######## debounce_bank ########
debounce_bank/floorplan.png
(4 px per um) Pins as bars on the die edge. Tap cells in grey.
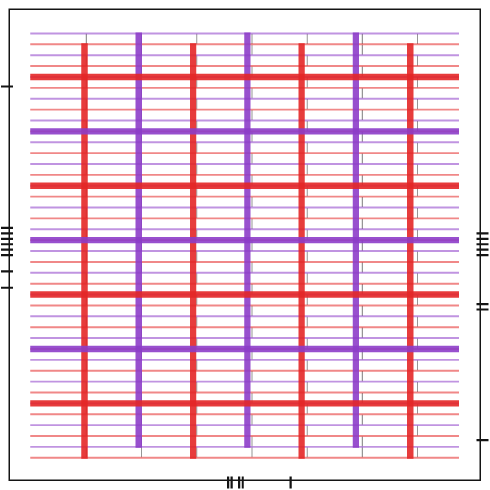
debounce_bank/class_map.png
(4 px per um) Fill, decap, tap and diode cells in grey.
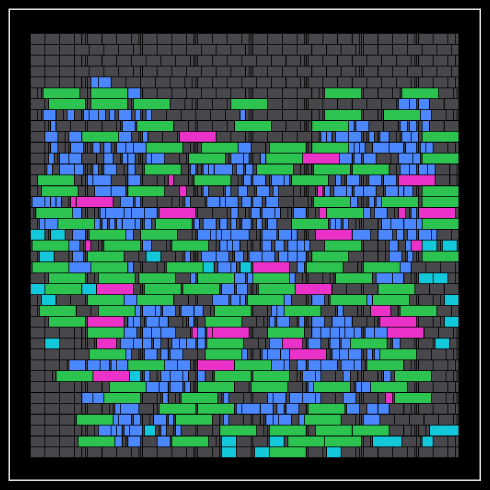
==> src/rtl/debounce_bank.sv <==
// Multi-channel push-button conditioner: 2-flop synchroniser, restartable stability
// counter and registered press/release strobes per channel. Optional auto-repeat: DEBOUNCE_AUTOREPEAT_EN.
module debounce_bank #(
    parameter int unsigned CHANNELS      = 5,
    parameter int unsigned LIMIT         = 100_000,
    parameter logic        RESET_LEVEL   = 1'b0,
    parameter int unsigned REPEAT_DELAY  = 2_500_000,
    parameter int unsigned REPEAT_PERIOD = 500_000
) (
    input  logic                clock,
    input  logic                reset_n,
    input  logic [CHANNELS-1:0] button,
    output logic [CHANNELS-1:0] button_s,
    output logic [CHANNELS-1:0] rise,
    output logic [CHANNELS-1:0] fall
);

    localparam int unsigned CW = (LIMIT > 1) ? $clog2(LIMIT) : 1;
    localparam int unsigned RW = (REPEAT_DELAY > 0) ? $clog2(REPEAT_DELAY + 1) : 1;

    if (CHANNELS < 1) begin : g_chk_channels
        $error("debounce_bank: CHANNELS must be at least 1");
    end
    if (LIMIT < 2) begin : g_chk_limit
        $error("debounce_bank: LIMIT must be at least 2");
    end
    if (REPEAT_PERIOD < 1 || REPEAT_PERIOD > REPEAT_DELAY) begin : g_chk_repeat
        $error("debounce_bank: need 1 <= REPEAT_PERIOD <= REPEAT_DELAY");
    end

    typedef enum logic {
        S_IDLE,
        S_COUNT
    } state_e;

    state_e              state_q [CHANNELS];
    logic [CW-1:0]       count_q [CHANNELS];
    logic [CHANNELS-1:0] sync1_q;
    logic [CHANNELS-1:0] sync2_q;
    logic [CHANNELS-1:0] level_q;
    logic [CHANNELS-1:0] rise_q;
    logic [CHANNELS-1:0] fall_q;
`ifdef DEBOUNCE_AUTOREPEAT_EN
    logic [RW-1:0]       rpt_q   [CHANNELS];
`endif

    always_ff @(posedge clock or negedge reset_n) begin
        if (!reset_n) begin
            sync1_q <= {CHANNELS{RESET_LEVEL}};
            sync2_q <= {CHANNELS{RESET_LEVEL}};
            level_q <= {CHANNELS{RESET_LEVEL}};
            rise_q  <= '0;
            fall_q  <= '0;
            for (int unsigned i = 0; i < CHANNELS; i++) begin
                state_q[i] <= S_IDLE;
                count_q[i] <= '0;
`ifdef DEBOUNCE_AUTOREPEAT_EN
                rpt_q[i]   <= '0;
`endif
            end
        end else begin
            sync1_q <= button;
            sync2_q <= sync1_q;
            rise_q  <= '0;
            fall_q  <= '0;
            for (int unsigned i = 0; i < CHANNELS; i++) begin
`ifdef DEBOUNCE_AUTOREPEAT_EN
                // Reload keeps later strobes REPEAT_PERIOD apart; a commit below overrides this.
                if (level_q[i]) begin
                    if (rpt_q[i] == RW'(REPEAT_DELAY - 1)) begin
                        rpt_q[i]  <= RW'(REPEAT_DELAY - REPEAT_PERIOD);
                        rise_q[i] <= 1'b1;
                    end else begin
                        rpt_q[i] <= rpt_q[i] + RW'(1);
                    end
                end
`endif
                case (state_q[i])
                    S_IDLE: begin
                        count_q[i] <= '0;
                        if (sync2_q[i] != level_q[i]) begin
                            state_q[i] <= S_COUNT;
                        end
                    end
                    S_COUNT: begin
                        if (sync2_q[i] == level_q[i]) begin
                            state_q[i] <= S_IDLE;
                            count_q[i] <= '0;
                        end else if (count_q[i] == CW'(LIMIT - 1)) begin
                            level_q[i] <= sync2_q[i];
                            rise_q[i]  <= sync2_q[i];
                            fall_q[i]  <= ~sync2_q[i];
                            state_q[i] <= S_IDLE;
                            count_q[i] <= '0;
`ifdef DEBOUNCE_AUTOREPEAT_EN
                            rpt_q[i]   <= '0;
`endif
                        end else begin
                            count_q[i] <= count_q[i] + CW'(1);
                        end
                    end
                    default: begin
                        state_q[i] <= S_IDLE;
                        count_q[i] <= '0;
                    end
                endcase
            end
        end
    end

    assign button_s = level_q;
    assign rise     = rise_q;
    assign fall     = fall_q;

endmodule

==> config.mk <==
export PLATFORM = sky130hd
export DESIGN_NAME = debounce_bank
export DESIGN_NICKNAME = d
export VERILOG_FILES = /design/src/rtl/debounce_bank.sv
export SDC_FILE = /design/constraint.sdc
export NUM_CORES = 1
export LEC_CHECK = 0
export CORE_MARGIN = 5
export CORE_UTILIZATION = 45
export CTS_CLUSTER_DIAMETER = 150
export CTS_CLUSTER_SIZE = 28
export DETAILED_ROUTE_END_ITERATION = 8
export PLACE_DENSITY = 0.69
export REMOVE_ABC_BUFFERS = 1
export SYNTH_ARGS = -nofsm -noshare
export SYNTH_HDL_FRONTEND = slang
export SYNTH_SLANG_ARGS = --single-unit
==> constraint.sdc <==
create_clock -name clock -period 2.3 [get_ports clock]
set_input_delay 0.46 -clock clock [delete_from_list [all_inputs] [get_ports clock]]
set_output_delay 0.46 -clock clock [all_outputs]
set_load 0.02 [all_outputs]
==> run notes <==
run metrics: GRT Total Usage=0.148, Area contributors post-synth=dfrtp_1 (55%), xor2_1 (7.6%), nor2_1 (5.6%), xnor2_1 (4.1%), nand4_1 (2.9%), CP Class=register to register, xor/xnor share of the synthesized area=0.116, RR Endpoint=count_q[25]$_DFF_PN0_, RR Startpoint=count_q[17]$_DFF_PN0_, worst-path cell chain=ha_1 -> and4_1 -> and4_1 -> nand3b_1 -> buf_4 -> nor2_1, reg-to-reg slack, setup=320 ps, GPL Wtd Cong=roughly 0.8, switching share of total power=0.206, endpoint class of the critical path=register, ys cells=480, largest net degree at the start of global routing=between 70 and 80, Comb group=between 100 and 150 uW, chip area in the Yosys report=between 5000 and 6000 um^2, Worst Setup Start Kind=register, signal arrival time at the worst endpoint=around 2300 ps, aoi share=0.0246, initial antenna violation count=0, outcome=finished clean, Gate Area=roughly 2200 um^2, drt wl/cell=14.0 um, leading area contributor after synthesis=dfrtp_1, Top pwr grp=the clock network, Clk pwr share=0.511, part of the power in registers=0.465, fraction of layout instances using a drive strength above 1=0.0892, crit-path max FO=9, Tcrit/Tclk final=0.861, Slew @ Worst Pin=between 300 and 400 ps
## Picture notes: debounce_bank/floorplan.png
VSS -> red
VDD -> purple
met1 rails = 40
rows = 39
met5 straps = 7
met4 straps = 7
Core Area: 11400 um^2
die height: 117 um
worst vdd rail ir drop: 603 uV
Die Width: 117 um

## Picture notes: debounce_bank/class_map.png
remaining buffers and delay cells -> cyan  # cells 27, share of their area 4.7%
clock drivers and dummy loads -> magenta  # cells 31, share of their area 8.7%
sequential cells -> green  # cells 115, share of their area 49%
remaining logic cells -> blue  # cells 354, share of their area 38%
Post-Layout Inst Area: 6100 um^2
final core occ: 0.536
Seq/total area: 0.472
Cell Rows: 39

-- metrics by stage --
step / worst slack (ps) / instances
after global placement: 415 / 639
after detailed placement: 348 / 639
after CTS: 314 / 670
after floorplan: 507 / 469
after global routing: 195 / 670
final: 319 / 670
-- placed cells by master (no fill, tap or decap), types with 3 or more instances in the layout --
cell type and count:
buf_4 5, nor2_1 78, mux2_2 4, clkbuf_1 6, or3_1 8, a21oi_1 11
clkbuf_16 17, clkinv_2 4, and3_1 3, or4b_1 4, nor3_1 9, nand4_1 24
nand3_1 27, o21ai_0 8, nor3b_1 10, nand4b_1 4, nor4b_1 5, ha_1 5
inv_1 5, and4_1 16, nor4_1 6, xnor2_1 24, xor2_1 45, clkdlybuf4s50_1 20
and2_1 9, dfrtp_1 115, nand2_1 29, clkbuf_8 3
-- routing by layer --
layer / track usage / up-vias / share of wire
met5: 0 / - / 0
met4: 0.0580 / 0 / 0.018
met3: 0.0534 / 16 / 0.041
met2: 0.225 / 54 / 0.47
met1: 0.194 / 1747 / 0.47
li1: - / 1755 / -
-- state kept, by name, indices dropped and copies added, names as in the netlist --
register and count:
button_s 5, count_q 85, fall 5, rise 5
state_q 5, sync1_q 5, sync2_q 5

######## regs_ctx_sched_flat ########
regs_ctx_sched_flat/floorplan.png
(1 px per um) Pins as bars on the die edge. Tap cells in grey.
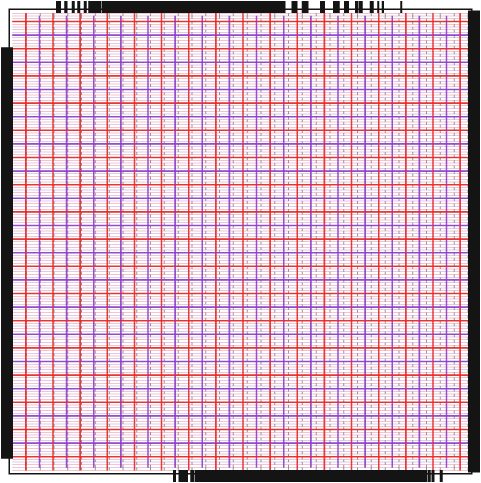
regs_ctx_sched_flat/class_map.png
(1 px per um) Fill, decap, tap and diode cells in grey.
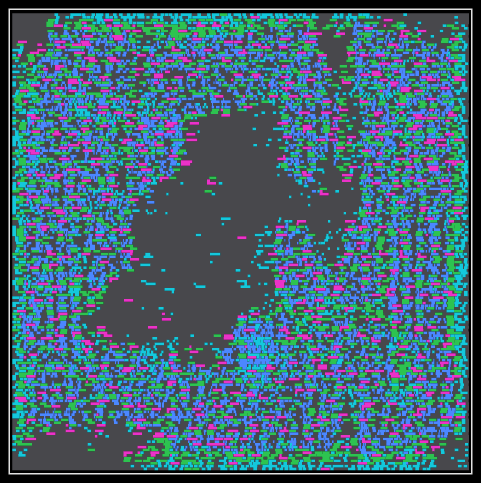
regs_ctx_sched_flat/clock_wires.png
(1 px per um)
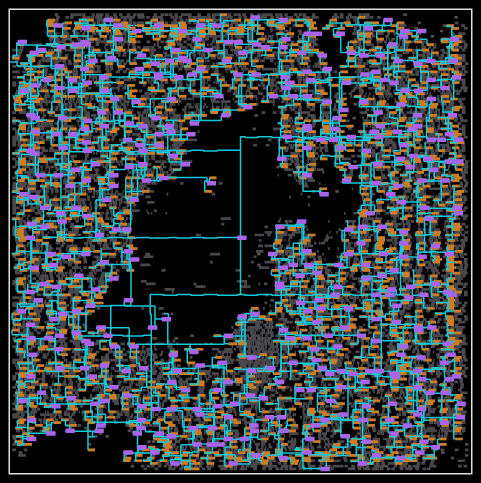
==> config.mk <==
export PLATFORM = sky130hd
export DESIGN_NAME = regs_ctx_sched_flat
export DESIGN_NICKNAME = d
export VERILOG_FILES = /design/src/rtl/regs_ctx_pkg.sv /design/src/rtl/regs_ctx_sched_if.sv /design/src/rtl/rr_pick.sv /design/src/rtl/regs_ctx_sched.sv /design/src/flat_wrapper.sv
export SDC_FILE = /design/constraint.sdc
export NUM_CORES = 2
export LEC_CHECK = 0
export CAP_MARGIN = 20
export CORE_AREA = 2 2 459 461
export CTS_CLUSTER_DIAMETER = 30
export CTS_CLUSTER_SIZE = 14
export DETAILED_ROUTE_END_ITERATION = 8
export DIE_AREA = 0 0 461 463
export GPL_TIMING_DRIVEN = 0
export HOLD_SLACK_MARGIN = 0.15
export PLACE_DENSITY = 0.64
export SLEW_MARGIN = 30
export SYNTH_ARGS = -nofsm -noshare
export SYNTH_HDL_FRONTEND = slang
export SYNTH_HIERARCHICAL = 1
export SYNTH_SLANG_ARGS = --single-unit
export TNS_END_PERCENT = 1
==> constraint.sdc <==
create_clock -name clk -period 2.9 [get_ports clk]
set_input_delay 0.87 -clock clk [delete_from_list [all_inputs] [get_ports clk]]
set_output_delay 0.87 -clock clk [all_outputs]
set_load 0.005 [all_outputs]
==> src/rtl/regs_ctx_pkg.sv <==
// Shared types for the thread-context scheduler: FSM states, bus widths and
// the per-slot context payload.
package regs_ctx_pkg;

  localparam int unsigned REG_BITS  = 256;
  localparam int unsigned PC_BITS   = 32;
  localparam int unsigned WORD_BITS = 32;
  localparam int unsigned NREGS     = 8;

  typedef enum logic [2:0] {
    ST_IDLE   = 3'd0,
    ST_LOAD   = 3'd1,
    ST_RUN    = 3'd2,
    ST_DRAIN  = 3'd3,
    ST_SAVE   = 3'd4,
    ST_RETIRE = 3'd5
  } state_e;

  typedef struct packed {
    logic [REG_BITS-1:0] regs;
    logic [PC_BITS-1:0]  pc;
  } ctx_t;

endpackage

==> src/rtl/regs_ctx_sched_if.sv <==
// Bundle of the work-queue, register-file and core signals around the
// context scheduler; master is the scheduler side.
interface regs_ctx_sched_if #(
  parameter int unsigned NCTX = 4
);
  import regs_ctx_pkg::*;

  localparam int unsigned SW = $clog2(NCTX);

  logic                ctx_in_valid;
  logic                ctx_in_ready;
  logic [REG_BITS-1:0] ctx_in_regs;
  logic [PC_BITS-1:0]  ctx_in_pc;
  logic                writing_regs;
  logic [REG_BITS-1:0] change_me;
  logic                give_me;
  logic [REG_BITS-1:0] the_regs;
  logic                core_stall;
  logic                core_start;
  logic [PC_BITS-1:0]  core_pc;
  logic                core_done;
  logic [PC_BITS-1:0]  core_pc_cur;
  logic                ctx_out_valid;
  logic                ctx_out_ready;
  logic [REG_BITS-1:0] ctx_out_regs;
  logic [PC_BITS-1:0]  ctx_out_pc;
  logic [SW-1:0]       active_slot;
  logic                busy;

  modport master (
    input  ctx_in_valid, ctx_in_regs, ctx_in_pc, the_regs, core_done,
           core_pc_cur, ctx_out_ready,
    output ctx_in_ready, writing_regs, change_me, give_me, core_stall,
           core_start, core_pc, ctx_out_valid, ctx_out_regs, ctx_out_pc,
           active_slot, busy
  );

  modport slave (
    output ctx_in_valid, ctx_in_regs, ctx_in_pc, the_regs, core_done,
           core_pc_cur, ctx_out_ready,
    input  ctx_in_ready, writing_regs, change_me, give_me, core_stall,
           core_start, core_pc, ctx_out_valid, ctx_out_regs, ctx_out_pc,
           active_slot, busy
  );

endinterface

==> src/rtl/rr_pick.sv <==
// Combinational first-set search over vec, starting one past index last and
// wrapping; N must be a power of two.
module rr_pick #(
  parameter  int unsigned N = 4,
  localparam int unsigned W = $clog2(N)
) (
  input  logic [N-1:0] vec,
  input  logic [W-1:0] last,
  output logic         found,
  output logic [W-1:0] idx
);

  logic [W-1:0] cand;

  always_comb begin
    found = 1'b0;
    idx   = '0;
    cand  = '0;
    for (int unsigned i = 0; i < N; i++) begin
      cand = last + W'(i + 1);
      if (!found && vec[cand]) begin
        found = 1'b1;
        idx   = cand;
      end
    end
  end

endmodule

==> src/rtl/regs_ctx_sched.sv <==
// Round-robin time-slice scheduler multiplexing one register file between
// NCTX saved contexts (regs 0-7 plus PC per slot).
module regs_ctx_sched #(
  parameter int unsigned NCTX  = 4,
  parameter int unsigned SLICE = 16,
  parameter int unsigned DRAIN = 2
) (
  input logic             clk,
  input logic             reset,
  regs_ctx_sched_if.master bus
);
  import regs_ctx_pkg::*;

  localparam int unsigned SW = $clog2(NCTX);
  localparam int unsigned CW = $clog2(SLICE);
  localparam int unsigned DW = (DRAIN > 1) ? $clog2(DRAIN) : 1;

  state_e              state_q, state_d;
  ctx_t                slot_q [NCTX];
  ctx_t                slot_d [NCTX];
  logic [NCTX-1:0]     valid_q, valid_d;
  logic [SW-1:0]       last_q, last_d;
  logic [SW-1:0]       active_q, active_d;
  logic [CW-1:0]       cnt_q, cnt_d;
  logic [DW-1:0]       dcnt_q, dcnt_d;
  logic                done_q, done_d;

  logic                ctx_in_ready_q, ctx_in_ready_d;
  logic                writing_regs_q, writing_regs_d;
  logic [REG_BITS-1:0] change_me_q, change_me_d;
  logic                give_me_q, give_me_d;
  logic                core_stall_q, core_stall_d;
  logic                core_start_q, core_start_d;
  logic [PC_BITS-1:0]  core_pc_q, core_pc_d;
  logic                ctx_out_valid_q, ctx_out_valid_d;
  logic [REG_BITS-1:0] ctx_out_regs_q, ctx_out_regs_d;
  logic [PC_BITS-1:0]  ctx_out_pc_q, ctx_out_pc_d;
  logic                busy_q, busy_d;

  logic                pick_found, free_found, in_fire;
  logic [SW-1:0]       pick_idx, free_idx;

  // Dispatch choice rotates from the last dispatched slot.
  rr_pick #(.N(NCTX)) u_pick (
    .vec   (valid_q),
    .last  (last_q),
    .found (pick_found),
    .idx   (pick_idx)
  );

  // Starting after NCTX-1 makes the search begin at slot 0: lowest free slot.
  rr_pick #(.N(NCTX)) u_free (
    .vec   (~valid_q),
    .last  (SW'(NCTX - 1)),
    .found (free_found),
    .idx   (free_idx)
  );

  assign in_fire = bus.ctx_in_valid && ctx_in_ready_q && free_found;

  always_comb begin
    state_d  = state_q;
    slot_d   = slot_q;
    valid_d  = valid_q;
    last_d   = last_q;
    active_d = active_q;
    cnt_d    = cnt_q;
    dcnt_d   = dcnt_q;
    done_d   = done_q;

    case (state_q)
      ST_IDLE: begin
        if (pick_found) begin
          active_d = pick_idx;
          last_d   = pick_idx;
          state_d  = ST_LOAD;
        end
      end
      ST_LOAD: begin
        cnt_d   = CW'(SLICE - 1);
        state_d = ST_RUN;
      end
      ST_RUN: begin
        // Completion takes priority over slice expiry in the same cycle.
        if (bus.core_done || cnt_q == '0) begin
          slot_d[active_q].pc = bus.core_pc_cur;
          done_d              = bus.core_done;
          dcnt_d              = DW'(DRAIN - 1);
          state_d             = ST_DRAIN;
        end else begin
          cnt_d = cnt_q - CW'(1);
        end
      end
      ST_DRAIN: begin
        if (dcnt_q == '0) state_d = ST_SAVE;
        else              dcnt_d  = dcnt_q - DW'(1);
      end
      ST_SAVE: begin
        slot_d[active_q].regs = bus.the_regs;
        state_d               = done_q ? ST_RETIRE : ST_IDLE;
      end
      ST_RETIRE: begin
        if (bus.ctx_out_ready) begin
          valid_d[active_q] = 1'b0;
          state_d           = ST_IDLE;
        end
      end
      default: state_d = ST_IDLE;
    endcase

    // Enqueue targets a slot invalid in valid_q, so it never collides with
    // the active slot being saved or retired.
    if (in_fire) begin
      valid_d[free_idx] = 1'b1;
      slot_d[free_idx]  = '{regs: bus.ctx_in_regs, pc: bus.ctx_in_pc};
    end

    // Outputs are registered versions of what the next state presents.
    writing_regs_d  = (state_d == ST_LOAD);
    change_me_d     = writing_regs_d ? slot_d[active_d].regs : '0;
    core_stall_d    = state_d inside {ST_LOAD, ST_DRAIN, ST_SAVE, ST_RETIRE};
    give_me_d       = state_d inside {ST_DRAIN, ST_SAVE};
    core_start_d    = (state_q == ST_LOAD);
    core_pc_d       = core_start_d ? slot_d[active_d].pc : '0;
    ctx_out_valid_d = (state_d == ST_RETIRE);
    ctx_out_regs_d  = ctx_out_valid_d ? slot_d[active_d].regs : '0;
    ctx_out_pc_d    = ctx_out_valid_d ? slot_d[active_d].pc : '0;
    ctx_in_ready_d  = ~&valid_d;
    busy_d          = (state_d != ST_IDLE);
  end

  always_ff @(posedge clk) begin
    if (reset) begin
      state_q  <= ST_IDLE;
      for (int unsigned i = 0; i < NCTX; i++) slot_q[i] <= '0;
      valid_q  <= '0;
      last_q   <= SW'(NCTX - 1);
      active_q <= '0;
      cnt_q    <= '0;
      dcnt_q   <= '0;
      done_q   <= 1'b0;

      ctx_in_ready_q  <= 1'b1;
      writing_regs_q  <= 1'b0;
      change_me_q     <= '0;
      give_me_q       <= 1'b0;
      core_stall_q    <= 1'b0;
      core_start_q    <= 1'b0;
      core_pc_q       <= '0;
      ctx_out_valid_q <= 1'b0;
      ctx_out_regs_q  <= '0;
      ctx_out_pc_q    <= '0;
      busy_q          <= 1'b0;
    end else begin
      state_q  <= state_d;
      slot_q   <= slot_d;
      valid_q  <= valid_d;
      last_q   <= last_d;
      active_q <= active_d;
      cnt_q    <= cnt_d;
      dcnt_q   <= dcnt_d;
      done_q   <= done_d;

      ctx_in_ready_q  <= ctx_in_ready_d;
      writing_regs_q  <= writing_regs_d;
      change_me_q     <= change_me_d;
      give_me_q       <= give_me_d;
      core_stall_q    <= core_stall_d;
      core_start_q    <= core_start_d;
      core_pc_q       <= core_pc_d;
      ctx_out_valid_q <= ctx_out_valid_d;
      ctx_out_regs_q  <= ctx_out_regs_d;
      ctx_out_pc_q    <= ctx_out_pc_d;
      busy_q          <= busy_d;
    end
  end

  assign bus.ctx_in_ready  = ctx_in_ready_q;
  assign bus.writing_regs  = writing_regs_q;
  assign bus.change_me     = change_me_q;
  assign bus.give_me       = give_me_q;
  assign bus.core_stall    = core_stall_q;
  assign bus.core_start    = core_start_q;
  assign bus.core_pc       = core_pc_q;
  assign bus.ctx_out_valid = ctx_out_valid_q;
  assign bus.ctx_out_regs  = ctx_out_regs_q;
  assign bus.ctx_out_pc    = ctx_out_pc_q;
  assign bus.active_slot   = active_q;
  assign bus.busy          = busy_q;

endmodule

==> src/flat_wrapper.sv <==
// flat-port wrapper written by rule: the top's interface ports become plain ports
module regs_ctx_sched_flat import regs_ctx_pkg::*;
#(
  parameter int unsigned NCTX  = 4,
  parameter int unsigned SLICE = 16,
  parameter int unsigned DRAIN = 2
)
  (clk, reset, bus_ctx_in_valid, bus_ctx_in_regs, bus_ctx_in_pc, bus_the_regs, bus_core_done, bus_core_pc_cur, bus_ctx_out_ready, bus_ctx_in_ready, bus_writing_regs, bus_change_me, bus_give_me, bus_core_stall, bus_core_start, bus_core_pc, bus_ctx_out_valid, bus_ctx_out_regs, bus_ctx_out_pc, bus_active_slot, bus_busy);
  regs_ctx_sched_if #(.NCTX(NCTX)) bus_i ();
  input logic clk;
  input logic reset;
  input wire logic [$bits(bus_i.ctx_in_valid)-1:0] bus_ctx_in_valid;
  input wire logic [$bits(bus_i.ctx_in_regs)-1:0] bus_ctx_in_regs;
  input wire logic [$bits(bus_i.ctx_in_pc)-1:0] bus_ctx_in_pc;
  input wire logic [$bits(bus_i.the_regs)-1:0] bus_the_regs;
  input wire logic [$bits(bus_i.core_done)-1:0] bus_core_done;
  input wire logic [$bits(bus_i.core_pc_cur)-1:0] bus_core_pc_cur;
  input wire logic [$bits(bus_i.ctx_out_ready)-1:0] bus_ctx_out_ready;
  output wire logic [$bits(bus_i.ctx_in_ready)-1:0] bus_ctx_in_ready;
  output wire logic [$bits(bus_i.writing_regs)-1:0] bus_writing_regs;
  output wire logic [$bits(bus_i.change_me)-1:0] bus_change_me;
  output wire logic [$bits(bus_i.give_me)-1:0] bus_give_me;
  output wire logic [$bits(bus_i.core_stall)-1:0] bus_core_stall;
  output wire logic [$bits(bus_i.core_start)-1:0] bus_core_start;
  output wire logic [$bits(bus_i.core_pc)-1:0] bus_core_pc;
  output wire logic [$bits(bus_i.ctx_out_valid)-1:0] bus_ctx_out_valid;
  output wire logic [$bits(bus_i.ctx_out_regs)-1:0] bus_ctx_out_regs;
  output wire logic [$bits(bus_i.ctx_out_pc)-1:0] bus_ctx_out_pc;
  output wire logic [$bits(bus_i.active_slot)-1:0] bus_active_slot;
  output wire logic [$bits(bus_i.busy)-1:0] bus_busy;
  assign bus_i.ctx_in_valid = bus_ctx_in_valid;
  assign bus_i.ctx_in_regs = bus_ctx_in_regs;
  assign bus_i.ctx_in_pc = bus_ctx_in_pc;
  assign bus_i.the_regs = bus_the_regs;
  assign bus_i.core_done = bus_core_done;
  assign bus_i.core_pc_cur = bus_core_pc_cur;
  assign bus_i.ctx_out_ready = bus_ctx_out_ready;
  assign bus_ctx_in_ready = bus_i.ctx_in_ready;
  assign bus_writing_regs = bus_i.writing_regs;
  assign bus_change_me = bus_i.change_me;
  assign bus_give_me = bus_i.give_me;
  assign bus_core_stall = bus_i.core_stall;
  assign bus_core_start = bus_i.core_start;
  assign bus_core_pc = bus_i.core_pc;
  assign bus_ctx_out_valid = bus_i.ctx_out_valid;
  assign bus_ctx_out_regs = bus_i.ctx_out_regs;
  assign bus_ctx_out_pc = bus_i.ctx_out_pc;
  assign bus_active_slot = bus_i.active_slot;
  assign bus_busy = bus_i.busy;
  regs_ctx_sched #(.NCTX(NCTX), .SLICE(SLICE), .DRAIN(DRAIN)) u_core (.clk(clk), .reset(reset), .bus(bus_i));
endmodule
==> run notes <==
run metrics: outcome=finished with violations, failing checks=negative setup slack, Required @ worst endpoint=~3700 ps, max-cap violations=0, Top-area cell share=0.463, Peak Freq=~0.32 GHz, routed wl met2=about 170000 um, Worst setup endpoint=u_core/bus.change_me[7]$_SDFF_PP0_, final setup fails=about 680, vias in the first global route=roughly 76000, Yosys cell types=54, Worst Setup Start Kind=register, Pleak=48.4 nW, Overflow after GRT=0, clock root buffer=clkbuf_16, Mapped Avg Cell Area=9.47 um^2, Power per Cell Area=849 nW/um^2, Post-layout nets=10248, area of the die=213000 um^2, r2r worst-path depth=12, final worst slack=-265 ps, fraction of layout instances using a drive strength above 1=0.162, worst hold stages=3, beginning of the critical path=u_core/valid_q[2]$_SDFF_PP0_, CLK BUF=approximately 540, min-delay worst type=input port to register, Combinational Power Share=0.177, routed via count=between 70000 and 80000, post-cts sizing count=approximately 710, Gate Area=between 30000 and 40000 um^2, routed vias/inst=roughly 6.1
About regs_ctx_sched_flat/floorplan.png:
VSS -> red
VDD -> purple
signal pins = 1166
met1 rails = 169
met4 straps = 33
rows = 168
Core Area: 209000 um^2
Die Width: 461 um
worst vdd rail ir drop: 628 uV

About regs_ctx_sched_flat/class_map.png:
remaining buffers and delay cells -> cyan  # cells 2066, share of their area 16%
sequential cells -> green  # cells 1752, share of their area 33%
clock drivers and dummy loads -> magenta  # cells 784, share of their area 14%
remaining logic cells -> blue  # cells 5413, share of their area 36%
Cell Rows: 168
Post-Layout Inst Area: 110000 um^2

About regs_ctx_sched_flat/clock_wires.png:
flip-flops -> orange  # count 1752
clock-net drivers -> purple  # count 433
clock wires -> cyan  # length 27.3 mm
flops lie = widely spread
routed clock nets = 434
Clk pwr share: 0.538
skew final: 97.4 ps
Latency at later pin: 1010 ps

cells by family (layout without fill, tap and decap cells):
| group | Yosys count | in the layout | synth area share |
|---|---|---|---|
| AOI/OAI and AO/OA | 2439 | 2439 | 0.247 |
| and+or+nand+nor | 1789 | 1789 | 0.0908 |
| DFF | 1752 | 1752 | 0.463 |
| muxes | 1160 | 1160 | 0.154 |
| buffers and inverters | 851 | 2862 | 0.0442 |
| xor gates and xnor gates | 3 | 3 | 0.000347 |
| adders and majority gates | 1 | 1 | 0.000165 |
| other | 1 | 132 | 0.0000495 |
per-stage QoR:
stage / total power [mW] / std cells
floorplan: 35.0 / 8004
global placement: 41.4 / 11972
detailed placement: 41.8 / 11996
CTS: 92.6 / 12788
global route: 95.8 / 12916
finish: 93.5 / 12943
power by group through the flow:
stage               clock network (mW)  registers, mW  logic (mW)
CTS                               50.5           26.7        15.4
detailed placement                   0           27.1        14.7
finish                            50.3           26.7        16.5
global route                      51.9           26.8        17.1
global placement                     0           27.0        14.4
floorplan                            0           26.9        8.16
per-layer routing:
layer,up-vias,track usage
met5,-,0
met4,86,0.267
met3,1256,0.116
met2,5454,0.530
met1,38290,0.409
li1,33850,-

######## sequence_loader ########
sequence_loader/floorplan.png
(6 px per um) Pins as bars on the die edge. Tap cells in grey.
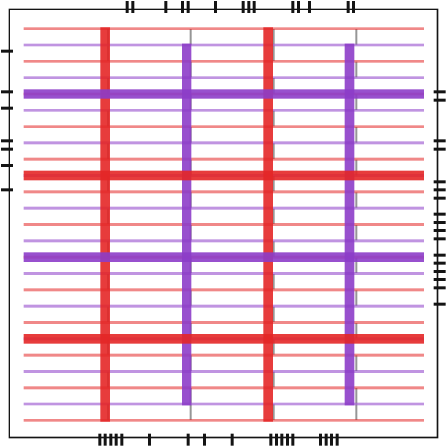
sequence_loader/class_map.png
(6 px per um) Fill, decap, tap and diode cells in grey.
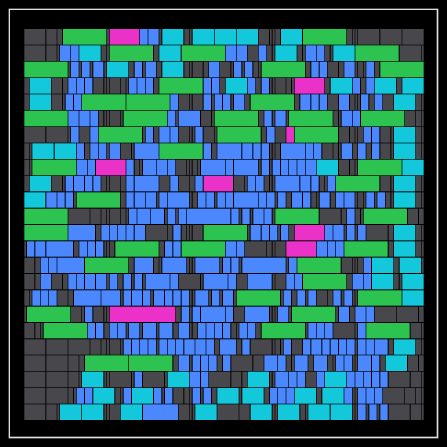
sequence_loader/clock_wires.png
(6 px per um)
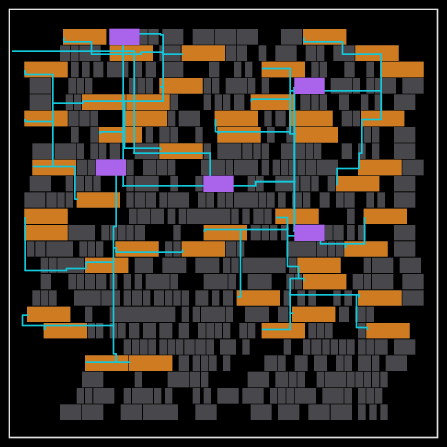
### config.mk
export PLATFORM = sky130hd
export DESIGN_NAME = sequence_loader
export DESIGN_NICKNAME = d
export VERILOG_FILES = /design/src/rtl/sequence_loader_pkg.sv /design/src/rtl/ascii_base_decoder.sv /design/src/rtl/sequence_loader.sv
export SDC_FILE = /design/constraint.sdc
export NUM_CORES = 1
export LEC_CHECK = 0
export ABC_AREA = 1
export CAP_MARGIN = 0
export CORE_MARGIN = 2
export CORE_UTILIZATION = 54
export CTS_CLUSTER_DIAMETER = 30
export DETAILED_ROUTE_END_ITERATION = 6
export HOLD_SLACK_MARGIN = 0.06
export PLACE_DENSITY_LB_ADDON = 0.15
export SYNTH_ARGS = -nofsm -noshare
export SYNTH_HDL_FRONTEND = slang
export SYNTH_HIERARCHICAL = 1
export SYNTH_SLANG_ARGS = --single-unit
### constraint.sdc
create_clock -name clk -period 4.15 [get_ports clk]
set_input_delay 0.415 -clock clk [delete_from_list [all_inputs] [get_ports clk]]
set_output_delay 0.415 -clock clk [all_outputs]
set_load 0.05 [all_outputs]
### src/rtl/sequence_loader_pkg.sv
// Shared types for the sequence loader: DNA base encoding, loader FSM states,
// whitespace byte constants and a base-to-ASCII helper used by the echo path.
package sequence_loader_pkg;

  typedef enum logic [1:0] {A, C, G, T} dna_base;

  typedef enum logic [1:0] {LOAD1, LOAD2, READY, ERROR} loader_state_t;

  localparam logic [7:0] ASCII_LF = 8'h0A;
  localparam logic [7:0] ASCII_CR = 8'h0D;
  localparam logic [7:0] ASCII_SP = 8'h20;

  function automatic logic [7:0] base_to_ascii(input dna_base b);
    case (b)
      A:       return 8'h41;
      C:       return 8'h43;
      G:       return 8'h47;
      default: return 8'h54;
    endcase
  endfunction

endpackage

### src/rtl/ascii_base_decoder.sv
// Combinational ASCII-to-dna_base decoder; flags bases (either case) and
// the whitespace bytes that are consumed without effect.
module ascii_base_decoder
  import sequence_loader_pkg::*;
(
  input  logic [7:0] in_data,
  output dna_base    base,
  output logic       is_base,
  output logic       is_skip
);

  always_comb begin
    base    = A;
    is_base = 1'b0;
    is_skip = 1'b0;
    case (in_data)
      8'h41, 8'h61: begin base = A; is_base = 1'b1; end
      8'h43, 8'h63: begin base = C; is_base = 1'b1; end
      8'h47, 8'h67: begin base = G; is_base = 1'b1; end
      8'h54, 8'h74: begin base = T; is_base = 1'b1; end
      ASCII_LF, ASCII_CR, ASCII_SP: is_skip = 1'b1;
      default: ;
    endcase
  end

endmodule

### src/rtl/sequence_loader.sv
// Loads seq1 then seq2 from an ASCII byte stream and holds short_solver in
// reset until both are complete. Optional echo port: SEQ_LOADER_ECHO_EN.
module sequence_loader
  import sequence_loader_pkg::*;
#(
  parameter int unsigned len1 = 10,
  parameter int unsigned len2 = 9
) (
  input  logic                 clk,
  input  logic                 rst,
  input  logic [7:0]           in_data,
  input  logic                 in_valid,
  output logic                 in_ready,
  input  logic                 restart,
  input  logic                 solver_finished,
  output dna_base [len1-1:0]   seq1,
  output dna_base [len2-1:0]   seq2,
  output logic                 seqs_valid,
  output logic                 solver_rst,
  output logic                 load_error,
  output logic                 busy
`ifdef SEQ_LOADER_ECHO_EN
  ,
  output logic [7:0]           echo_data,
  output logic                 echo_valid
`endif
);

  localparam int unsigned LMAX = (len1 > len2) ? len1 : len2;
  localparam int unsigned CW   = $clog2(LMAX) + 1;

  loader_state_t state, state_nxt;
  logic [CW-1:0] cnt, cnt_nxt;
  logic          wr1, wr2, xfer;
  dna_base       dec_base;
  logic          dec_is_base, dec_is_skip;

  ascii_base_decoder u_decoder (
    .in_data (in_data),
    .base    (dec_base),
    .is_base (dec_is_base),
    .is_skip (dec_is_skip)
  );

  assign in_ready   = (state == LOAD1) || (state == LOAD2);
  assign xfer       = in_valid && in_ready;
  assign seqs_valid = (state == READY);
  assign solver_rst = (state != READY);
  assign load_error = (state == ERROR);
  assign busy       = (state == READY) && !solver_finished;

  always_comb begin
    state_nxt = state;
    cnt_nxt   = cnt;
    wr1       = 1'b0;
    wr2       = 1'b0;
    case (state)
      LOAD1: begin
        if (xfer) begin
          if (dec_is_base) begin
            wr1 = 1'b1;
            if (cnt == CW'(len1 - 1)) begin
              state_nxt = LOAD2;
              cnt_nxt   = '0;
            end else begin
              cnt_nxt = cnt + 1'b1;
            end
          end else if (!dec_is_skip) begin
            state_nxt = ERROR;
          end
        end
      end
      LOAD2: begin
        if (xfer) begin
          if (dec_is_base) begin
            wr2 = 1'b1;
            if (cnt == CW'(len2 - 1)) begin
              state_nxt = READY;
            end else begin
              cnt_nxt = cnt + 1'b1;
            end
          end else if (!dec_is_skip) begin
            state_nxt = ERROR;
          end
        end
      end
      default: begin
        if (restart) begin
          state_nxt = LOAD1;
          cnt_nxt   = '0;
        end
      end
    endcase
  end

  // Sequence storage is not cleared on restart; the next load overwrites it.
  always_ff @(posedge clk) begin
    if (rst) begin
      state <= LOAD1;
      cnt   <= '0;
      for (int unsigned i = 0; i < len1; i++) seq1[i] <= A;
      for (int unsigned i = 0; i < len2; i++) seq2[i] <= A;
    end else begin
      state <= state_nxt;
      cnt   <= cnt_nxt;
      for (int unsigned i = 0; i < len1; i++)
        if (wr1 && cnt == CW'(i)) seq1[i] <= dec_base;
      for (int unsigned i = 0; i < len2; i++)
        if (wr2 && cnt == CW'(i)) seq2[i] <= dec_base;
    end
  end

`ifdef SEQ_LOADER_ECHO_EN
  always_ff @(posedge clk) begin
    if (rst) begin
      echo_valid <= 1'b0;
      echo_data  <= '0;
    end else begin
      echo_valid <= wr1 || wr2;
      if (wr1 || wr2) echo_data <= base_to_ascii(dec_base);
    end
  end
`endif

endmodule
==> run notes <==
run metrics: CP Class=register to output port, Sink Count=45, CTS HTree Levels=2, Worst Setup Start Kind=register, outcome=finished clean, worst-path cell chain=clkinv_8 -> nor2_1 -> inv_1 -> nor2_1 -> clkdlybuf4s50_1, Post-synth EDFFs=0, post-synthesis cell count=~370, number of diodes=0, Layout area overhead=28.3%, Crit path top cell by count=nor2_1, Post-DP Area=around 3000 um^2, area of the die=a little over 5000 um^2, CTS tree=built, post-synthesis async set-or-reset flop share=0, final worst slack=about 1700 ps, part of the power in registers=0.448, final setup fails=0, register bit count reported by yosys=45, RSZ-0062 raised after global routing=no, Overflow after GRT=0
## Picture notes: sequence_loader/floorplan.png
VDD -> purple
VSS -> red
signal pins = 56
tap cells = 52
met5 straps = 4
Die Width: 71.1 um
worst vdd rail ir drop: 252 uV
die height: 71.1 um
Core Area: 4350 um^2

## Picture notes: sequence_loader/class_map.png
sequential cells -> green  # cells 45, share of their area 29%
clock drivers and dummy loads -> magenta  # cells 8, share of their area 3.8%
remaining buffers and delay cells -> cyan  # cells 55, share of their area 18%
remaining logic cells -> blue  # cells 312, share of their area 49%
Seq/total area: 0.289
Post-Layout Inst Area: 3120 um^2
final core occ: 0.717

## Picture notes: sequence_loader/clock_wires.png
clock-net drivers -> purple  # count 5
flip-flops -> orange  # count 45
clock wires -> cyan  # length 554 um
routed clock nets = 6
Clk pwr share: 0.337
clock group power: 347 uW
skew final: 3.69 ps

-- area by class of cell --
class | count | area (um^2) | share of cell area
multi-input combinational | 257 | 1270 | 0.407
clock buffer | 7 | 86.3 | 0.0277
inverter | 55 | 219 | 0.0701
timing repair buffer | 55 | 551 | 0.176
sequential | 45 | 901 | 0.289
clock inverter | 1 | 30.0 | 0.00962
tap | 52 | 65.1 | 0.0208
-- kinds of logic (layout without fill, tap and decap cells) --
family                     Yosys count  after routing  share of synthesized area
AOI/OAI and AO/OA                   45             45                     0.0936
xor gates and xnor gates             2              2                    0.00720
adders and majority gates            4              4                     0.0206
buffers and inverters               64            118                      0.108
DFF                                 45             45                      0.370
and+or+nand+nor                    206            206                      0.401
-- metrics by stage --
step	hold WS [ps]	total power [mW]
floorplan	573	0.637
global placement	462	0.687
detailed placement	472	0.690
CTS	491	1.03
global route	511	1.08
finish	483	1.03
-- state kept, by name, indices dropped and copies added (netlist names) --
name   count
state      2
seq2      18
cnt        5
seq1      20
-- worst max-delay path, delay by kind of cell (launching register included) --
family                 cells  cell delay (ps)
buffers and inverters      3              980
flip-flops                 1              570
AND/OR/NAND/NOR            2              220

######## data_memory_block ########
===== src/rtl/data_memory_block_pkg.sv =====
// -----------------------------------------------------------------------------
// data_memory_block_pkg
// Shared constants and types for the memory-access (DM) stage of the 8-bit
// pipelined processor.
//   DATA_W : data word width (ALU result, store data, stage result)
//   ADDR_W : data memory address width; depth is 2**ADDR_W words
//   data_t : one data word
// -----------------------------------------------------------------------------
package data_memory_block_pkg;

    localparam int DATA_W = 8;
    localparam int ADDR_W = 8;
    localparam int DEPTH  = 1 << ADDR_W;

    typedef logic [DATA_W-1:0] data_t;

endpackage : data_memory_block_pkg


===== src/rtl/data_memory_block_dm_ram.sv =====
// -----------------------------------------------------------------------------
// data_memory_block_dm_ram
// Single-port 2**ADDR_W x DATA_W data memory.
// Synchronous write, synchronous clear of every word on reset, and a
// combinational read that returns zero while the port is disabled.
// Ports:
//   clk      : rising-edge clock
//   rst_n    : synchronous active-low reset, clears all words
//   en_i     : access enable
//   we_i     : 1 = write, 0 = read (only meaningful when en_i = 1)
//   addr_i   : word address
//   wdata_i  : write data
//   rdata_o  : combinational read data (old contents during a write)
// -----------------------------------------------------------------------------
module data_memory_block_dm_ram
    import data_memory_block_pkg::*;
#(
    parameter int RAM_DATA_W = DATA_W,
    parameter int RAM_ADDR_W = ADDR_W
) (
    input  logic                  clk,
    input  logic                  rst_n,
    input  logic                  en_i,
    input  logic                  we_i,
    input  logic [RAM_ADDR_W-1:0] addr_i,
    input  logic [RAM_DATA_W-1:0] wdata_i,
    output logic [RAM_DATA_W-1:0] rdata_o
);

    localparam int RAM_DEPTH = 1 << RAM_ADDR_W;

    logic [RAM_DATA_W-1:0] mem_q [RAM_DEPTH];

    // Reset clears the whole array and beats any write in the same cycle.
    always_ff @(posedge clk) begin
        if (!rst_n) begin
            for (int i = 0; i < RAM_DEPTH; i++) begin
                mem_q[i] <= '0;
            end
        end else if (en_i && we_i) begin
            mem_q[addr_i] <= wdata_i;
        end
    end

    // Read is taken from the array before the edge, so a read-during-write
    // to the same address sees the old word.
    assign rdata_o = en_i ? mem_q[addr_i] : '0;

endmodule : data_memory_block_dm_ram


===== src/rtl/data_memory_block.sv =====
// -----------------------------------------------------------------------------
// data_memory_block
// Memory-access (DM) stage. The EX-stage ALU result addresses the data memory
// and DM_data is the store data. The registered stage result is either the
// loaded word or the pass-through ALU result, and feeds write-back.
// There is no handshake: every cycle is an independent transaction and
// ans_dm reflects the inputs of the previous rising edge.
// Ports:
//   clk            : rising-edge clock
//   reset          : synchronous active-low reset (0 = reset)
//   ans_ex         : ALU result; low ADDR_W bits are the memory address
//   DM_data        : store data
//   mem_rw_ex      : 1 = store, 0 = load
//   mem_en_ex      : memory access enable
//   mem_mux_sel_dm : 1 = result is memory read data, 0 = result is ans_ex
//   ans_dm         : registered stage result
// -----------------------------------------------------------------------------
module data_memory_block
    import data_memory_block_pkg::*;
(
    input  logic              clk,
    input  logic              reset,
    input  logic [DATA_W-1:0] ans_ex,
    input  logic [DATA_W-1:0] DM_data,
    input  logic              mem_rw_ex,
    input  logic              mem_en_ex,
    input  logic              mem_mux_sel_dm,
    output logic [DATA_W-1:0] ans_dm
);

    logic [ADDR_W-1:0] addr;
    logic [DATA_W-1:0] rd_data;
    logic [DATA_W-1:0] ans_dm_d;
    logic [DATA_W-1:0] ans_dm_q;

    // Only the low ADDR_W bits of the ALU result select a word.
    assign addr = ans_ex[ADDR_W-1:0];

    data_memory_block_dm_ram #(
        .RAM_DATA_W (DATA_W),
        .RAM_ADDR_W (ADDR_W)
    ) u_dm_ram (
        .clk     (clk),
        .rst_n   (reset),
        .en_i    (mem_en_ex),
        .we_i    (mem_rw_ex),
        .addr_i  (addr),
        .wdata_i (DM_data),
        .rdata_o (rd_data)
    );

    always_comb begin
        ans_dm_d = ans_ex;
        if (mem_mux_sel_dm) begin
            ans_dm_d = rd_data;
        end
    end

    always_ff @(posedge clk) begin
        if (!reset) begin
            ans_dm_q <= '0;
        end else begin
            ans_dm_q <= ans_dm_d;
        end
    end

    assign ans_dm = ans_dm_q;

endmodule : data_memory_block


===== config.mk =====
export PLATFORM = sky130hd
export DESIGN_NAME = data_memory_block
export DESIGN_NICKNAME = d
export VERILOG_FILES = /design/src/rtl/data_memory_block_pkg.sv /design/src/rtl/data_memory_block_dm_ram.sv /design/src/rtl/data_memory_block.sv
export SDC_FILE = /design/constraint.sdc
export NUM_CORES = 2
export LEC_CHECK = 0
export ABC_AREA = 1
export CELL_PAD_IN_SITES_DETAIL_PLACEMENT = 0
export CELL_PAD_IN_SITES_GLOBAL_PLACEMENT = 1
export CORE_MARGIN = 8
export CORE_UTILIZATION = 35
export CTS_BUF_LIST = sky130_fd_sc_hd__clkbuf_8
export CTS_CLUSTER_DIAMETER = 200
export CTS_CLUSTER_SIZE = 14
export DETAILED_ROUTE_END_ITERATION = 16
export MAX_ROUTING_LAYER = met4
export PLACE_DENSITY_LB_ADDON = 0.1
export RECOVER_POWER = 25
export REMOVE_ABC_BUFFERS = 1
export SKIP_LAST_GASP = 1
export SLEW_MARGIN = 20
export SYNTH_ARGS = -nofsm -noshare
export SYNTH_HDL_FRONTEND = slang
export SYNTH_SLANG_ARGS = --single-unit

===== constraint.sdc =====
create_clock -name clk -period 7 [get_ports clk]
set_input_delay 1.4 -clock clk [delete_from_list [all_inputs] [get_ports clk]]
set_output_delay 1.4 -clock clk [all_outputs]
set_load 0.03 [all_outputs]

==> run notes <==
run metrics: Worst path max stage delay=1280 ps, Worst setup endpoint=u_dm_ram.mem_q[96][0]$_SDFFCE_PN0P_, routed via count=between 60000 and 70000, setup slack at placement=between 1000 and 1500 ps, Largest cell class=sequential cells, Placed Cells=approximately 14000, Post-layout nets=just over 10000, worst-path cell chain=dlygate4sd3_1 -> nand3_1 -> nor3_1 -> clkbuf_1 -> nand2_1 -> nand2_1, mapped cell area=around 95000 um^2, switching share of total power=0.268, final hold vios=0, first-pass GRT wire length=around 470000 um, Top logic family=simple AND/OR/NAND/NOR gates, Non-clk invs=31, fin cells=13855, r2r worst-path depth=14, leading area contributor after synthesis=edfxtp_1, RR Startpoint=u_dm_ram.mem_q[242][3]$_SDFFCE_PN0P_, failing checks=max-capacitance violations, max-slew violations, Slew Viols, Final=between 60 and 70, critical path's top delay family=simple AND/OR/NAND/NOR gates, max-cap violations=7, beginning of the critical path=mem_en_ex, Worst Setup Start Kind=input port, flip-flop and latch count=around 2100, Well Taps=roughly 3600, outcome=finished with violations, Setup TNS=0 ps
-- power groups by stage --
stage	registers (mW)	clock network [mW]	logic, mW
6_report	14.3	6.32	2.30
5_1_grt	14.3	6.90	2.53
4_1_cts	14.3	6.52	2.34
3_5_place_dp	14.6	0	2.34
3_3_place_gp	14.6	0	2.34
2_1_floorplan	14.5	0	1.24
-- per-layer routing --
metal	vias to the layer above	wire length, um
li1	33093	-
met1	34400	146000
met2	1671	156000
met3	375	14400
met4	0	9050
met5	-	0
-- placed cells by master (no fill, tap or decap), types with 2 or more instances in the layout --
cell type / count
diode_2: 13
nor2_1: 2145
nand2_2: 15
clkbuf_8: 169
clkinv_1: 3
inv_8: 10
nor2_2: 3
nand4_1: 2
edfxtp_1: 2048
clkinvlp_4: 4
nor2_4: 10
inv_1: 25
buf_12: 35
inv_6: 4
dlygate4sd3_1: 3
nor3_1: 18
dfxtp_1: 8
clkbuf_1: 26
a21oi_1: 40
o21ai_0: 160
nand3_1: 237
buf_4: 70
nand2_1: 5202
buf_8: 3
clkdlybuf4s50_1: 22
inv_2: 5
inv_4: 2
-- flip-flops by register name (all words and copies together) (netlist names) --
name,count
u_dm_ram.mem_q,2048
ans_dm,8
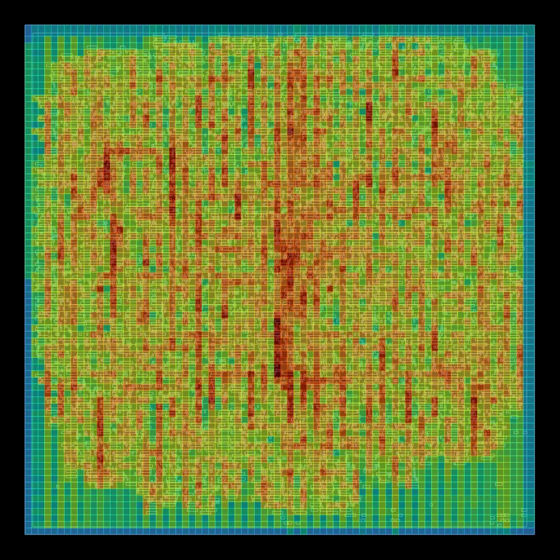
data_memory_block/congestion_map.png
routing usage on met3: 0.0230
GRT Total Usage: 0.227
met1 Resource Use GR: 0.303
Top Usage Layer GRT: met2
M2 GR Usage: 0.373


######## digit_entry ########
digit_entry/floorplan.png
(8 px per um) Pins as bars on the die edge. Tap cells in grey.
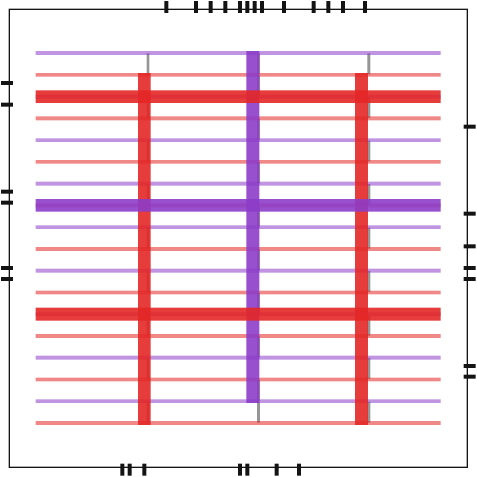
digit_entry/class_map.png
(8 px per um) Fill, decap, tap and diode cells in grey.
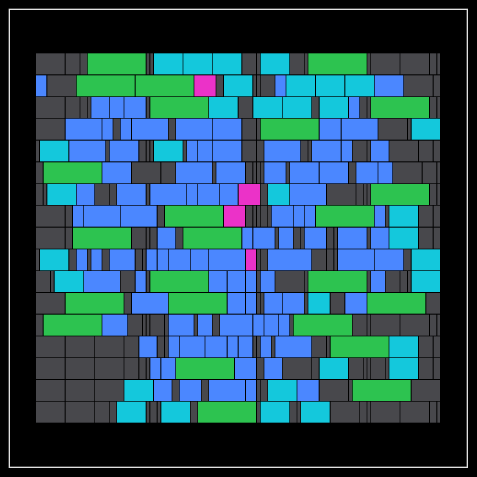
digit_entry/clock_wires.png
(6 px per um)
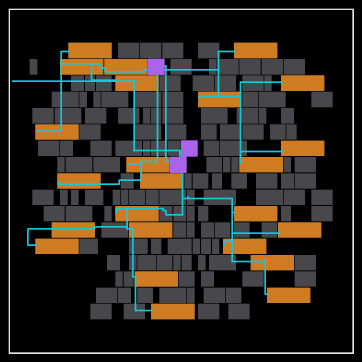
File: src/rtl/digit_entry.sv
// rtl/digit_entry.sv - BCD guess entry: digits, backspace, enter; optional timeout via DIGIT_ENTRY_TIMEOUT_EN
// Outputs are registered; simultaneous keys resolve arm > key_back > key_valid > key_enter.
module digit_entry #(
  parameter int          NUM_DIGITS     = 4,
  parameter logic [31:0] TIMEOUT_CYCLES = 32'd500_000_000
) (
  input  logic                    clk,
  input  logic                    rst,
  input  logic                    arm,
  input  logic                    key_valid,
  input  logic [3:0]              key_digit,
  input  logic                    key_back,
  input  logic                    key_enter,
  output logic [4*NUM_DIGITS-1:0] user_int,
  output logic [2:0]              digit_count,
  output logic                    entry_active,
  output logic                    submit,
  output logic                    reject,
  output logic                    timed_out
);

  localparam int W = 4 * NUM_DIGITS;

  typedef enum logic [1:0] {
    IDLE  = 2'd0,
    ENTRY = 2'd1,
    FULL  = 2'd2,
    DONE  = 2'd3
  } state_t;

  state_t         state, state_nxt;
  logic [W-1:0]   user_nxt;
  logic [2:0]     count_nxt;
  logic           submit_nxt;
  logic           reject_nxt;
  logic           timeout_nxt;
  logic           accepted;
  logic           in_entry;
  logic           expire;

  assign in_entry = (state == ENTRY) || (state == FULL);

`ifdef DIGIT_ENTRY_TIMEOUT_EN
  logic [31:0] idle_cnt;

  assign expire = in_entry && (idle_cnt == TIMEOUT_CYCLES - 32'd1);

  // Only accepted keys restart the idle window; rejected keys do not.
  always_ff @(posedge clk) begin
    if (rst) begin
      idle_cnt <= 32'd0;
    end else if (arm || accepted || expire || !in_entry) begin
      idle_cnt <= 32'd0;
    end else begin
      idle_cnt <= idle_cnt + 32'd1;
    end
  end
`else
  localparam logic unused_timeout_cycles = ^TIMEOUT_CYCLES;
  assign expire = 1'b0;
`endif

  always_comb begin
    state_nxt   = state;
    user_nxt    = user_int;
    count_nxt   = digit_count;
    submit_nxt  = 1'b0;
    reject_nxt  = 1'b0;
    timeout_nxt = 1'b0;
    accepted    = 1'b0;

    if (arm) begin
      state_nxt = ENTRY;
      user_nxt  = '0;
      count_nxt = 3'd0;
    end else if (in_entry) begin
      if (expire) begin
        // Timeout wins over any key in the same cycle; the key is dropped.
        state_nxt   = DONE;
        timeout_nxt = 1'b1;
      end else if (key_back) begin
        if (digit_count != 3'd0) begin
          user_nxt  = user_int >> 4;
          count_nxt = digit_count - 3'd1;
          state_nxt = ENTRY;
          accepted  = 1'b1;
        end else begin
          reject_nxt = 1'b1;
        end
      end else if (key_valid) begin
        if ((state == FULL) || (key_digit > 4'd9)) begin
          reject_nxt = 1'b1;
        end else begin
          user_nxt  = {user_int[W-5:0], key_digit};
          count_nxt = digit_count + 3'd1;
          accepted  = 1'b1;
          if (count_nxt == 3'(NUM_DIGITS)) begin
            state_nxt = FULL;
          end
        end
      end else if (key_enter) begin
        if (state == FULL) begin
          state_nxt  = DONE;
          submit_nxt = 1'b1;
        end else begin
          reject_nxt = 1'b1;
        end
      end
    end
  end

  always_ff @(posedge clk) begin
    if (rst) begin
      state        <= IDLE;
      user_int     <= '0;
      digit_count  <= 3'd0;
      entry_active <= 1'b0;
      submit       <= 1'b0;
      reject       <= 1'b0;
      timed_out    <= 1'b0;
    end else begin
      state        <= state_nxt;
      user_int     <= user_nxt;
      digit_count  <= count_nxt;
      entry_active <= (state_nxt == ENTRY) || (state_nxt == FULL);
      submit       <= submit_nxt;
      reject       <= reject_nxt;
      timed_out    <= timeout_nxt;
    end
  end

endmodule
File: config.mk
export PLATFORM = sky130hd
export DESIGN_NAME = digit_entry
export DESIGN_NICKNAME = d
export VERILOG_FILES = /design/src/rtl/digit_entry.sv
export SDC_FILE = /design/constraint.sdc
export NUM_CORES = 1
export LEC_CHECK = 0
export ABC_CLOCK_PERIOD_IN_PS = 4550
export CORE_MARGIN = 3
export CORE_UTILIZATION = 50
export CTS_BUF_LIST = sky130_fd_sc_hd__clkbuf_4
export CTS_CLUSTER_SIZE = 40
export DETAILED_ROUTE_END_ITERATION = 12
export PLACE_DENSITY = 0.89
export SETUP_SLACK_MARGIN = 0.2
export SLEW_MARGIN = 30
export SYNTH_ARGS = -nofsm -noshare
export SYNTH_HDL_FRONTEND = slang
export SYNTH_SLANG_ARGS = --single-unit
File: constraint.sdc
create_clock -name clk -period 4.55 [get_ports clk]
set_input_delay 0.6825 -clock clk [delete_from_list [all_inputs] [get_ports clk]]
set_output_delay 0.6825 -clock clk [all_outputs]
set_load 0.05 [all_outputs]
==> run notes <==
run metrics: GPL Wtd Cong=between 0.8 and 0.9, Top Usage Layer GRT=met2, HP Start=user_int[12]$_SDFFE_PP0P_, CTS tree=built, M2 GR Usage=0.308, clock root buffer=clkbuf_4, Post-layout nets=179, Peak Freq=0.415 GHz, aoi share=0.217, Iter 0 DRT Violations=14, vias in the first global route=1061, adder share=0.0576, worst hold stages=2, routing usage on met3=0.0362, DRC viols=0, Power per Cell Area=~240 nW/um^2, outcome=finished clean, Slowest cell on crit path=clkdlybuf4s50_1, Core Util at FP=0.557, number of flip-flops under the largest register name=16, final setup fails=0
## Picture notes: digit_entry/floorplan.png
VSS -> red
VDD -> purple
tap cells = 28
met5 straps = 3
Core Area: 2340 um^2
die height: 57.1 um
worst vdd rail ir drop: 223 uV

## Picture notes: digit_entry/class_map.png
remaining buffers and delay cells -> cyan  # cells 33, share of their area 21%
clock drivers and dummy loads -> magenta  # cells 4, share of their area 1.7%
sequential cells -> green  # cells 24, share of their area 30%
remaining logic cells -> blue  # cells 101, share of their area 47%
final core occ: 0.689
Seq/total area: 0.298
Post-Layout Inst Area: 1610 um^2

## Picture notes: digit_entry/clock_wires.png
clock wires -> cyan  # length 307 um
flip-flops -> orange  # count 24
clock-net drivers -> purple  # count 3
routed clock nets = 4
skew final: 13.2 ps
Clk pwr share: 0.256

==> cell usage after synthesis, drive strengths merged <==
cell type  instances
dfxtp             24
nor2              17
a211oi            16
mux2i             12
buf                8
a21oi              7
ha                 6
inv                6
nand2b             6
nand2              4
nand3b             4
a21o               3
and2               2
clkbuf             2
nor2b              2
nor3               2
o21a               2
o22ai              2
xnor2              2
a2111oi            1
a31o               1
conb               1
mux2               1
nor3b              1
nor4b              1
o21ai              1
or2                1
==> cell type report <==
cell class	count	area share
Multi-Input combinational cell	95	0.448
Sequential cell	24	0.298
Timing Repair Buffer	33	0.202
Tap cell	28	0.0217
Clock buffer	3	0.0140
Inverter	6	0.0140
Clock inverter	1	0.00233
==> worst reg2reg max path, delay by kind of cell, from the launching register on <==
family / cells / cell delay (ps)
AND-OR/OR-AND: 3 / 520
adder cells (fa/ha/maj): 1 / 210
buffers and inverters: 2 / 450
AND/OR/NAND/NOR: 2 / 270
flip-flops: 1 / 430
==> cells in the final DEF (no fill, tap or decap), types with 5 or more instances in the layout <==
cell / instances
a211oi_1: 5
inv_1: 6
a211oi_2: 11
dfxtp_1: 24
clkdlybuf4s50_1: 31
nor2_1: 16
nand2b_1: 6
mux2i_1: 12
a21oi_1: 7
ha_1: 6

######## uart_mmio_ctrl ########
uart_mmio_ctrl/floorplan.png
(6 px per um) Pins as bars on the die edge. Tap cells in grey.
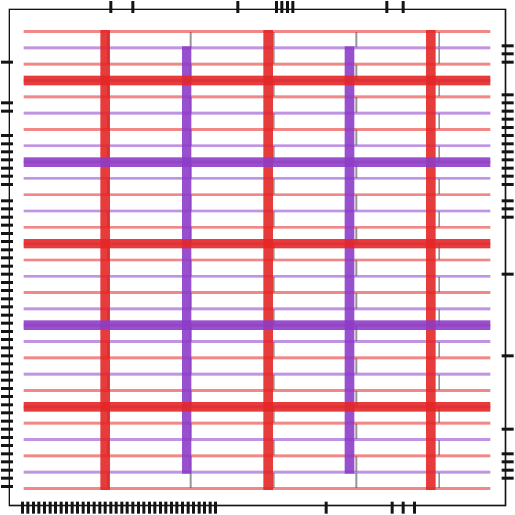
uart_mmio_ctrl/class_map.png
(6 px per um) Fill, decap, tap and diode cells in grey.
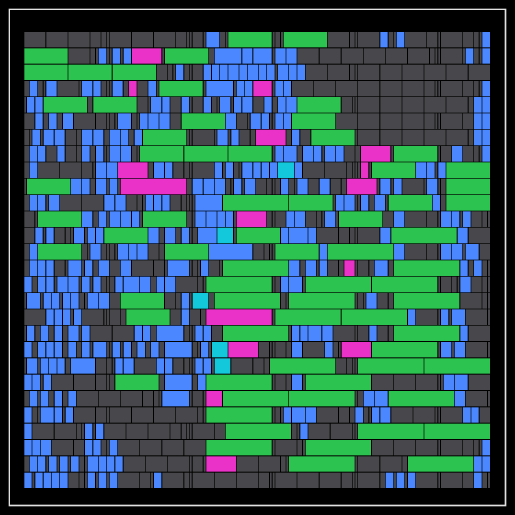
uart_mmio_ctrl/clock_wires.png
(4 px per um)
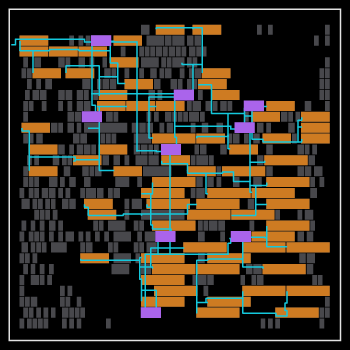
File: config.mk
export PLATFORM = sky130hd
export DESIGN_NAME = uart_mmio_ctrl
export DESIGN_NICKNAME = d
export VERILOG_FILES = /design/src/rtl/uart_mmio_ctrl.sv
export SDC_FILE = /design/constraint.sdc
export NUM_CORES = 1
export LEC_CHECK = 0
export ABC_AREA = 1
export CAP_MARGIN = 10
export CORE_MARGIN = 2
export CORE_UTILIZATION = 55
export CTS_CLUSTER_SIZE = 10
export DETAILED_ROUTE_END_ITERATION = 8
export DONT_BUFFER_PORTS = 1
export PLACE_DENSITY = 0.75
export RECOVER_POWER = 50
export SLEW_MARGIN = 10
export SYNTH_ARGS = -nofsm -noshare
export SYNTH_HDL_FRONTEND = slang
export SYNTH_SLANG_ARGS = --single-unit
File: constraint.sdc
create_clock -name clk -period 3.17 [get_ports clk]
set_clock_uncertainty 0.05 [all_clocks]
set_input_delay 0.634 -clock clk [delete_from_list [all_inputs] [get_ports clk]]
set_output_delay 0.634 -clock clk [all_outputs]
set_load 0.02 [all_outputs]
File: src/rtl/uart_mmio_ctrl.sv
// Memory-mapped UART controller: TX FIFO, transmit sequencer, RX capture,
// status/interrupt flags and CPU interrupt request.
module uart_mmio_ctrl #(
  parameter logic [31:0] BASE_ADDR     = 32'h40000018,
  parameter int unsigned TX_FIFO_DEPTH = 4
) (
  input  logic        clk,
  input  logic        reset,
  input  logic [31:0] addr,
  input  logic        rd_en,
  input  logic        wr_en,
  input  logic [31:0] wdata,
  output logic [31:0] rdata,
  output logic        irq,
  input  logic [7:0]  rx_data,
  input  logic        rx_done,
  input  logic        tx_status,
  output logic [7:0]  tx_data,
  output logic        tx_start
);

  localparam int unsigned PTR_W = $clog2(TX_FIFO_DEPTH);
  localparam int unsigned CNT_W = PTR_W + 1;
  localparam logic [31:0] TXD_ADDR = BASE_ADDR;
  localparam logic [31:0] RXD_ADDR = BASE_ADDR + 32'd4;
  localparam logic [31:0] CON_ADDR = BASE_ADDR + 32'd8;
  localparam logic [3:0]  TIMEOUT_LAST = 4'd14;

  typedef enum logic [1:0] {
    S_IDLE      = 2'd0,
    S_ISSUE     = 2'd1,
    S_WAIT_BUSY = 2'd2,
    S_WAIT_DONE = 2'd3
  } state_t;

  state_t            state_q;
  logic [3:0]        to_cnt_q;
  logic [7:0]        fifo_q [TX_FIFO_DEPTH];
  logic [PTR_W-1:0]  wr_ptr_q, rd_ptr_q;
  logic [CNT_W-1:0]  count_q, count_d;
  logic [7:0]        rxd_q;
  logic              tx_ie_q, rx_ie_q, tx_flag_q, rx_flag_q, tx_ovf_q, rx_ovr_q;
  logic              tx_ie_d, rx_ie_d, tx_flag_d, rx_flag_d, tx_ovf_d, rx_ovr_d;

  logic txd_wr, con_wr, con_rd;
  logic fifo_full, fifo_empty, push, pop, drop;
  logic timeout, tx_done_set, tx_busy;
  logic unused_wdata;

  assign unused_wdata = ^{wdata[31:7], wdata[4:2]};

  // Bus decode and FIFO handshake
  assign txd_wr      = wr_en && (addr == TXD_ADDR);
  assign con_wr      = wr_en && (addr == CON_ADDR);
  assign con_rd      = rd_en && (addr == CON_ADDR);
  assign fifo_full   = (count_q == CNT_W'(TX_FIFO_DEPTH));
  assign fifo_empty  = (count_q == '0);
  assign pop         = (state_q == S_ISSUE);
  assign push        = txd_wr && (!fifo_full || pop);
  assign drop        = txd_wr && fifo_full && !pop;
  assign timeout     = (state_q == S_WAIT_BUSY) && tx_status && (to_cnt_q == TIMEOUT_LAST);
  assign tx_done_set = ((state_q == S_WAIT_DONE) && tx_status) || timeout;
  assign tx_busy     = (state_q != S_IDLE) || !fifo_empty;

  // Read mux: combinational, zero when not selected
  always_comb begin
    rdata = '0;
    if (rd_en) begin
      if (addr == RXD_ADDR) begin
        rdata = {24'd0, rxd_q};
      end else if (addr == CON_ADDR) begin
        rdata = {25'd0, rx_ovr_q, tx_ovf_q, tx_busy, rx_flag_q, tx_flag_q, rx_ie_q, tx_ie_q};
      end
    end
  end

  // FIFO occupancy next state
  always_comb begin
    count_d = count_q;
    if (push && !pop) begin
      count_d = count_q + CNT_W'(1);
    end else if (pop && !push) begin
      count_d = count_q - CNT_W'(1);
    end
  end

  // Control/status next state: set events win over read-clear and W1C
  always_comb begin
    tx_ie_d   = tx_ie_q;
    rx_ie_d   = rx_ie_q;
    tx_flag_d = tx_flag_q;
    rx_flag_d = rx_flag_q;
    tx_ovf_d  = tx_ovf_q;
    rx_ovr_d  = rx_ovr_q;
    if (con_wr) begin
      tx_ie_d = wdata[0];
      rx_ie_d = wdata[1];
      if (wdata[5]) tx_ovf_d = 1'b0;
      if (wdata[6]) rx_ovr_d = 1'b0;
    end
    if (con_rd) begin
      tx_flag_d = 1'b0;
      rx_flag_d = 1'b0;
    end
    if (tx_done_set) tx_flag_d = 1'b1;
    if (rx_done)     rx_flag_d = 1'b1;
    if (drop)        tx_ovf_d  = 1'b1;
    if (rx_done && rx_flag_q && !con_rd) rx_ovr_d = 1'b1;
  end

  // Status registers, RX byte and interrupt request
  always_ff @(posedge clk) begin
    if (reset) begin
      tx_ie_q   <= 1'b0;
      rx_ie_q   <= 1'b0;
      tx_flag_q <= 1'b0;
      rx_flag_q <= 1'b0;
      tx_ovf_q  <= 1'b0;
      rx_ovr_q  <= 1'b0;
      rxd_q     <= '0;
      irq       <= 1'b0;
    end else begin
      tx_ie_q   <= tx_ie_d;
      rx_ie_q   <= rx_ie_d;
      tx_flag_q <= tx_flag_d;
      rx_flag_q <= rx_flag_d;
      tx_ovf_q  <= tx_ovf_d;
      rx_ovr_q  <= rx_ovr_d;
      if (rx_done) rxd_q <= rx_data;
      irq <= (tx_ie_d & tx_flag_d) | (rx_ie_d & rx_flag_d);
    end
  end

  // TX FIFO pointers and occupancy; reset flushes the queue
  always_ff @(posedge clk) begin
    if (reset) begin
      wr_ptr_q <= '0;
      rd_ptr_q <= '0;
      count_q  <= '0;
    end else begin
      if (push) wr_ptr_q <= wr_ptr_q + PTR_W'(1);
      if (pop)  rd_ptr_q <= rd_ptr_q + PTR_W'(1);
      count_q <= count_d;
    end
  end

  // TX FIFO storage
  always_ff @(posedge clk) begin
    if (push) fifo_q[wr_ptr_q] <= wdata[7:0];
  end

  // Transmit sequencer: one byte in flight, tx_start asserted during ISSUE
  always_ff @(posedge clk) begin
    if (reset) begin
      state_q  <= S_IDLE;
      tx_start <= 1'b0;
      tx_data  <= '0;
      to_cnt_q <= '0;
    end else begin
      tx_start <= 1'b0;
      case (state_q)
        S_IDLE: begin
          if (!fifo_empty && tx_status) begin
            state_q  <= S_ISSUE;
            tx_start <= 1'b1;
            tx_data  <= fifo_q[rd_ptr_q];
          end
        end
        S_ISSUE: begin
          state_q  <= S_WAIT_BUSY;
          to_cnt_q <= '0;
        end
        S_WAIT_BUSY: begin
          if (!tx_status) begin
            state_q <= S_WAIT_DONE;
          end else if (to_cnt_q == TIMEOUT_LAST) begin
            state_q <= S_IDLE;
          end else begin
            to_cnt_q <= to_cnt_q + 4'd1;
          end
        end
        S_WAIT_DONE: begin
          if (tx_status) state_q <= S_IDLE;
        end
        default: state_q <= S_IDLE;
      endcase
    end
  end

endmodule

==> run notes <==
run metrics: Gate Area=1330 um^2, top cells by count, synth=nor2_1 (78), nand2_1 (57), inv_1 (41), number of diodes=0, ClkCell Share=0.0597, fin crit period=around 2600 ps, Tcrit/Tclk final=0.812, WHS=between 300 and 400 ps, outcome=finished clean, area of the die=slightly below 7000 um^2, Worst path max stage delay=~430 ps, WL final=roughly 6500 um, ys cells=412, Sink Count=69, final hold vios=0, worst-path cell chain=nor2_2 -> nand3_1 -> nor2_1 -> nand2_1 -> nor2_2 -> nand2_1 -> a21oi_1, Placed Cells=between 400 and 500
About uart_mmio_ctrl/floorplan.png:
VDD -> purple
VSS -> red
tap cells = 75
signal pins = 120
met1 rails = 29
met4 straps = 5
met5 straps = 5
Core Area: 5920 um^2
Die Width: 82.5 um
die height: 82.5 um

About uart_mmio_ctrl/class_map.png:
sequential cells -> green  # cells 69, share of their area 49%
remaining logic cells -> blue  # cells 333, share of their area 44%
remaining buffers and delay cells -> cyan  # cells 5, share of their area 1.1%
clock drivers and dummy loads -> magenta  # cells 16, share of their area 6.1%
Seq/total area: 0.478
Cell Rows: 28
final core occ: 0.602

About uart_mmio_ctrl/clock_wires.png:
clock wires -> cyan  # length 758 um
clock-net drivers -> purple  # count 9
flip-flops -> orange  # count 69
routed clock nets = 10
flops lie = widely spread
clock group power: 758 uW
Latency at later pin: 330 ps
Clk pwr share: 0.336

power by group:
part	switching [mW]	internal, mW
clock	0.320	0.439
sequential	0.105	0.999
combinational	0.267	0.129
total	0.692	1.57
layout by cell type, fill, tap and decap left out:
cell type	instances
nor2_1	78
nand2_1	58
inv_1	42
dfxtp_1	37
o21ai_0	34
edfxtp_1	32
a21oi_1	27
nand3_1	25
conb_1	24
o22ai_1	9
clkbuf_8	9
nor3_1	8
ha_1	7
buf_4	5
inv_2	4
clkinv_1	4
nor2_2	3
nand4_1	2
clkinv_2	2
xor2_1	2
bufinv_16	2
nor2_4	1
nand3_2	1
nand2_2	1
nand3b_1	1
o2111ai_1	1
o21ai_1	1
fa_1	1
clkinvlp_4	1
inv_6	1
cell families after synthesis:
kind of cell             synth area share
buffers and inverters               0.124
XOR/XNOR                          0.00517
AND/OR/NAND/NOR                     0.224
other                             0.00111
adder cells (fa/ha/maj)            0.0318
flip-flops                          0.503
AND-OR/OR-AND                       0.111
per-layer routing:
metal,track usage,vias up,part of all wire
li1,-,1317,-
met1,0.229,1188,0.40
met2,0.360,124,0.50
met3,0.0739,6,0.097
met4,0.0800,0,0.010
met5,0,-,0

######## instruction_fetch_unit ########
instruction_fetch_unit/floorplan.png
(3 px per um) Pins as bars on the die edge. Tap cells in grey.
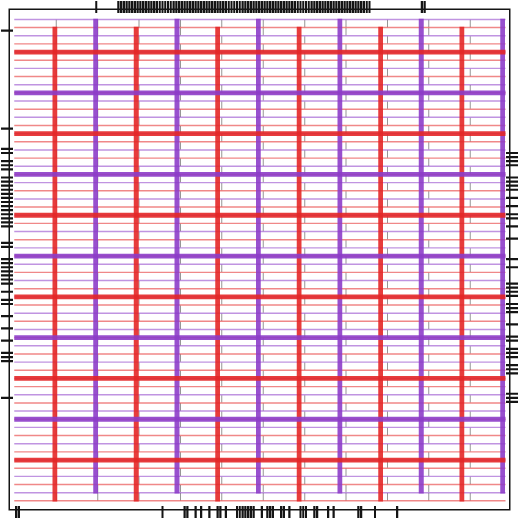
instruction_fetch_unit/class_map.png
(3 px per um) Fill, decap, tap and diode cells in grey.
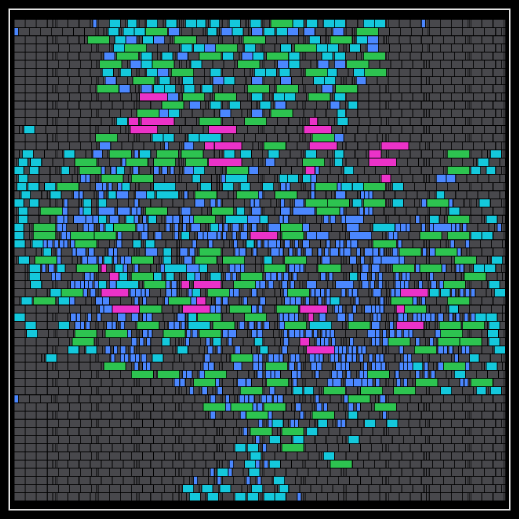
instruction_fetch_unit/clock_wires.png
(2 px per um)
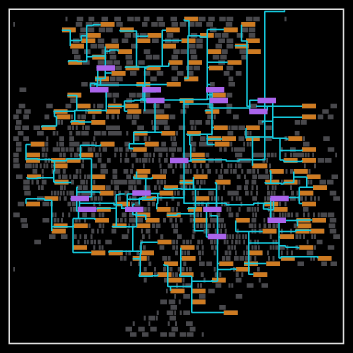
**config.mk**
```make
export PLATFORM = sky130hd
export DESIGN_NAME = instruction_fetch_unit
export DESIGN_NICKNAME = d
export VERILOG_FILES = /design/src/rtl/mips_pipe_pkg.sv /design/src/rtl/if_id_reg.sv /design/src/rtl/instruction_fetch_unit.sv
export SDC_FILE = /design/constraint.sdc
export NUM_CORES = 1
export LEC_CHECK = 0
export ABC_AREA = 1
export CAP_MARGIN = 5
export CORE_UTILIZATION = 25
export CTS_BUF_LIST = sky130_fd_sc_hd__clkbuf_16
export CTS_CLUSTER_DIAMETER = 60
export CTS_CLUSTER_SIZE = 8
export DETAILED_ROUTE_END_ITERATION = 10
export GPL_ROUTABILITY_DRIVEN = 0
export MAX_ROUTING_LAYER = met4
export SYNTH_ARGS = -nofsm -noshare
export SYNTH_HDL_FRONTEND = slang
export SYNTH_SLANG_ARGS = --single-unit
```
**constraint.sdc**
```tcl
create_clock -name clk -period 1.75 [get_ports clk]
set_input_delay 0.2625 -clock clk [delete_from_list [all_inputs] [get_ports clk]]
set_output_delay 0.2625 -clock clk [all_outputs]
set_load 0.02 [all_outputs]
```
**src/rtl/mips_pipe_pkg.sv**
```systemverilog
// Shared MIPS pipeline definitions: constants and the IF/ID register layout.
package mips_pipe_pkg;

   localparam logic [31:0] INST_NOP         = 32'h0000_0000;
   localparam logic [31:0] WORD_BYTES       = 32'd4;
   localparam logic [31:0] RESET_PC_DEFAULT = 32'h0000_0000;

   typedef struct packed {
      logic        valid;
      logic [31:0] instr;
      logic [31:0] pc;
      logic [31:0] link;
   } if_id_t;

   // Byte address forced onto a word boundary.
   function automatic logic [31:0] word_align(input logic [31:0] addr);
      return addr & ~(WORD_BYTES - 32'd1);
   endfunction

endpackage

```
**src/rtl/if_id_reg.sv**
```systemverilog
// IF/ID pipeline register with hold (stall) and flush (nop-load) controls.
module if_id_reg
   import mips_pipe_pkg::*;
(
   input  logic   clk,
   input  logic   reset,
   input  logic   hold,
   input  logic   flush,
   input  if_id_t d,
   output if_id_t q
);

   if_id_t q_reg;
   if_id_t q_next;

   // A flushed entry still records pc/link so a later debug view stays coherent.
   always_comb begin
      q_next = q_reg;
      if (!hold) begin
         q_next = d;
         if (flush) begin
            q_next.valid = 1'b0;
            q_next.instr = INST_NOP;
         end
      end
   end

   always_ff @(posedge clk) begin
      if (reset) begin
         q_reg <= '0;
      end else begin
         q_reg <= q_next;
      end
   end

   assign q = q_reg;

endmodule

```
**src/rtl/instruction_fetch_unit.sv**
```systemverilog
// MIPS IF stage: pc register, deferred redirects across stalls, IF/ID capture.
// Optional feature macro: BRANCH_DELAY_SLOT_EN (keeps the delay-slot word, link = pc+8).
module instruction_fetch_unit
   import mips_pipe_pkg::*;
#(
   parameter int          INST_ADDR_BITS = 8,
   parameter logic [31:0] RESET_PC       = RESET_PC_DEFAULT
) (
   input  logic                      clk,
   input  logic                      reset,
   output logic [INST_ADDR_BITS-1:0] inst_addr,
   input  logic [31:0]               inst_data,
   input  logic                      stall,
   input  logic                      redirect_valid,
   input  logic [31:0]               redirect_target,
   output logic [31:0]               fetch_pc,
   output logic                      id_valid,
   output logic [31:0]               id_instruction,
   output logic [31:0]               id_pc,
   output logic [31:0]               id_link
);

`ifdef BRANCH_DELAY_SLOT_EN
   localparam logic [31:0] LINK_OFFSET = 2 * WORD_BYTES;
   localparam logic        FLUSH_ON_REDIRECT = 1'b0;
`else
   localparam logic [31:0] LINK_OFFSET = WORD_BYTES;
   localparam logic        FLUSH_ON_REDIRECT = 1'b1;
`endif

   logic [31:0] pc_reg, pc_next;
   logic        pending_valid_reg, pending_valid_next;
   logic [31:0] pending_target_reg, pending_target_next;

   logic        redirect_now;
   logic        pending_apply;
   logic        apply;
   logic [31:0] target_eff;
   if_id_t      if_id_d;
   if_id_t      if_id_q;

   // A live redirect always beats a stored one; both only act when not stalled.
   assign redirect_now  = redirect_valid & ~stall;
   assign pending_apply = pending_valid_reg & ~stall & ~redirect_valid;
   assign apply         = redirect_now | pending_apply;
   assign target_eff    = redirect_now ? redirect_target : pending_target_reg;

   always_comb begin
      pc_next = pc_reg;
      if (apply) begin
         pc_next = word_align(target_eff);
      end else if (!stall) begin
         pc_next = pc_reg + WORD_BYTES;
      end
   end

   // Latest redirect seen during a stall wins; any unstalled cycle retires it.
   always_comb begin
      pending_valid_next  = pending_valid_reg;
      pending_target_next = pending_target_reg;
      if (stall) begin
         if (redirect_valid) begin
            pending_valid_next  = 1'b1;
            pending_target_next = redirect_target;
         end
      end else begin
         pending_valid_next = 1'b0;
      end
   end

   always_ff @(posedge clk) begin
      if (reset) begin
         pc_reg             <= RESET_PC;
         pending_valid_reg  <= 1'b0;
         pending_target_reg <= 32'h0;
      end else begin
         pc_reg             <= pc_next;
         pending_valid_reg  <= pending_valid_next;
         pending_target_reg <= pending_target_next;
      end
   end

   assign if_id_d.valid = 1'b1;
   assign if_id_d.instr = inst_data;
   assign if_id_d.pc    = pc_reg;
   assign if_id_d.link  = pc_reg + LINK_OFFSET;

   if_id_reg u_if_id_reg (
      .clk   (clk),
      .reset (reset),
      .hold  (stall),
      .flush (apply & FLUSH_ON_REDIRECT),
      .d     (if_id_d),
      .q     (if_id_q)
   );

   assign inst_addr      = pc_reg[INST_ADDR_BITS+1:2];
   assign fetch_pc       = pc_reg;
   assign id_valid       = if_id_q.valid;
   assign id_instruction = if_id_q.instr;
   assign id_pc          = if_id_q.pc;
   assign id_link        = if_id_q.link;

endmodule
```
==> run notes <==
run metrics: CTS HTree Levels=4, Comb/total area=0.300, drt wl/cell=about 16 um, ys cells=about 860, Seq/Total Area, Yosys=0.457, DRT met1 WL=10200 um, CLK BUF=17, DRC viols=7, outcome=finished with violations, failing checks=design-rule violations, final setup fails=0, post-synthesis async set-or-reset flop share=0, Placed Cells=1352, Top pwr grp=sequential cells, Non-clk invs=between 60 and 70, HPWL Detailed=approximately 17000 um
## Picture notes: instruction_fetch_unit/floorplan.png
VDD -> purple
VSS -> red
rows = 59
signal pins = 205
met1 rails = 60
met5 straps = 11
tap cells = 335
worst vdd rail ir drop: 455 uV
Die Width: 166 um
die height: 166 um
Core Area: 26300 um^2

## Picture notes: instruction_fetch_unit/class_map.png
sequential cells -> green  # cells 154, share of their area 33%
clock drivers and dummy loads -> magenta  # cells 32, share of their area 6.4%
remaining buffers and delay cells -> cyan  # cells 250, share of their area 26%
remaining logic cells -> blue  # cells 615, share of their area 34%
Seq/total area: 0.318
Post-Layout Inst Area: 9700 um^2
Cell Rows: 59

## Picture notes: instruction_fetch_unit/clock_wires.png
clock-net drivers -> purple  # count 17
flip-flops -> orange  # count 154
clock wires -> cyan  # length 2150 um
flops lie = widely spread
skew final: 11.9 ps
Clk pwr share: 0.429
clock group power: 3.76 mW
Latency at later pin: 420 ps

==> how the worst min path moves through the flow <==
| stage | depth (start not counted) | slack [ps] | start | to |
|---|---|---|---|---|
| finish | 3 | 410 | redirect_target[9] | pending_target_reg[9]$_SDFFE_PP0P_ |
| global route | 3 | 420 | redirect_target[9] | pending_target_reg[9]$_SDFFE_PP0P_ |
| CTS | 3 | 390 | redirect_target[9] | pending_target_reg[9]$_SDFFE_PP0P_ |
| detailed placement | 2 | 430 | pending_target_reg[17]$_SDFFE_PP0P_ | pending_target_reg[17]$_SDFFE_PP0P_ |
| global placement | 2 | 430 | pending_target_reg[17]$_SDFFE_PP0P_ | pending_target_reg[17]$_SDFFE_PP0P_ |
| floorplan | 2 | 410 | redirect_target[10] | pending_target_reg[10]$_SDFFE_PP0P_ |
==> through the flow <==
step	hold WS, ps	utilization	TNS (ps)	instance area (um^2)	setup WS [ps]
2_1_floorplan	410	-	0	6770	301
3_3_place_gp	428	0.347	-375	9120	-44.0
3_5_place_dp	433	0.347	-2190	9120	-109
4_1_cts	393	0.368	0	9670	38.4
5_1_grt	421	0.369	0	9700	0.888
6_report	408	0.369	0	9700	71.7

######## serial_tx_dff ########
serial_tx_dff/floorplan.png
(8 px per um) Pins as bars on the die edge. Tap cells in grey.
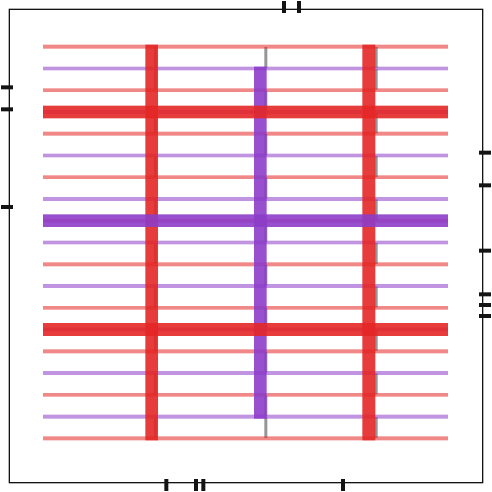
serial_tx_dff/class_map.png
(8 px per um) Fill, decap, tap and diode cells in grey.
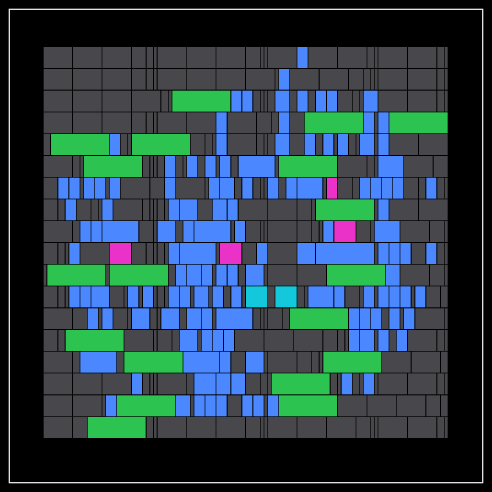
serial_tx_dff/clock_wires.png
(6 px per um)
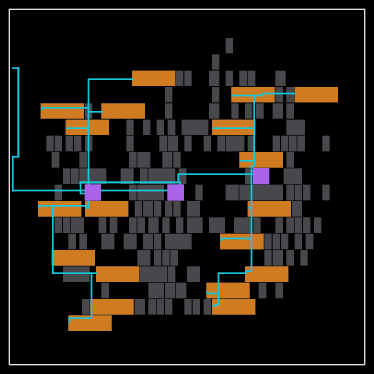
**src/rtl/serial_pkg.sv**
```systemverilog
// serial_pkg: shared definitions for the serial transmitter slice.
//   state_e      - transmitter FSM state encoding
//   WIDTH_DEF    - default number of data bits per frame
//   DIV_DEF      - default number of clk cycles per serial bit
//   LINE_IDLE    - level of the serial line when no frame is sent
//   cnt_w()      - counter width for a modulus n, never below 1 bit
package serial_pkg;

  typedef enum logic [1:0] {
    IDLE  = 2'd0,
    START = 2'd1,
    DATA  = 2'd2,
    STOP  = 2'd3
  } state_e;

  localparam int unsigned WIDTH_DEF = 8;
  localparam int unsigned DIV_DEF   = 4;
  localparam logic        LINE_IDLE = 1'b1;

  function automatic int unsigned cnt_w(input int unsigned n);
    return (n > 1) ? $clog2(n) : 1;
  endfunction

endpackage

```
**src/rtl/ser_shift_reg.sv**
```systemverilog
// ser_shift_reg: right-shifting register built from one D flip-flop cell per bit.
//   clk     - system clock
//   reset   - synchronous active-low reset, clears every cell
//   load_i  - parallel load of data_i (has priority over shift_i)
//   shift_i - shift one place towards the LSB, 0 enters at the MSB
//   data_i  - parallel load word
//   lsb_o   - current bit 0
//   nxt_o   - current bit 1, i.e. the LSB after the next shift
module ser_shift_reg #(
  parameter int unsigned WIDTH = 8
) (
  input  logic             clk,
  input  logic             reset,
  input  logic             load_i,
  input  logic             shift_i,
  input  logic [WIDTH-1:0] data_i,
  output logic             lsb_o,
  output logic             nxt_o
);

  logic [WIDTH-1:0] sr_q;
  logic [WIDTH-1:0] shr;

  assign shr = {1'b0, sr_q[WIDTH-1:1]};

  for (genvar i = 0; i < WIDTH; i++) begin : g_cell
    logic bit_d;
    logic bit_q;

    always_comb begin
      bit_d = bit_q;
      if (load_i) begin
        bit_d = data_i[i];
      end else if (shift_i) begin
        bit_d = shr[i];
      end
    end

    always_ff @(posedge clk) begin
      if (!reset) begin
        bit_q <= 1'b0;
      end else begin
        bit_q <= bit_d;
      end
    end

    assign sr_q[i] = bit_q;
  end

  assign lsb_o = sr_q[0];
  assign nxt_o = sr_q[1];

endmodule

```
**src/rtl/serial_tx_dff.sv**
```systemverilog
// serial_tx_dff: parallel-to-serial frame transmitter (start bit, WIDTH data
// bits LSB first, stop bit), DIV clk cycles per serial bit.
//   clk     - system clock, rising edge
//   reset   - synchronous active-low reset
//   load    - request to send data_in (accepted only while ready)
//   data_in - parallel word to send
//   ready   - block accepts load (IDLE)
//   sout    - serial line, idles high
//   busy    - a frame is on sout
//   done    - one-cycle pulse on the final cycle of the stop bit
module serial_tx_dff
  import serial_pkg::*;
#(
  parameter int unsigned WIDTH = WIDTH_DEF,
  parameter int unsigned DIV   = DIV_DEF
) (
  input  logic             clk,
  input  logic             reset,
  input  logic             load,
  input  logic [WIDTH-1:0] data_in,
  output logic             ready,
  output logic             sout,
  output logic             busy,
  output logic             done
);

  localparam int unsigned DIV_W = cnt_w(DIV);
  localparam int unsigned IDX_W = cnt_w(WIDTH);
  localparam logic [DIV_W-1:0] DIV_LAST = DIV_W'(DIV - 1);
  localparam logic [IDX_W-1:0] IDX_LAST = IDX_W'(WIDTH - 1);

  state_e           state_q, state_d;
  logic [DIV_W-1:0] div_q, div_d;
  logic [IDX_W-1:0] idx_q, idx_d;
  logic             sout_q, sout_d;
  logic             busy_q, busy_d;
  logic             ready_q, ready_d;
  logic             done_q, done_d;

  logic             sr_load;
  logic             sr_shift;
  logic             sr_lsb;
  logic             sr_nxt;
  logic             bit_end;

  ser_shift_reg #(
    .WIDTH (WIDTH)
  ) u_shift (
    .clk     (clk),
    .reset   (reset),
    .load_i  (sr_load),
    .shift_i (sr_shift),
    .data_i  (data_in),
    .lsb_o   (sr_lsb),
    .nxt_o   (sr_nxt)
  );

  assign bit_end = (div_q == DIV_LAST);

  always_comb begin
    state_d  = state_q;
    div_d    = div_q;
    idx_d    = idx_q;
    sr_load  = 1'b0;
    sr_shift = 1'b0;

    case (state_q)
      IDLE: begin
        if (load && ready_q) begin
          state_d = START;
          div_d   = '0;
          idx_d   = '0;
          sr_load = 1'b1;
        end
      end
      START: begin
        if (bit_end) begin
          state_d = DATA;
          div_d   = '0;
        end else begin
          div_d = div_q + DIV_W'(1);
        end
      end
      DATA: begin
        if (bit_end) begin
          div_d    = '0;
          sr_shift = 1'b1;
          if (idx_q == IDX_LAST) begin
            state_d = STOP;
          end else begin
            idx_d = idx_q + IDX_W'(1);
          end
        end else begin
          div_d = div_q + DIV_W'(1);
        end
      end
      STOP: begin
        if (bit_end) begin
          state_d = IDLE;
          div_d   = '0;
        end else begin
          div_d = div_q + DIV_W'(1);
        end
      end
      default: begin
        state_d = IDLE;
        div_d   = '0;
      end
    endcase

    // Outputs are flops loaded with the value belonging to the next cycle.
    // The shift register updates on the same edge, so the next data bit is
    // taken from its pre-shift view: bit 0 on entry to DATA, bit 1 on a shift.
    sout_d = sout_q;
    case (state_d)
      IDLE:  sout_d = LINE_IDLE;
      START: sout_d = 1'b0;
      DATA: begin
        if (state_q == START) begin
          sout_d = sr_lsb;
        end else if (sr_shift) begin
          sout_d = sr_nxt;
        end
      end
      STOP:  sout_d = 1'b1;
      default: sout_d = LINE_IDLE;
    endcase

    busy_d  = (state_d != IDLE);
    ready_d = (state_d == IDLE);
    done_d  = (state_d == STOP) && (div_d == DIV_LAST);
  end

  always_ff @(posedge clk) begin
    if (!reset) begin
      state_q <= IDLE;
      div_q   <= '0;
      idx_q   <= '0;
      sout_q  <= LINE_IDLE;
      busy_q  <= 1'b0;
      ready_q <= 1'b1;
      done_q  <= 1'b0;
    end else begin
      state_q <= state_d;
      div_q   <= div_d;
      idx_q   <= idx_d;
      sout_q  <= sout_d;
      busy_q  <= busy_d;
      ready_q <= ready_d;
      done_q  <= done_d;
    end
  end

  assign sout  = sout_q;
  assign busy  = busy_q;
  assign ready = ready_q;
  assign done  = done_q;

endmodule

```
**config.mk**
```make
export PLATFORM = sky130hd
export DESIGN_NAME = serial_tx_dff
export DESIGN_NICKNAME = d
export VERILOG_FILES = /design/src/rtl/serial_pkg.sv /design/src/rtl/ser_shift_reg.sv /design/src/rtl/serial_tx_dff.sv
export SDC_FILE = /design/constraint.sdc
export NUM_CORES = 1
export LEC_CHECK = 0
export ABC_AREA = 1
export CAP_MARGIN = 20
export CORE_MARGIN = 4
export CORE_UTILIZATION = 40
export CTS_CLUSTER_SIZE = 10
export DETAILED_ROUTE_END_ITERATION = 8
export DONT_BUFFER_PORTS = 1
export SLEW_MARGIN = 20
export SYNTH_ARGS = -nofsm -noshare
export SYNTH_HDL_FRONTEND = slang
export SYNTH_HIERARCHICAL = 1
export SYNTH_SLANG_ARGS = --single-unit
```
**constraint.sdc**
```tcl
create_clock -name clk -period 2.2 [get_ports clk]
set_input_delay 0.33 -clock clk [delete_from_list [all_inputs] [get_ports clk]]
set_output_delay 0.33 -clock clk [all_outputs]
set_load 0.02 [all_outputs]
```
==> run notes <==
run metrics: outcome=finished clean, mapped cell area=~1000 um^2, clock root buffer=clkbuf_4, Top Usage Layer GRT=met2, number of diodes=0, Worst Setup Start Kind=register, post-CTS setup repair buffer count=0, Worst Path Buf+Inv=1, routed vias/inst=4.65, routed wl met2=about 950 um, post-cts sizing count=0, dominant synthesized flop cell=dfxtp_1, Mapped Avg Cell Area=6.80 um^2, Die Width=between 50 and 60 um, cell with the most instances after synthesis=nand2_1
About serial_tx_dff/floorplan.png:
VDD -> purple
VSS -> red
signal pins = 15
met4 straps = 3
met5 straps = 3
tap cells = 30
worst vdd rail ir drop: 408 uV
die height: 59.0 um
Core Area: 2480 um^2

About serial_tx_dff/class_map.png:
clock drivers and dummy loads -> magenta  # cells 4, share of their area 2.5%
remaining buffers and delay cells -> cyan  # cells 2, share of their area 1.4%
sequential cells -> green  # cells 19, share of their area 36%
remaining logic cells -> blue  # cells 132, share of their area 60%
Seq/total area: 0.347
Cell Rows: 18
final core occ: 0.442
Post-Layout Inst Area: 1100 um^2

About serial_tx_dff/clock_wires.png:
clock-net drivers -> purple  # count 3
flip-flops -> orange  # count 19
clock wires -> cyan  # length 242 um
routed clock nets = 4
Clk pwr share: 0.236
clock group power: 173 uW
Latency at later pin: 290 ps
skew final: 2.76 ps

power breakdown:
| part | switching [mW] | internal [mW] | leakage, nW |
|---|---|---|---|
| combinational | 0.0939 | 0.0577 | 0.391 |
| sequential | 0.0316 | 0.378 | 0.156 |
| clock | 0.102 | 0.0706 | 0.0150 |
| total | 0.228 | 0.506 | 0.562 |
cell usage in the layout, fill, tap and decap left out:
master / Yosys / layout
nor2_2: 3 / 3
or2_0: 1 / 1
a21oi_2: 4 / 4
nor2_1: 17 / 17
o211ai_1: 1 / 1
a21oi_1: 2 / 2
nor2_8: 1 / 1
nand2_2: 2 / 2
inv_4: 1 / 1
clkbuf_4: 0 / 3
o21ai_0: 1 / 1
ha_1: 7 / 7
inv_2: 1 / 1
nand2_1: 57 / 57
nand4_1: 1 / 1
inv_1: 21 / 21
dfxtp_1: 19 / 19
buf_4: 0 / 2
or2_2: 1 / 1
clkbuf_1: 0 / 1
nand3_1: 11 / 11
layout make-up:
type | count | area [um^2]
tap | 30 | 37.5
fill | 284 | 1380
sequential | 19 | 380
timing repair buffer | 2 | 15.0
clock buffer | 4 | 26.3
multi-input combinational | 109 | 548
inverter | 23 | 88.8

######## simd_sub_wb ########
**config.mk**
```make
export PLATFORM = sky130hd
export DESIGN_NAME = simd_sub_wb
export DESIGN_NICKNAME = d
export VERILOG_FILES = /design/src/rtl/simd_sub_wb.sv
export SDC_FILE = /design/constraint.sdc
export NUM_CORES = 1
export LEC_CHECK = 0
export CORE_MARGIN = 5
export CORE_UTILIZATION = 40
export DETAILED_ROUTE_END_ITERATION = 8
export MAX_ROUTING_LAYER = met4
export SETUP_SLACK_MARGIN = 0.05
export SLEW_MARGIN = 5
export SYNTH_ARGS = -nofsm -noshare
export SYNTH_HDL_FRONTEND = slang
export SYNTH_SLANG_ARGS = --single-unit
export TNS_END_PERCENT = 5
```
**constraint.sdc**
```tcl
create_clock -name clk -period 2.4 [get_ports clk]
set_input_delay 0.24 -clock clk [delete_from_list [all_inputs] [get_ports clk]]
set_output_delay 0.24 -clock clk [all_outputs]
set_load 0.01 [all_outputs]
```
**src/rtl/simd_sub_wb.sv**
```systemverilog
// simd_sub_wb: writeback stage behind the lane-partitioned 16-bit SIMD subtractor.
// Each accepted result is captured together with its destination tag and its
// per-lane zero/negative/borrow/overflow flags, then queued in a DEPTH-entry FIFO.
// The FIFO drains to register-file writeback over a valid/ready handshake.
//
// Optional build macro: SIMD_WB_SAT_EN
//   Defined   -> a lane whose borrow is set stores 0 (unsigned saturating
//                subtract). zero/neg follow the stored value, while borrow/ovf
//                follow the raw operands.
//   Undefined -> sub_res is stored unmodified (wrap-around).
//
// Ports:
//   clk, rst              clock; synchronous active-high reset
//   in_valid / in_ready   upstream handshake (in_ready depends on state only)
//   dataA, dataB, bitnum  subtractor operands and lane mode
//                         (00 = 4x4b, 01/11 = 2x8b, 10 = 1x16b)
//   sub_res, in_dst       subtractor result and destination tag
//   wb_valid / wb_ready   writeback handshake
//   wb_data, wb_dst       head entry payload (0 when wb_valid=0)
//   wb_zero/neg/borrow/ovf  per-lane flags of the head entry
//   count                 FIFO occupancy
module simd_sub_wb #(
  parameter int unsigned DEPTH = 4,
  parameter int unsigned TAGW  = 3
) (
  input  logic                     clk,
  input  logic                     rst,
  input  logic                     in_valid,
  output logic                     in_ready,
  input  logic [15:0]              dataA,
  input  logic [15:0]              dataB,
  input  logic [1:0]               bitnum,
  input  logic [15:0]              sub_res,
  input  logic [TAGW-1:0]          in_dst,
  output logic                     wb_valid,
  input  logic                     wb_ready,
  output logic [15:0]              wb_data,
  output logic [TAGW-1:0]          wb_dst,
  output logic [3:0]               wb_zero,
  output logic [3:0]               wb_neg,
  output logic [3:0]               wb_borrow,
  output logic [3:0]               wb_ovf,
  output logic [$clog2(DEPTH):0]   count
);

  localparam int unsigned PtrW = $clog2(DEPTH);
  localparam int unsigned CntW = PtrW + 1;

  typedef struct packed {
    logic [15:0]     data;
    logic [TAGW-1:0] dst;
    logic [3:0]      zero;
    logic [3:0]      neg;
    logic [3:0]      borrow;
    logic [3:0]      ovf;
  } wbEntryT;

  wbEntryT         mem [DEPTH];
  wbEntryT         inEntry;
  wbEntryT         headEntry;
  logic [PtrW-1:0] wrPtr;
  logic [PtrW-1:0] rdPtr;
  logic [CntW-1:0] countQ;
  logic [CntW-1:0] countNext;
  logic            inReadyQ;
  logic            wbValidQ;
  logic            doPush;
  logic            doPop;

  logic [15:0]     resStored;
  logic [3:0]      zeroC;
  logic [3:0]      negC;
  logic [3:0]      borrowC;
  logic [3:0]      ovfC;

  // Per-lane flags; borrow/ovf use the raw operands and raw result, zero/neg
  // use the value that will actually be stored.
  always_comb begin
    resStored = sub_res;
    zeroC     = '0;
    negC      = '0;
    borrowC   = '0;
    ovfC      = '0;
    case (bitnum)
      2'b00: begin
        for (int i = 0; i < 4; i++) begin
          borrowC[i] = (dataA[4*i +: 4] < dataB[4*i +: 4]);
          ovfC[i]    = (dataA[4*i+3] != dataB[4*i+3]) & (sub_res[4*i+3] != dataA[4*i+3]);
`ifdef SIMD_WB_SAT_EN
          if (borrowC[i]) resStored[4*i +: 4] = 4'h0;
`endif
        end
        for (int i = 0; i < 4; i++) begin
          zeroC[i] = (resStored[4*i +: 4] == 4'h0);
          negC[i]  = resStored[4*i+3];
        end
      end
      2'b10: begin
        borrowC[0] = (dataA < dataB);
        ovfC[0]    = (dataA[15] != dataB[15]) & (sub_res[15] != dataA[15]);
`ifdef SIMD_WB_SAT_EN
        if (borrowC[0]) resStored = 16'h0000;
`endif
        zeroC[0] = (resStored == 16'h0000);
        negC[0]  = resStored[15];
      end
      default: begin
        for (int i = 0; i < 2; i++) begin
          borrowC[i] = (dataA[8*i +: 8] < dataB[8*i +: 8]);
          ovfC[i]    = (dataA[8*i+7] != dataB[8*i+7]) & (sub_res[8*i+7] != dataA[8*i+7]);
`ifdef SIMD_WB_SAT_EN
          if (borrowC[i]) resStored[8*i +: 8] = 8'h00;
`endif
        end
        for (int i = 0; i < 2; i++) begin
          zeroC[i] = (resStored[8*i +: 8] == 8'h00);
          negC[i]  = resStored[8*i+7];
        end
      end
    endcase
  end

  always_comb begin
    inEntry.data   = resStored;
    inEntry.dst    = in_dst;
    inEntry.zero   = zeroC;
    inEntry.neg    = negC;
    inEntry.borrow = borrowC;
    inEntry.ovf    = ovfC;
  end

  // Handshakes use the registered ready/valid, so a full FIFO never accepts
  // even when it is popped in the same cycle.
  assign doPush = in_valid & inReadyQ;
  assign doPop  = wbValidQ & wb_ready;

  always_comb begin
    countNext = countQ;
    case ({doPush, doPop})
      2'b10:   countNext = countQ + CntW'(1);
      2'b01:   countNext = countQ - CntW'(1);
      default: countNext = countQ;
    endcase
  end

  // Control state: pointers, occupancy and the registered handshake outputs.
  always_ff @(posedge clk) begin
    if (rst) begin
      wrPtr    <= '0;
      rdPtr    <= '0;
      countQ   <= '0;
      inReadyQ <= 1'b1;
      wbValidQ <= 1'b0;
    end else begin
      if (doPush) wrPtr <= wrPtr + PtrW'(1);
      if (doPop)  rdPtr <= rdPtr + PtrW'(1);
      countQ   <= countNext;
      inReadyQ <= (countNext < CntW'(DEPTH));
      wbValidQ <= (countNext != '0);
    end
  end

  // Storage needs no reset: contents are only observed through wbValidQ.
  always_ff @(posedge clk) begin
    if (doPush) mem[wrPtr] <= inEntry;
  end

  assign headEntry = wbValidQ ? mem[rdPtr] : '0;

  assign in_ready  = inReadyQ;
  assign wb_valid  = wbValidQ;
  assign count     = countQ;
  assign wb_data   = headEntry.data;
  assign wb_dst    = headEntry.dst;
  assign wb_zero   = headEntry.zero;
  assign wb_neg    = headEntry.neg;
  assign wb_borrow = headEntry.borrow;
  assign wb_ovf    = headEntry.ovf;

endmodule

```
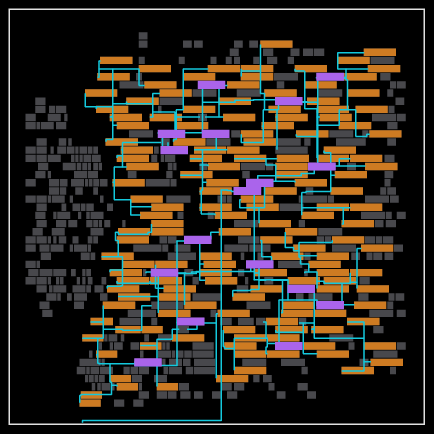
simd_sub_wb/clock_wires.png
(3 px per um)
clock wires -> cyan  # length 1700 um
flip-flops -> orange  # count 151
clock-net drivers -> purple  # count 17
routed clock nets = 18
skew final: 7.52 ps
clock group power: 2.58 mW
Clk pwr share: 0.338
Latency at later pin: 420 ps

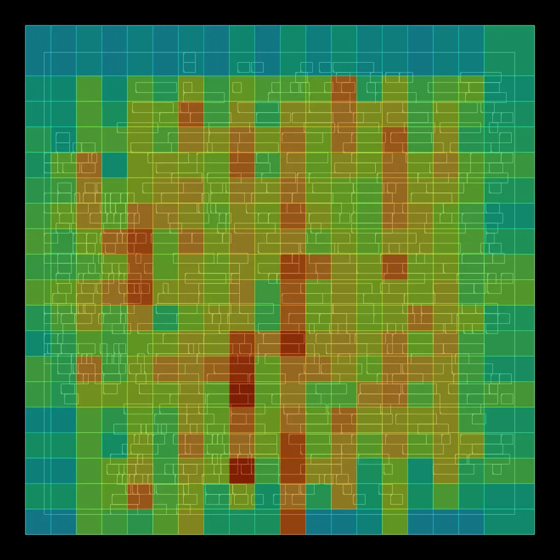
simd_sub_wb/congestion_map.png
M2 GR Usage: 0.251
Top Usage Layer GRT: met2
final core occ: 0.532
drt wl/cell: 18.0 um
routing usage on met3: 0.0362

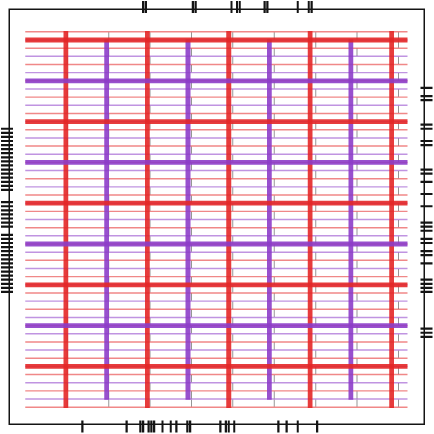
simd_sub_wb/floorplan.png
(3 px per um) Pins as bars on the die edge. Tap cells in grey.
VDD -> purple
VSS -> red
met4 straps = 9
met1 rails = 47
rows = 46
met5 straps = 9
signal pins = 97
worst vdd rail ir drop: 582 uV
Die Width: 138 um
Core Area: 15900 um^2

==> run notes <==
run metrics: fraction of layout instances using a drive strength above 1=0.171, Top pwr grp=sequential cells, routed wl met3=673 um, hold_buf cts=0, WHS Endpoint=mem[0][17]$_DFFE_PP_, worst hold stages=1, Well Taps=about 220, Yosys cell types=around 40, Largest cell class=sequential cells, final worst slack=89.2 ps, Combinational Power Share=0.231, CTS tree=built, routed via count=about 3700, adder share=0.0471, CTS HTree Levels=4, Pint=between 5 and 6 mW, Basic Gates by Area=0.0773, GRT Total Usage=0.156, sequential power=3.28 mW, r2r worst-path depth=8, largest net degree at the start of global routing=37, max-cap violations=0, DR pass1 iterations=4, CP Class=register to output port, Gate Area=about 1900 um^2, clk buf depth=2, initial antenna violation count=0, crit-path max FO=8, Worst setup endpoint=wb_data[2], flip-flop and latch count=about 150, top routing layer used=met4, number of flip-flops under the largest register name=140, routed wl met2=6530 um, CLK BUF=18, outcome=finished clean, FF/Latch Area=between 4000 and 5000 um^2, aoi share=0.0281, Post-DP Area=approximately 7900 um^2, GPL Wtd Cong=0.740, WL final=~13000 um, Slew headroom=0.601, Slew Viols, Final=0, Post-layout nets=around 600, reg-to-reg slack, setup=about 630 ps, Placed Cells=roughly 700
==> timing repair <==
| action | 4_1_cts | 5_1_grt |
|---|---|---|
| endpoints found under the setup margin | 35 | 11 |
| setup buffers | 1 | 1 |
| gates resized | 41 | 1 |
| gates cloned | 1 | 0 |
==> worst max-delay path, cell delays in order (launching register included) <==
cell,delay (ps)
dfxtp_4,450
buf_12,140
buf_16,120
mux4_2,500
and2_1,160
dlygate4sd2_1,270
==> cell usage after synthesis, drive strengths merged <==
cell	instances	share of area
clkbuf	7	0.0042
mux2i	1	0.0015
nand2	13	0.0075
edfxtp	140	0.64
and4b	1	0.0015
fa	1	0.0031
xor2	3	0.0040
a21o	1	0.0011
buf	7	0.013
or2	1	0.00096
nor2	18	0.011
nand2b	3	0.0029
o21ai	8	0.0061
ha	23	0.044
a31oi	1	0.00096
or4	4	0.0052
and2	38	0.036
a21oi	11	0.0090
a22o	1	0.0013
nand3	4	0.0031
mux4	35	0.12
a32oi	1	0.0013
nor3	2	0.0015
a2111oi	1	0.0015
nor4	1	0.00096
inv	26	0.015
o22ai	1	0.00096
dfxtp	11	0.034
and3	7	0.0067
xnor2	7	0.0094
o21a	3	0.0034
o31ai	2	0.0023

######## roll_scheduler ########
roll_scheduler/floorplan.png
(4 px per um) Pins as bars on the die edge. Tap cells in grey.
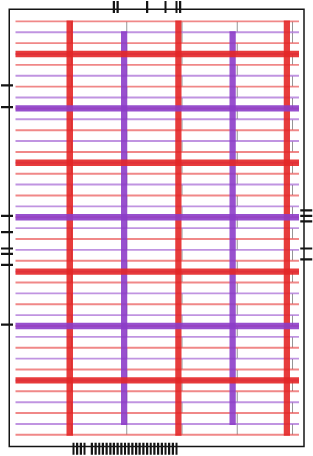
roll_scheduler/class_map.png
(4 px per um) Fill, decap, tap and diode cells in grey.
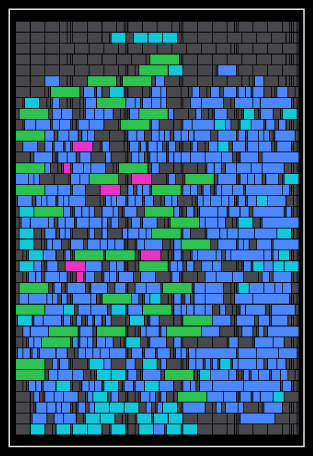
<file path="src/rtl/roll_pkg.sv">
// Shared types and die lookup tables for the roll scheduler.
// Die codes 0..5 select d4..d20; every other code is rejected before the TRNG is touched.
package roll_pkg;

    localparam logic [3:0] DIE_D4  = 4'd0;
    localparam logic [3:0] DIE_D6  = 4'd1;
    localparam logic [3:0] DIE_D8  = 4'd2;
    localparam logic [3:0] DIE_D10 = 4'd3;
    localparam logic [3:0] DIE_D12 = 4'd4;
    localparam logic [3:0] DIE_D20 = 4'd5;

    typedef enum logic [1:0] {
        ST_IDLE   = 2'd0,
        ST_SAMPLE = 2'd1,
        ST_CHECK  = 2'd2,
        ST_RESULT = 2'd3
    } state_t;

    typedef enum logic [1:0] {
        ERR_OK      = 2'b00,
        ERR_BAD_DIE = 2'b01,
        ERR_TIMEOUT = 2'b10,
        ERR_RETRY   = 2'b11
    } err_t;

    function automatic logic die_valid(input logic [3:0] code);
        return code <= DIE_D20;
    endfunction

    function automatic logic [4:0] die_sides(input logic [3:0] code);
        case (code)
            DIE_D4:  return 5'd4;
            DIE_D6:  return 5'd6;
            DIE_D8:  return 5'd8;
            DIE_D10: return 5'd10;
            DIE_D12: return 5'd12;
            DIE_D20: return 5'd20;
            default: return 5'd0;
        endcase
    endfunction

    // Largest multiple of the side count that fits in 0..127; samples at or above it are redrawn.
    function automatic logic [7:0] die_limit(input logic [3:0] code);
        case (code)
            DIE_D4:  return 8'd128;
            DIE_D6:  return 8'd126;
            DIE_D8:  return 8'd128;
            DIE_D10: return 8'd120;
            DIE_D12: return 8'd120;
            DIE_D20: return 8'd120;
            default: return 8'd0;
        endcase
    endfunction

endpackage

</file>
<file path="src/rtl/roll_reduce.sv">
// Combinational reduction of one 7-bit TRNG sample to an unbiased die roll.
// accept is low for invalid die codes and for samples in the biased tail.
module roll_reduce
    import roll_pkg::*;
(
    input  logic [3:0] die,
    input  logic [6:0] sample,
    output logic       accept,
    output logic [4:0] roll
);

    logic [4:0] rem;

    always_comb begin
        // NOTE: every output gets a default before any branch so no latch is inferred.
        accept = 1'b0;
        rem    = '0;
        roll   = '0;
        if (die_valid(die)) begin
            accept = {1'b0, sample} < die_limit(die);
            rem    = 5'(sample % {2'b00, die_sides(die)});
            roll   = rem + 5'd1;
        end
    end

endmodule

</file>
<file path="src/rtl/roll_scheduler.sv">
// Round-robin arbiter and sequencer sharing one TRNG among N_REQ roll requesters.
// One roll is in flight at a time; results leave through a valid/ready port.
module roll_scheduler
    import roll_pkg::*;
#(
    parameter int N_REQ     = 4,
    parameter int TIMEOUT   = 255,
    parameter int MAX_RETRY = 8
) (
    input  logic                     i_clk,
    input  logic                     i_reset_n,
    input  logic [N_REQ-1:0]         i_req,
    input  logic [4*N_REQ-1:0]       i_die_sel,
    output logic [N_REQ-1:0]         o_grant,
    output logic                     o_stop,
    input  logic                     i_valid,
    input  logic [6:0]               i_random_data,
    output logic                     o_res_valid,
    input  logic                     i_res_ready,
    output logic [$clog2(N_REQ)-1:0] o_res_id,
    output logic [4:0]               o_res_roll,
    output logic [1:0]               o_res_err,
    output logic                     o_busy
);

    localparam int ID_W    = $clog2(N_REQ);
    localparam int TIMER_W = $clog2(TIMEOUT + 1);
    localparam int RETRY_W = $clog2(MAX_RETRY + 1);

    state_t             state;
    logic [ID_W-1:0]    rr_ptr;
    logic [ID_W-1:0]    cur_id;
    logic [3:0]         cur_die;
    logic [6:0]         sample;
    logic [TIMER_W-1:0] timer;
    logic [RETRY_W-1:0] retry;
    logic [ID_W-1:0]    res_id;
    logic [4:0]         res_roll;
    err_t               res_err;

    logic               pick_found;
    logic [ID_W-1:0]    pick_id;
    logic [3:0]         pick_die;
    logic               accept;
    logic [4:0]         roll;
    logic [ID_W-1:0]    next_rr;

    // Lower segment first, upper segment (at/after rr_ptr) overrides; descending loops keep the lowest index.
    always_comb begin
        pick_found = 1'b0;
        pick_id    = '0;
        for (int j = N_REQ - 1; j >= 0; j--) begin
            if (i_req[j] && (j < int'(rr_ptr))) begin
                pick_found = 1'b1;
                pick_id    = ID_W'(j);
            end
        end
        for (int j = N_REQ - 1; j >= 0; j--) begin
            if (i_req[j] && (j >= int'(rr_ptr))) begin
                pick_found = 1'b1;
                pick_id    = ID_W'(j);
            end
        end
    end

    always_comb begin
        pick_die = '0;
        o_grant  = '0;
        for (int j = 0; j < N_REQ; j++) begin
            if (pick_id == ID_W'(j)) begin
                pick_die = i_die_sel[4*j +: 4];
            end
        end
        if (state == ST_IDLE && pick_found) begin
            o_grant[pick_id] = 1'b1;
        end
    end

    assign next_rr = (cur_id == ID_W'(N_REQ - 1)) ? '0 : cur_id + ID_W'(1);

    roll_reduce u_reduce (
        .die    (cur_die),
        .sample (sample),
        .accept (accept),
        .roll   (roll)
    );

    // NOTE: all sequential state uses non-blocking assignments so every flop samples pre-edge values.
    always_ff @(posedge i_clk) begin
        if (!i_reset_n) begin
            state    <= ST_IDLE;
            rr_ptr   <= '0;
            cur_id   <= '0;
            cur_die  <= '0;
            sample   <= '0;
            timer    <= '0;
            retry    <= '0;
            res_id   <= '0;
            res_roll <= '0;
            res_err  <= ERR_OK;
        end else begin
            case (state)
                ST_IDLE: begin
                    if (pick_found) begin
                        cur_id  <= pick_id;
                        cur_die <= pick_die;
                        if (!die_valid(pick_die)) begin
                            res_id   <= pick_id;
                            res_roll <= '0;
                            res_err  <= ERR_BAD_DIE;
                            state    <= ST_RESULT;
                        end else begin
                            timer <= '0;
                            retry <= '0;
                            state <= ST_SAMPLE;
                        end
                    end
                end
                ST_SAMPLE: begin
                    timer <= timer + TIMER_W'(1);
                    if (i_valid) begin
                        sample <= i_random_data;
                        state  <= ST_CHECK;
                    end else if (timer == TIMER_W'(TIMEOUT - 1)) begin
                        res_id   <= cur_id;
                        res_roll <= '0;
                        res_err  <= ERR_TIMEOUT;
                        state    <= ST_RESULT;
                    end
                end
                ST_CHECK: begin
                    if (accept) begin
                        res_id   <= cur_id;
                        res_roll <= roll;
                        res_err  <= ERR_OK;
                        state    <= ST_RESULT;
                    end else if (retry == RETRY_W'(MAX_RETRY - 1)) begin
                        res_id   <= cur_id;
                        res_roll <= '0;
                        res_err  <= ERR_RETRY;
                        state    <= ST_RESULT;
                    end else begin
                        retry <= retry + RETRY_W'(1);
                        timer <= '0;
                        state <= ST_SAMPLE;
                    end
                end
                ST_RESULT: begin
                    if (i_res_ready) begin
                        rr_ptr <= next_rr;
                        state  <= ST_IDLE;
                    end
                end
                default: state <= ST_IDLE;
            endcase
        end
    end

    assign o_stop      = (state != ST_SAMPLE);
    assign o_res_valid = (state == ST_RESULT);
    assign o_busy      = (state != ST_IDLE);
    assign o_res_id    = res_id;
    assign o_res_roll  = res_roll;
    assign o_res_err   = res_err;

endmodule

</file>
<file path="config.mk">
export PLATFORM = sky130hd
export DESIGN_NAME = roll_scheduler
export DESIGN_NICKNAME = d
export VERILOG_FILES = /design/src/rtl/roll_pkg.sv /design/src/rtl/roll_reduce.sv /design/src/rtl/roll_scheduler.sv
export SDC_FILE = /design/constraint.sdc
export NUM_CORES = 1
export LEC_CHECK = 0
export CAP_MARGIN = 20
export CORE_ASPECT_RATIO = 1.5
export CORE_UTILIZATION = 50
export CTS_CLUSTER_DIAMETER = 30
export DETAILED_ROUTE_END_ITERATION = 8
export GPL_ROUTABILITY_DRIVEN = 1
export HOLD_SLACK_MARGIN = 0.08
export PLACE_DENSITY = 0.81
export SYNTH_ARGS = -nofsm -noshare
export SYNTH_HDL_FRONTEND = slang
export SYNTH_HIERARCHICAL = 1
export SYNTH_SLANG_ARGS = --single-unit
</file>
<file path="constraint.sdc">
create_clock -name i_clk -period 8.8 [get_ports i_clk]
set_input_delay 0.88 -clock i_clk [delete_from_list [all_inputs] [get_ports i_clk]]
set_output_delay 0.88 -clock i_clk [all_outputs]
set_load 0.02 [all_outputs]
</file>
==> run notes <==
run metrics: outcome=finished clean, I/O Pins=~47, Top Usage Layer GRT=met2, post-synthesis cell count=492, Slew headroom=0.292, clock slew at reported path FFs=~80 ps, fraction of layout instances using a drive strength above 1=0.139, cell count along the critical path=roughly 44, area of the die=between 7000 and 8000 um^2, aoi share=0.312, Placed Cells=between 600 and 700, CTS HTree Levels=2, post-synthesis async set-or-reset flop share=0, r2r worst-path depth=around 44, vias in the first global route=approximately 3600, Tcrit/Tclk final=0.965, register bit count reported by yosys=38, number of diodes=0, routed vias/inst=between 6 and 7, Top Layout Cells=nand2_1 (49), clkdlybuf4s50_1 (46), dfxtp_1 (37), nor2_1 (34), Slew Viols, Final=0, dominant synthesized flop cell=dfxtp_1, final setup fails=0, GPL Wtd Cong=~0.86, Post-DP Area=about 4300 um^2, fin crit period=approximately 8500 ps, adder share=0.112, Cell Rows=38, Iter 0 DRT Violations=203, Seq/Total Area, Yosys=0.200, HP Start=retry[1]$_SDFFE_PN0P_, routing usage on met3=0.0277
About roll_scheduler/floorplan.png:
VSS -> red
VDD -> purple
rows = 38
met4 straps = 5
tap cells = 100
met5 straps = 7
Core Area: 7320 um^2
die height: 109 um
Die Width: 73.3 um

About roll_scheduler/class_map.png:
sequential cells -> green  # cells 38, share of their area 17%
remaining buffers and delay cells -> cyan  # cells 60, share of their area 13%
clock drivers and dummy loads -> magenta  # cells 7, share of their area 1.8%
remaining logic cells -> blue  # cells 426, share of their area 68%
Post-Layout Inst Area: 4600 um^2
Seq/total area: 0.166

-- stage by stage --
stage / util
finish: 0.628
global route: 0.628
CTS: 0.601
detailed placement: 0.589
global placement: 0.589
floorplan: -
-- worst min-delay path, stage by stage, from the launching register on --
cell and delay (ps):
dfxtp_1 330, nand2_1 60, mux2i_1 50
-- sequential cells by signal (all words and copies together) (netlist names) --
register / cells
timer: 8
state: 2
rr_ptr: 2
o_res_err: 2
o_res_id: 2
o_res_roll: 5
cur_die: 4
sample: 7
cur_id: 2
retry: 4
-- timing repair --
item	CTS	global route
pin swaps	0	7
endpoints found under the setup margin	1	3
hold buffers	0	0
buffers inserted	0	7
gates resized	3	24

######## pc_jump_unit ########
pc_jump_unit/class_map.png
(4 px per um) Fill, decap, tap and diode cells in grey.
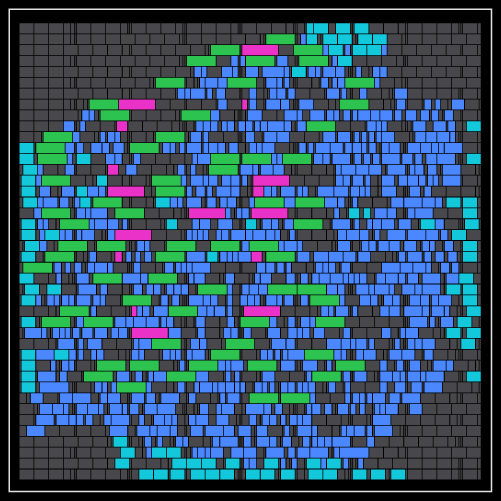
pc_jump_unit/congestion_map.png
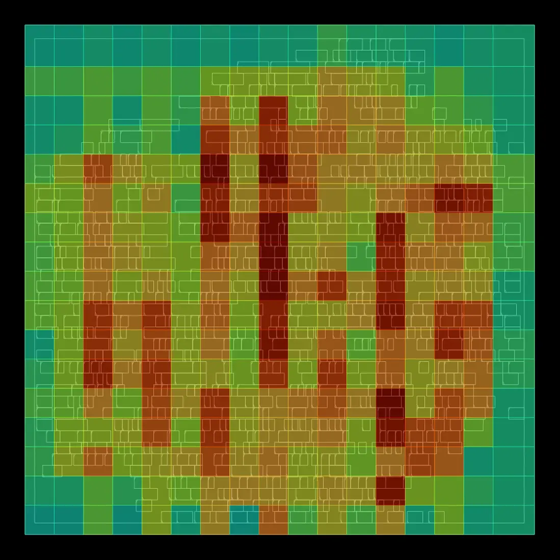
pc_jump_unit/floorplan.png
(4 px per um) Pins as bars on the die edge. Tap cells in grey.
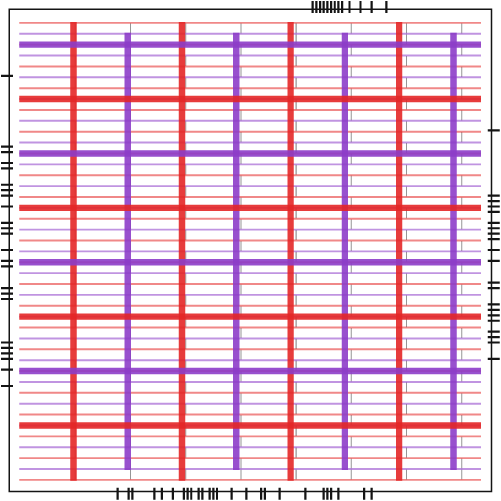
## src/rtl/pc_jump_unit_pkg.sv

```systemverilog
// Shared types and constants for the program-counter / jump-target block.
package cse331_pc_pkg;

  localparam int PC_W   = 32;
  localparam int JIDX_W = 26;
  localparam int BOFF_W = 16;

  localparam logic [PC_W-1:0] DEFAULT_RESET_PC = 32'h0000_0000;

  typedef enum logic [1:0] {
    IDLE = 2'd0,
    RUN  = 2'd1,
    HALT = 2'd2
  } state_t;

endpackage

```

## src/rtl/pc_target_calc.sv

```systemverilog
// Combinational redirect-target former: J-type region jump or PC-relative branch.
module pc_target_calc
  import cse331_pc_pkg::*;
(
  input  logic [PC_W-1:0]   base,
  input  logic              jump_req,
  input  logic [JIDX_W-1:0] jump_index,
  input  logic [BOFF_W-1:0] branch_offset,
  output logic [PC_W-1:0]   target,
  output logic              hit
);

  logic [PC_W-1:0] pc_plus4;
  logic [PC_W-1:0] boff_ext;

  assign pc_plus4 = base + 32'd4;
  // Word offset becomes a byte offset: sign-extend and shift left by two.
  assign boff_ext = {{14{branch_offset[15]}}, branch_offset, 2'b00};

  // Jump wins over branch; hit flags that the jump form was chosen.
  always_comb begin
    target = pc_plus4 + boff_ext;
    hit    = 1'b0;
    if (jump_req) begin
      target = {pc_plus4[31:28], jump_index, 2'b00};
      hit    = 1'b1;
    end else begin
      target = pc_plus4 + boff_ext;
      hit    = 1'b0;
    end
  end

endmodule

```

## src/rtl/pc_jump_unit.sv

```systemverilog
// Program counter with valid/ready fetch port and a one-entry redirect buffer.
module pc_jump_unit
  import cse331_pc_pkg::*;
#(
  parameter logic [PC_W-1:0] RESET_PC = DEFAULT_RESET_PC
) (
  input  logic              clk,
  input  logic              reset,
  input  logic              start,
  output logic [PC_W-1:0]   pc_out,
  output logic              pc_valid,
  input  logic              pc_ready,
  input  logic              jump_req,
  input  logic [JIDX_W-1:0] jump_index,
  input  logic              branch_req,
  input  logic [BOFF_W-1:0] branch_offset,
  input  logic              halt_req,
  output logic              redirect_ack,
  output logic              halted
);

  state_t          state;
  state_t          state_next;
  logic            pend_valid;
  logic [PC_W-1:0] pend_target;
  logic [PC_W-1:0] target;
  logic            jump_hit;
  logic            fire;
  logic            redir;
  logic [PC_W-1:0] pc_next;

  pc_target_calc u_calc (
    .base          (pc_out),
    .jump_req      (jump_req),
    .jump_index    (jump_index),
    .branch_offset (branch_offset),
    .target        (target),
    .hit           (jump_hit)
  );

  assign fire  = (state == RUN) && pc_ready;
  assign redir = (state == RUN) && (jump_req || branch_req);

  // Next-state decode; halt takes effect after this cycle's fetch/capture.
  always_comb begin
    state_next = state;
    case (state)
      IDLE:    if (start)    state_next = RUN;  else state_next = IDLE;
      RUN:     if (halt_req) state_next = HALT; else state_next = RUN;
      HALT:    if (start)    state_next = RUN;  else state_next = HALT;
      default: state_next = IDLE;
    endcase
  end

  // Fresh redirect beats the buffered one, which beats sequential fetch.
  always_comb begin
    pc_next = pc_out + 32'd4;
    if (redir) begin
      pc_next = target;
    end else if (pend_valid) begin
      pc_next = pend_target;
    end else begin
      pc_next = pc_out + 32'd4;
    end
  end

  // State, PC, pending buffer and registered status outputs.
  always_ff @(posedge clk) begin
    if (reset) begin
      state        <= IDLE;
      pc_out       <= RESET_PC;
      pend_valid   <= 1'b0;
      pend_target  <= RESET_PC;
      pc_valid     <= 1'b0;
      halted       <= 1'b0;
      redirect_ack <= 1'b0;
    end else begin
      state        <= state_next;
      pc_valid     <= (state_next == RUN);
      halted       <= (state_next == HALT);
      redirect_ack <= redir;
      if (fire) begin
        pc_out     <= pc_next;
        pend_valid <= 1'b0;
      end else if (redir) begin
        pend_valid  <= 1'b1;
        pend_target <= target;
      end
    end
  end

endmodule

```

## config.mk

```make
export PLATFORM = sky130hd
export DESIGN_NAME = pc_jump_unit
export DESIGN_NICKNAME = d
export VERILOG_FILES = /design/src/rtl/pc_jump_unit_pkg.sv /design/src/rtl/pc_target_calc.sv /design/src/rtl/pc_jump_unit.sv
export SDC_FILE = /design/constraint.sdc
export NUM_CORES = 1
export LEC_CHECK = 0
export CAP_MARGIN = 20
export CORE_MARGIN = 2
export CORE_UTILIZATION = 45
export CTS_BUF_LIST = sky130_fd_sc_hd__clkbuf_16
export DETAILED_ROUTE_END_ITERATION = 10
export PLACE_DENSITY = 0.75
export SYNTH_ARGS = -nofsm -noshare
export SYNTH_HDL_FRONTEND = slang
export SYNTH_HIERARCHICAL = 1
export SYNTH_SLANG_ARGS = --single-unit
```

## constraint.sdc

```tcl
create_clock -name clk -period 12 [get_ports clk]
set_input_delay 2.4 -clock clk [delete_from_list [all_inputs] [get_ports clk]]
set_output_delay 2.4 -clock clk [all_outputs]
set_load 0.1 [all_outputs]
```

==> run notes <==
run metrics: outcome=finished clean, DRT met1 WL=8760 um, DRT antenna net count=0, Latency at later pin=between 300 and 400 ps, Log Warnings=31, Top Usage Layer GRT=met2, worst hold stages=2, first-pass GRT wire length=30700 um, HP Start=pend_target[18]$_SDFFE_PP0P_, most numerous logic cell after layout=nand2_1, Required @ worst endpoint=between 10000 and 15000 ps, port bufs=about 83, vias in the first global route=between 6000 and 7000, hold_buf cts=0, clock slew at reported path FFs=~60 ps, WHS=~450 ps, RR Startpoint=pc_out[4]$_SDFFE_PP0P_, crit-path max FO=25, critical path's top delay family=AND-OR/OR-AND gates, largest net degree at the start of global routing=around 68, Ys Warns=6, signal arrival time at the worst endpoint=6330 ps, clk buf depth=2, Slew @ Worst Pin=a little over 1000 ps, syn_nets=926, Slew headroom=0.310
About pc_jump_unit/class_map.png:
sequential cells -> green  # cells 70, share of their area 20%
remaining logic cells -> blue  # cells 718, share of their area 64%
clock drivers and dummy loads -> magenta  # cells 16, share of their area 3.8%
remaining buffers and delay cells -> cyan  # cells 91, share of their area 13%
Cell Rows: 42
Core Area: 13200 um^2

About pc_jump_unit/congestion_map.png:
GRT Total Usage: 0.261
M2 GR Usage: 0.401
final core occ: 0.550
drt wl/cell: 17.6 um
met1 Resource Use GR: 0.369

About pc_jump_unit/floorplan.png:
VSS -> red
VDD -> purple
tap cells = 176
met5 straps = 8
die height: 120 um
worst vdd rail ir drop: 82.7 uV
Die Width: 120 um

## state kept, by name, indices dropped and copies added, names as in the netlist
| name | count |
|---|---|
| redirect_ack | 1 |
| halted | 1 |
| pend_valid | 1 |
| pend_target | 32 |
| pc_valid | 1 |
| pc_out | 32 |
| state | 2 |
## area by class of cell
cell class,count,area (um^2)
Fill cell,1243,5940
Clock inverter,7,42.5
Multi-Input combinational cell,701,4410
Tap cell,176,220
Inverter,17,63.8
Clock buffer,9,225
Sequential cell,70,1400
Timing Repair Buffer,91,881
## per-stage QoR
step	util	power, mW	instances	worst slack [ps]	cell area [um^2]
3_5_place_dp	0.529	0.533	1055	5520	6980
6_report	0.550	0.771	1071	5850	7250
2_1_floorplan	-	0.458	840	6640	6070
4_1_cts	0.550	0.770	1071	5850	7250
5_1_grt	0.550	0.805	1071	5480	7250
3_3_place_gp	0.529	0.530	1055	5620	6980
## report_power, final
group	internal, mW	switching, mW
Combinational	0.0945	0.171
Sequential	0.245	0.0226
Clock	0.138	0.100
Total	0.477	0.294


==> layout pictures side by side <==
Track usage over the die.
panel A
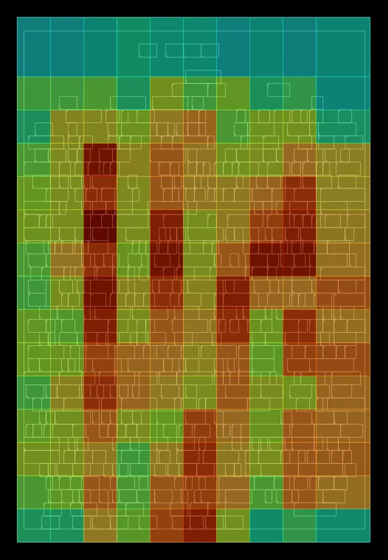
panel B
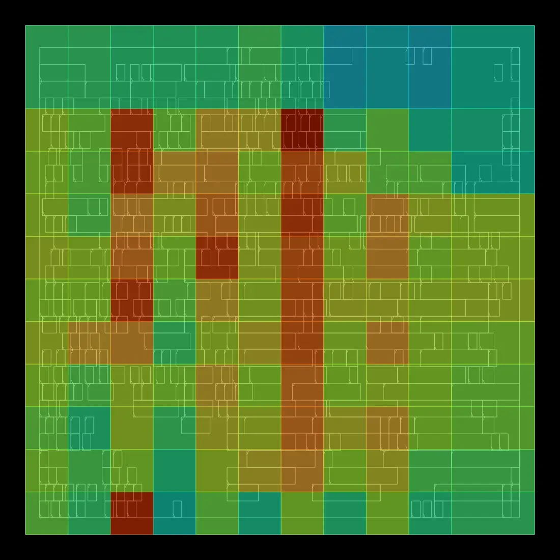
panel C
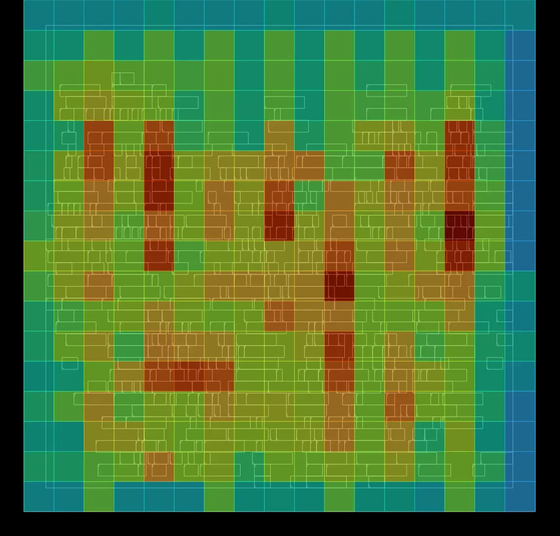
panel D
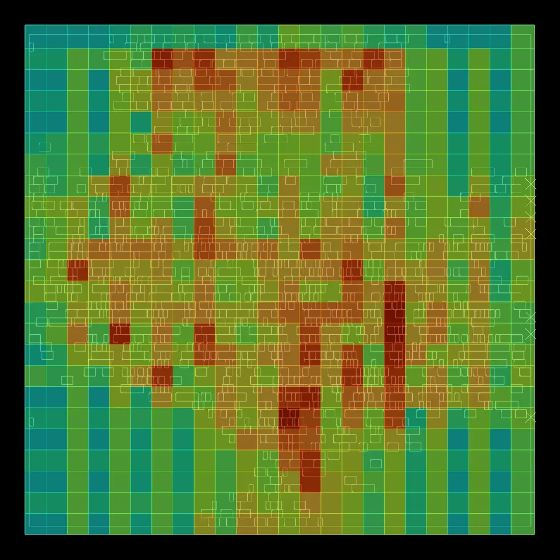
panel E
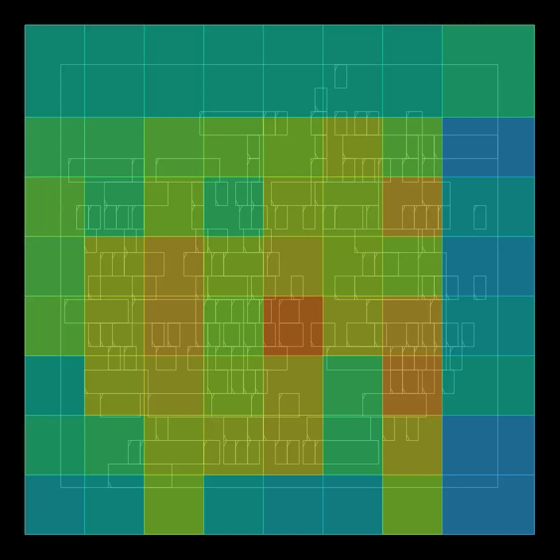
panel F
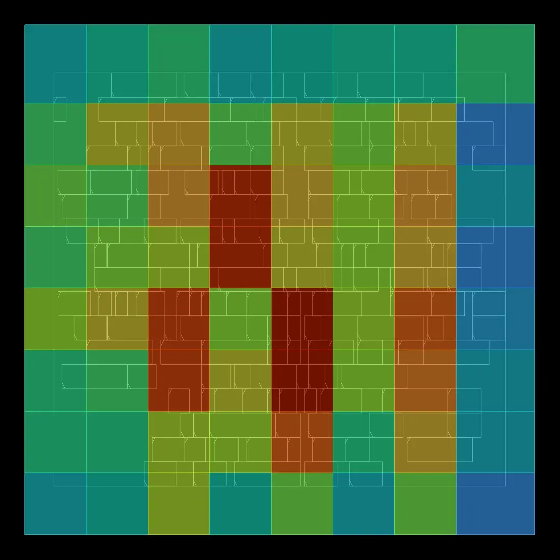
panel A: roll_scheduler
panel B: uart_mmio_ctrl
panel C: debounce_bank
panel E: serial_tx_dff
panel F: digit_entry
panel D: instruction_fetch_unit
The one with the highest track usage is panel A.
The one with the lowest utilization is panel D.


==> layout pictures side by side <==
Routed clock nets over the placement.
(a)
(3 px per um)
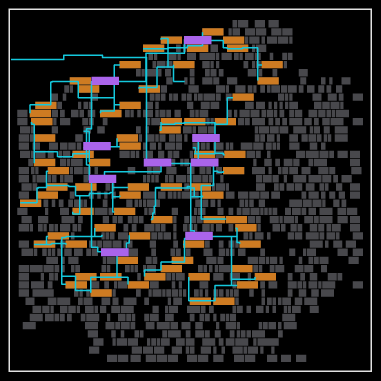
(b)
(3 px per um)
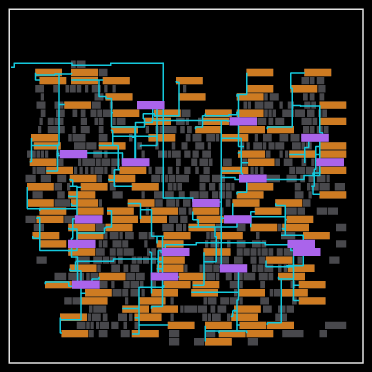
(c)
(3 px per um)
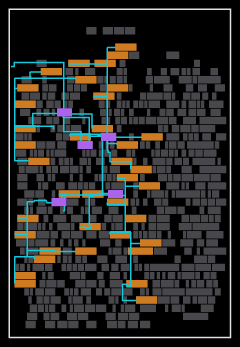
(d)
(1 px per um)
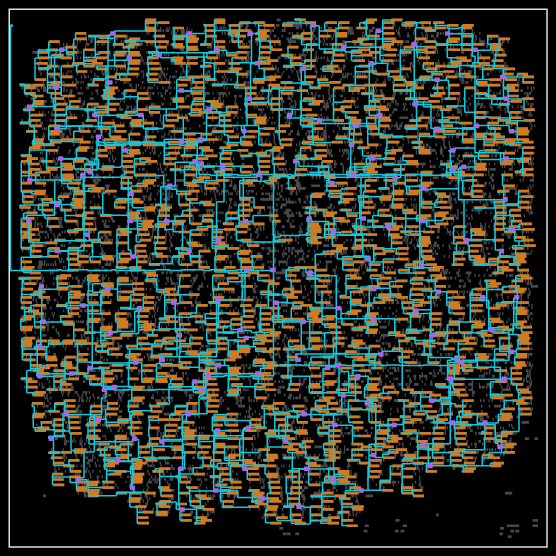
The one with the smallest die is (c).
- pc_jump_unit = (a)
- debounce_bank = (b)
- data_memory_block = (d)
- roll_scheduler = (c)

Power and IR drop assume default switching activity.
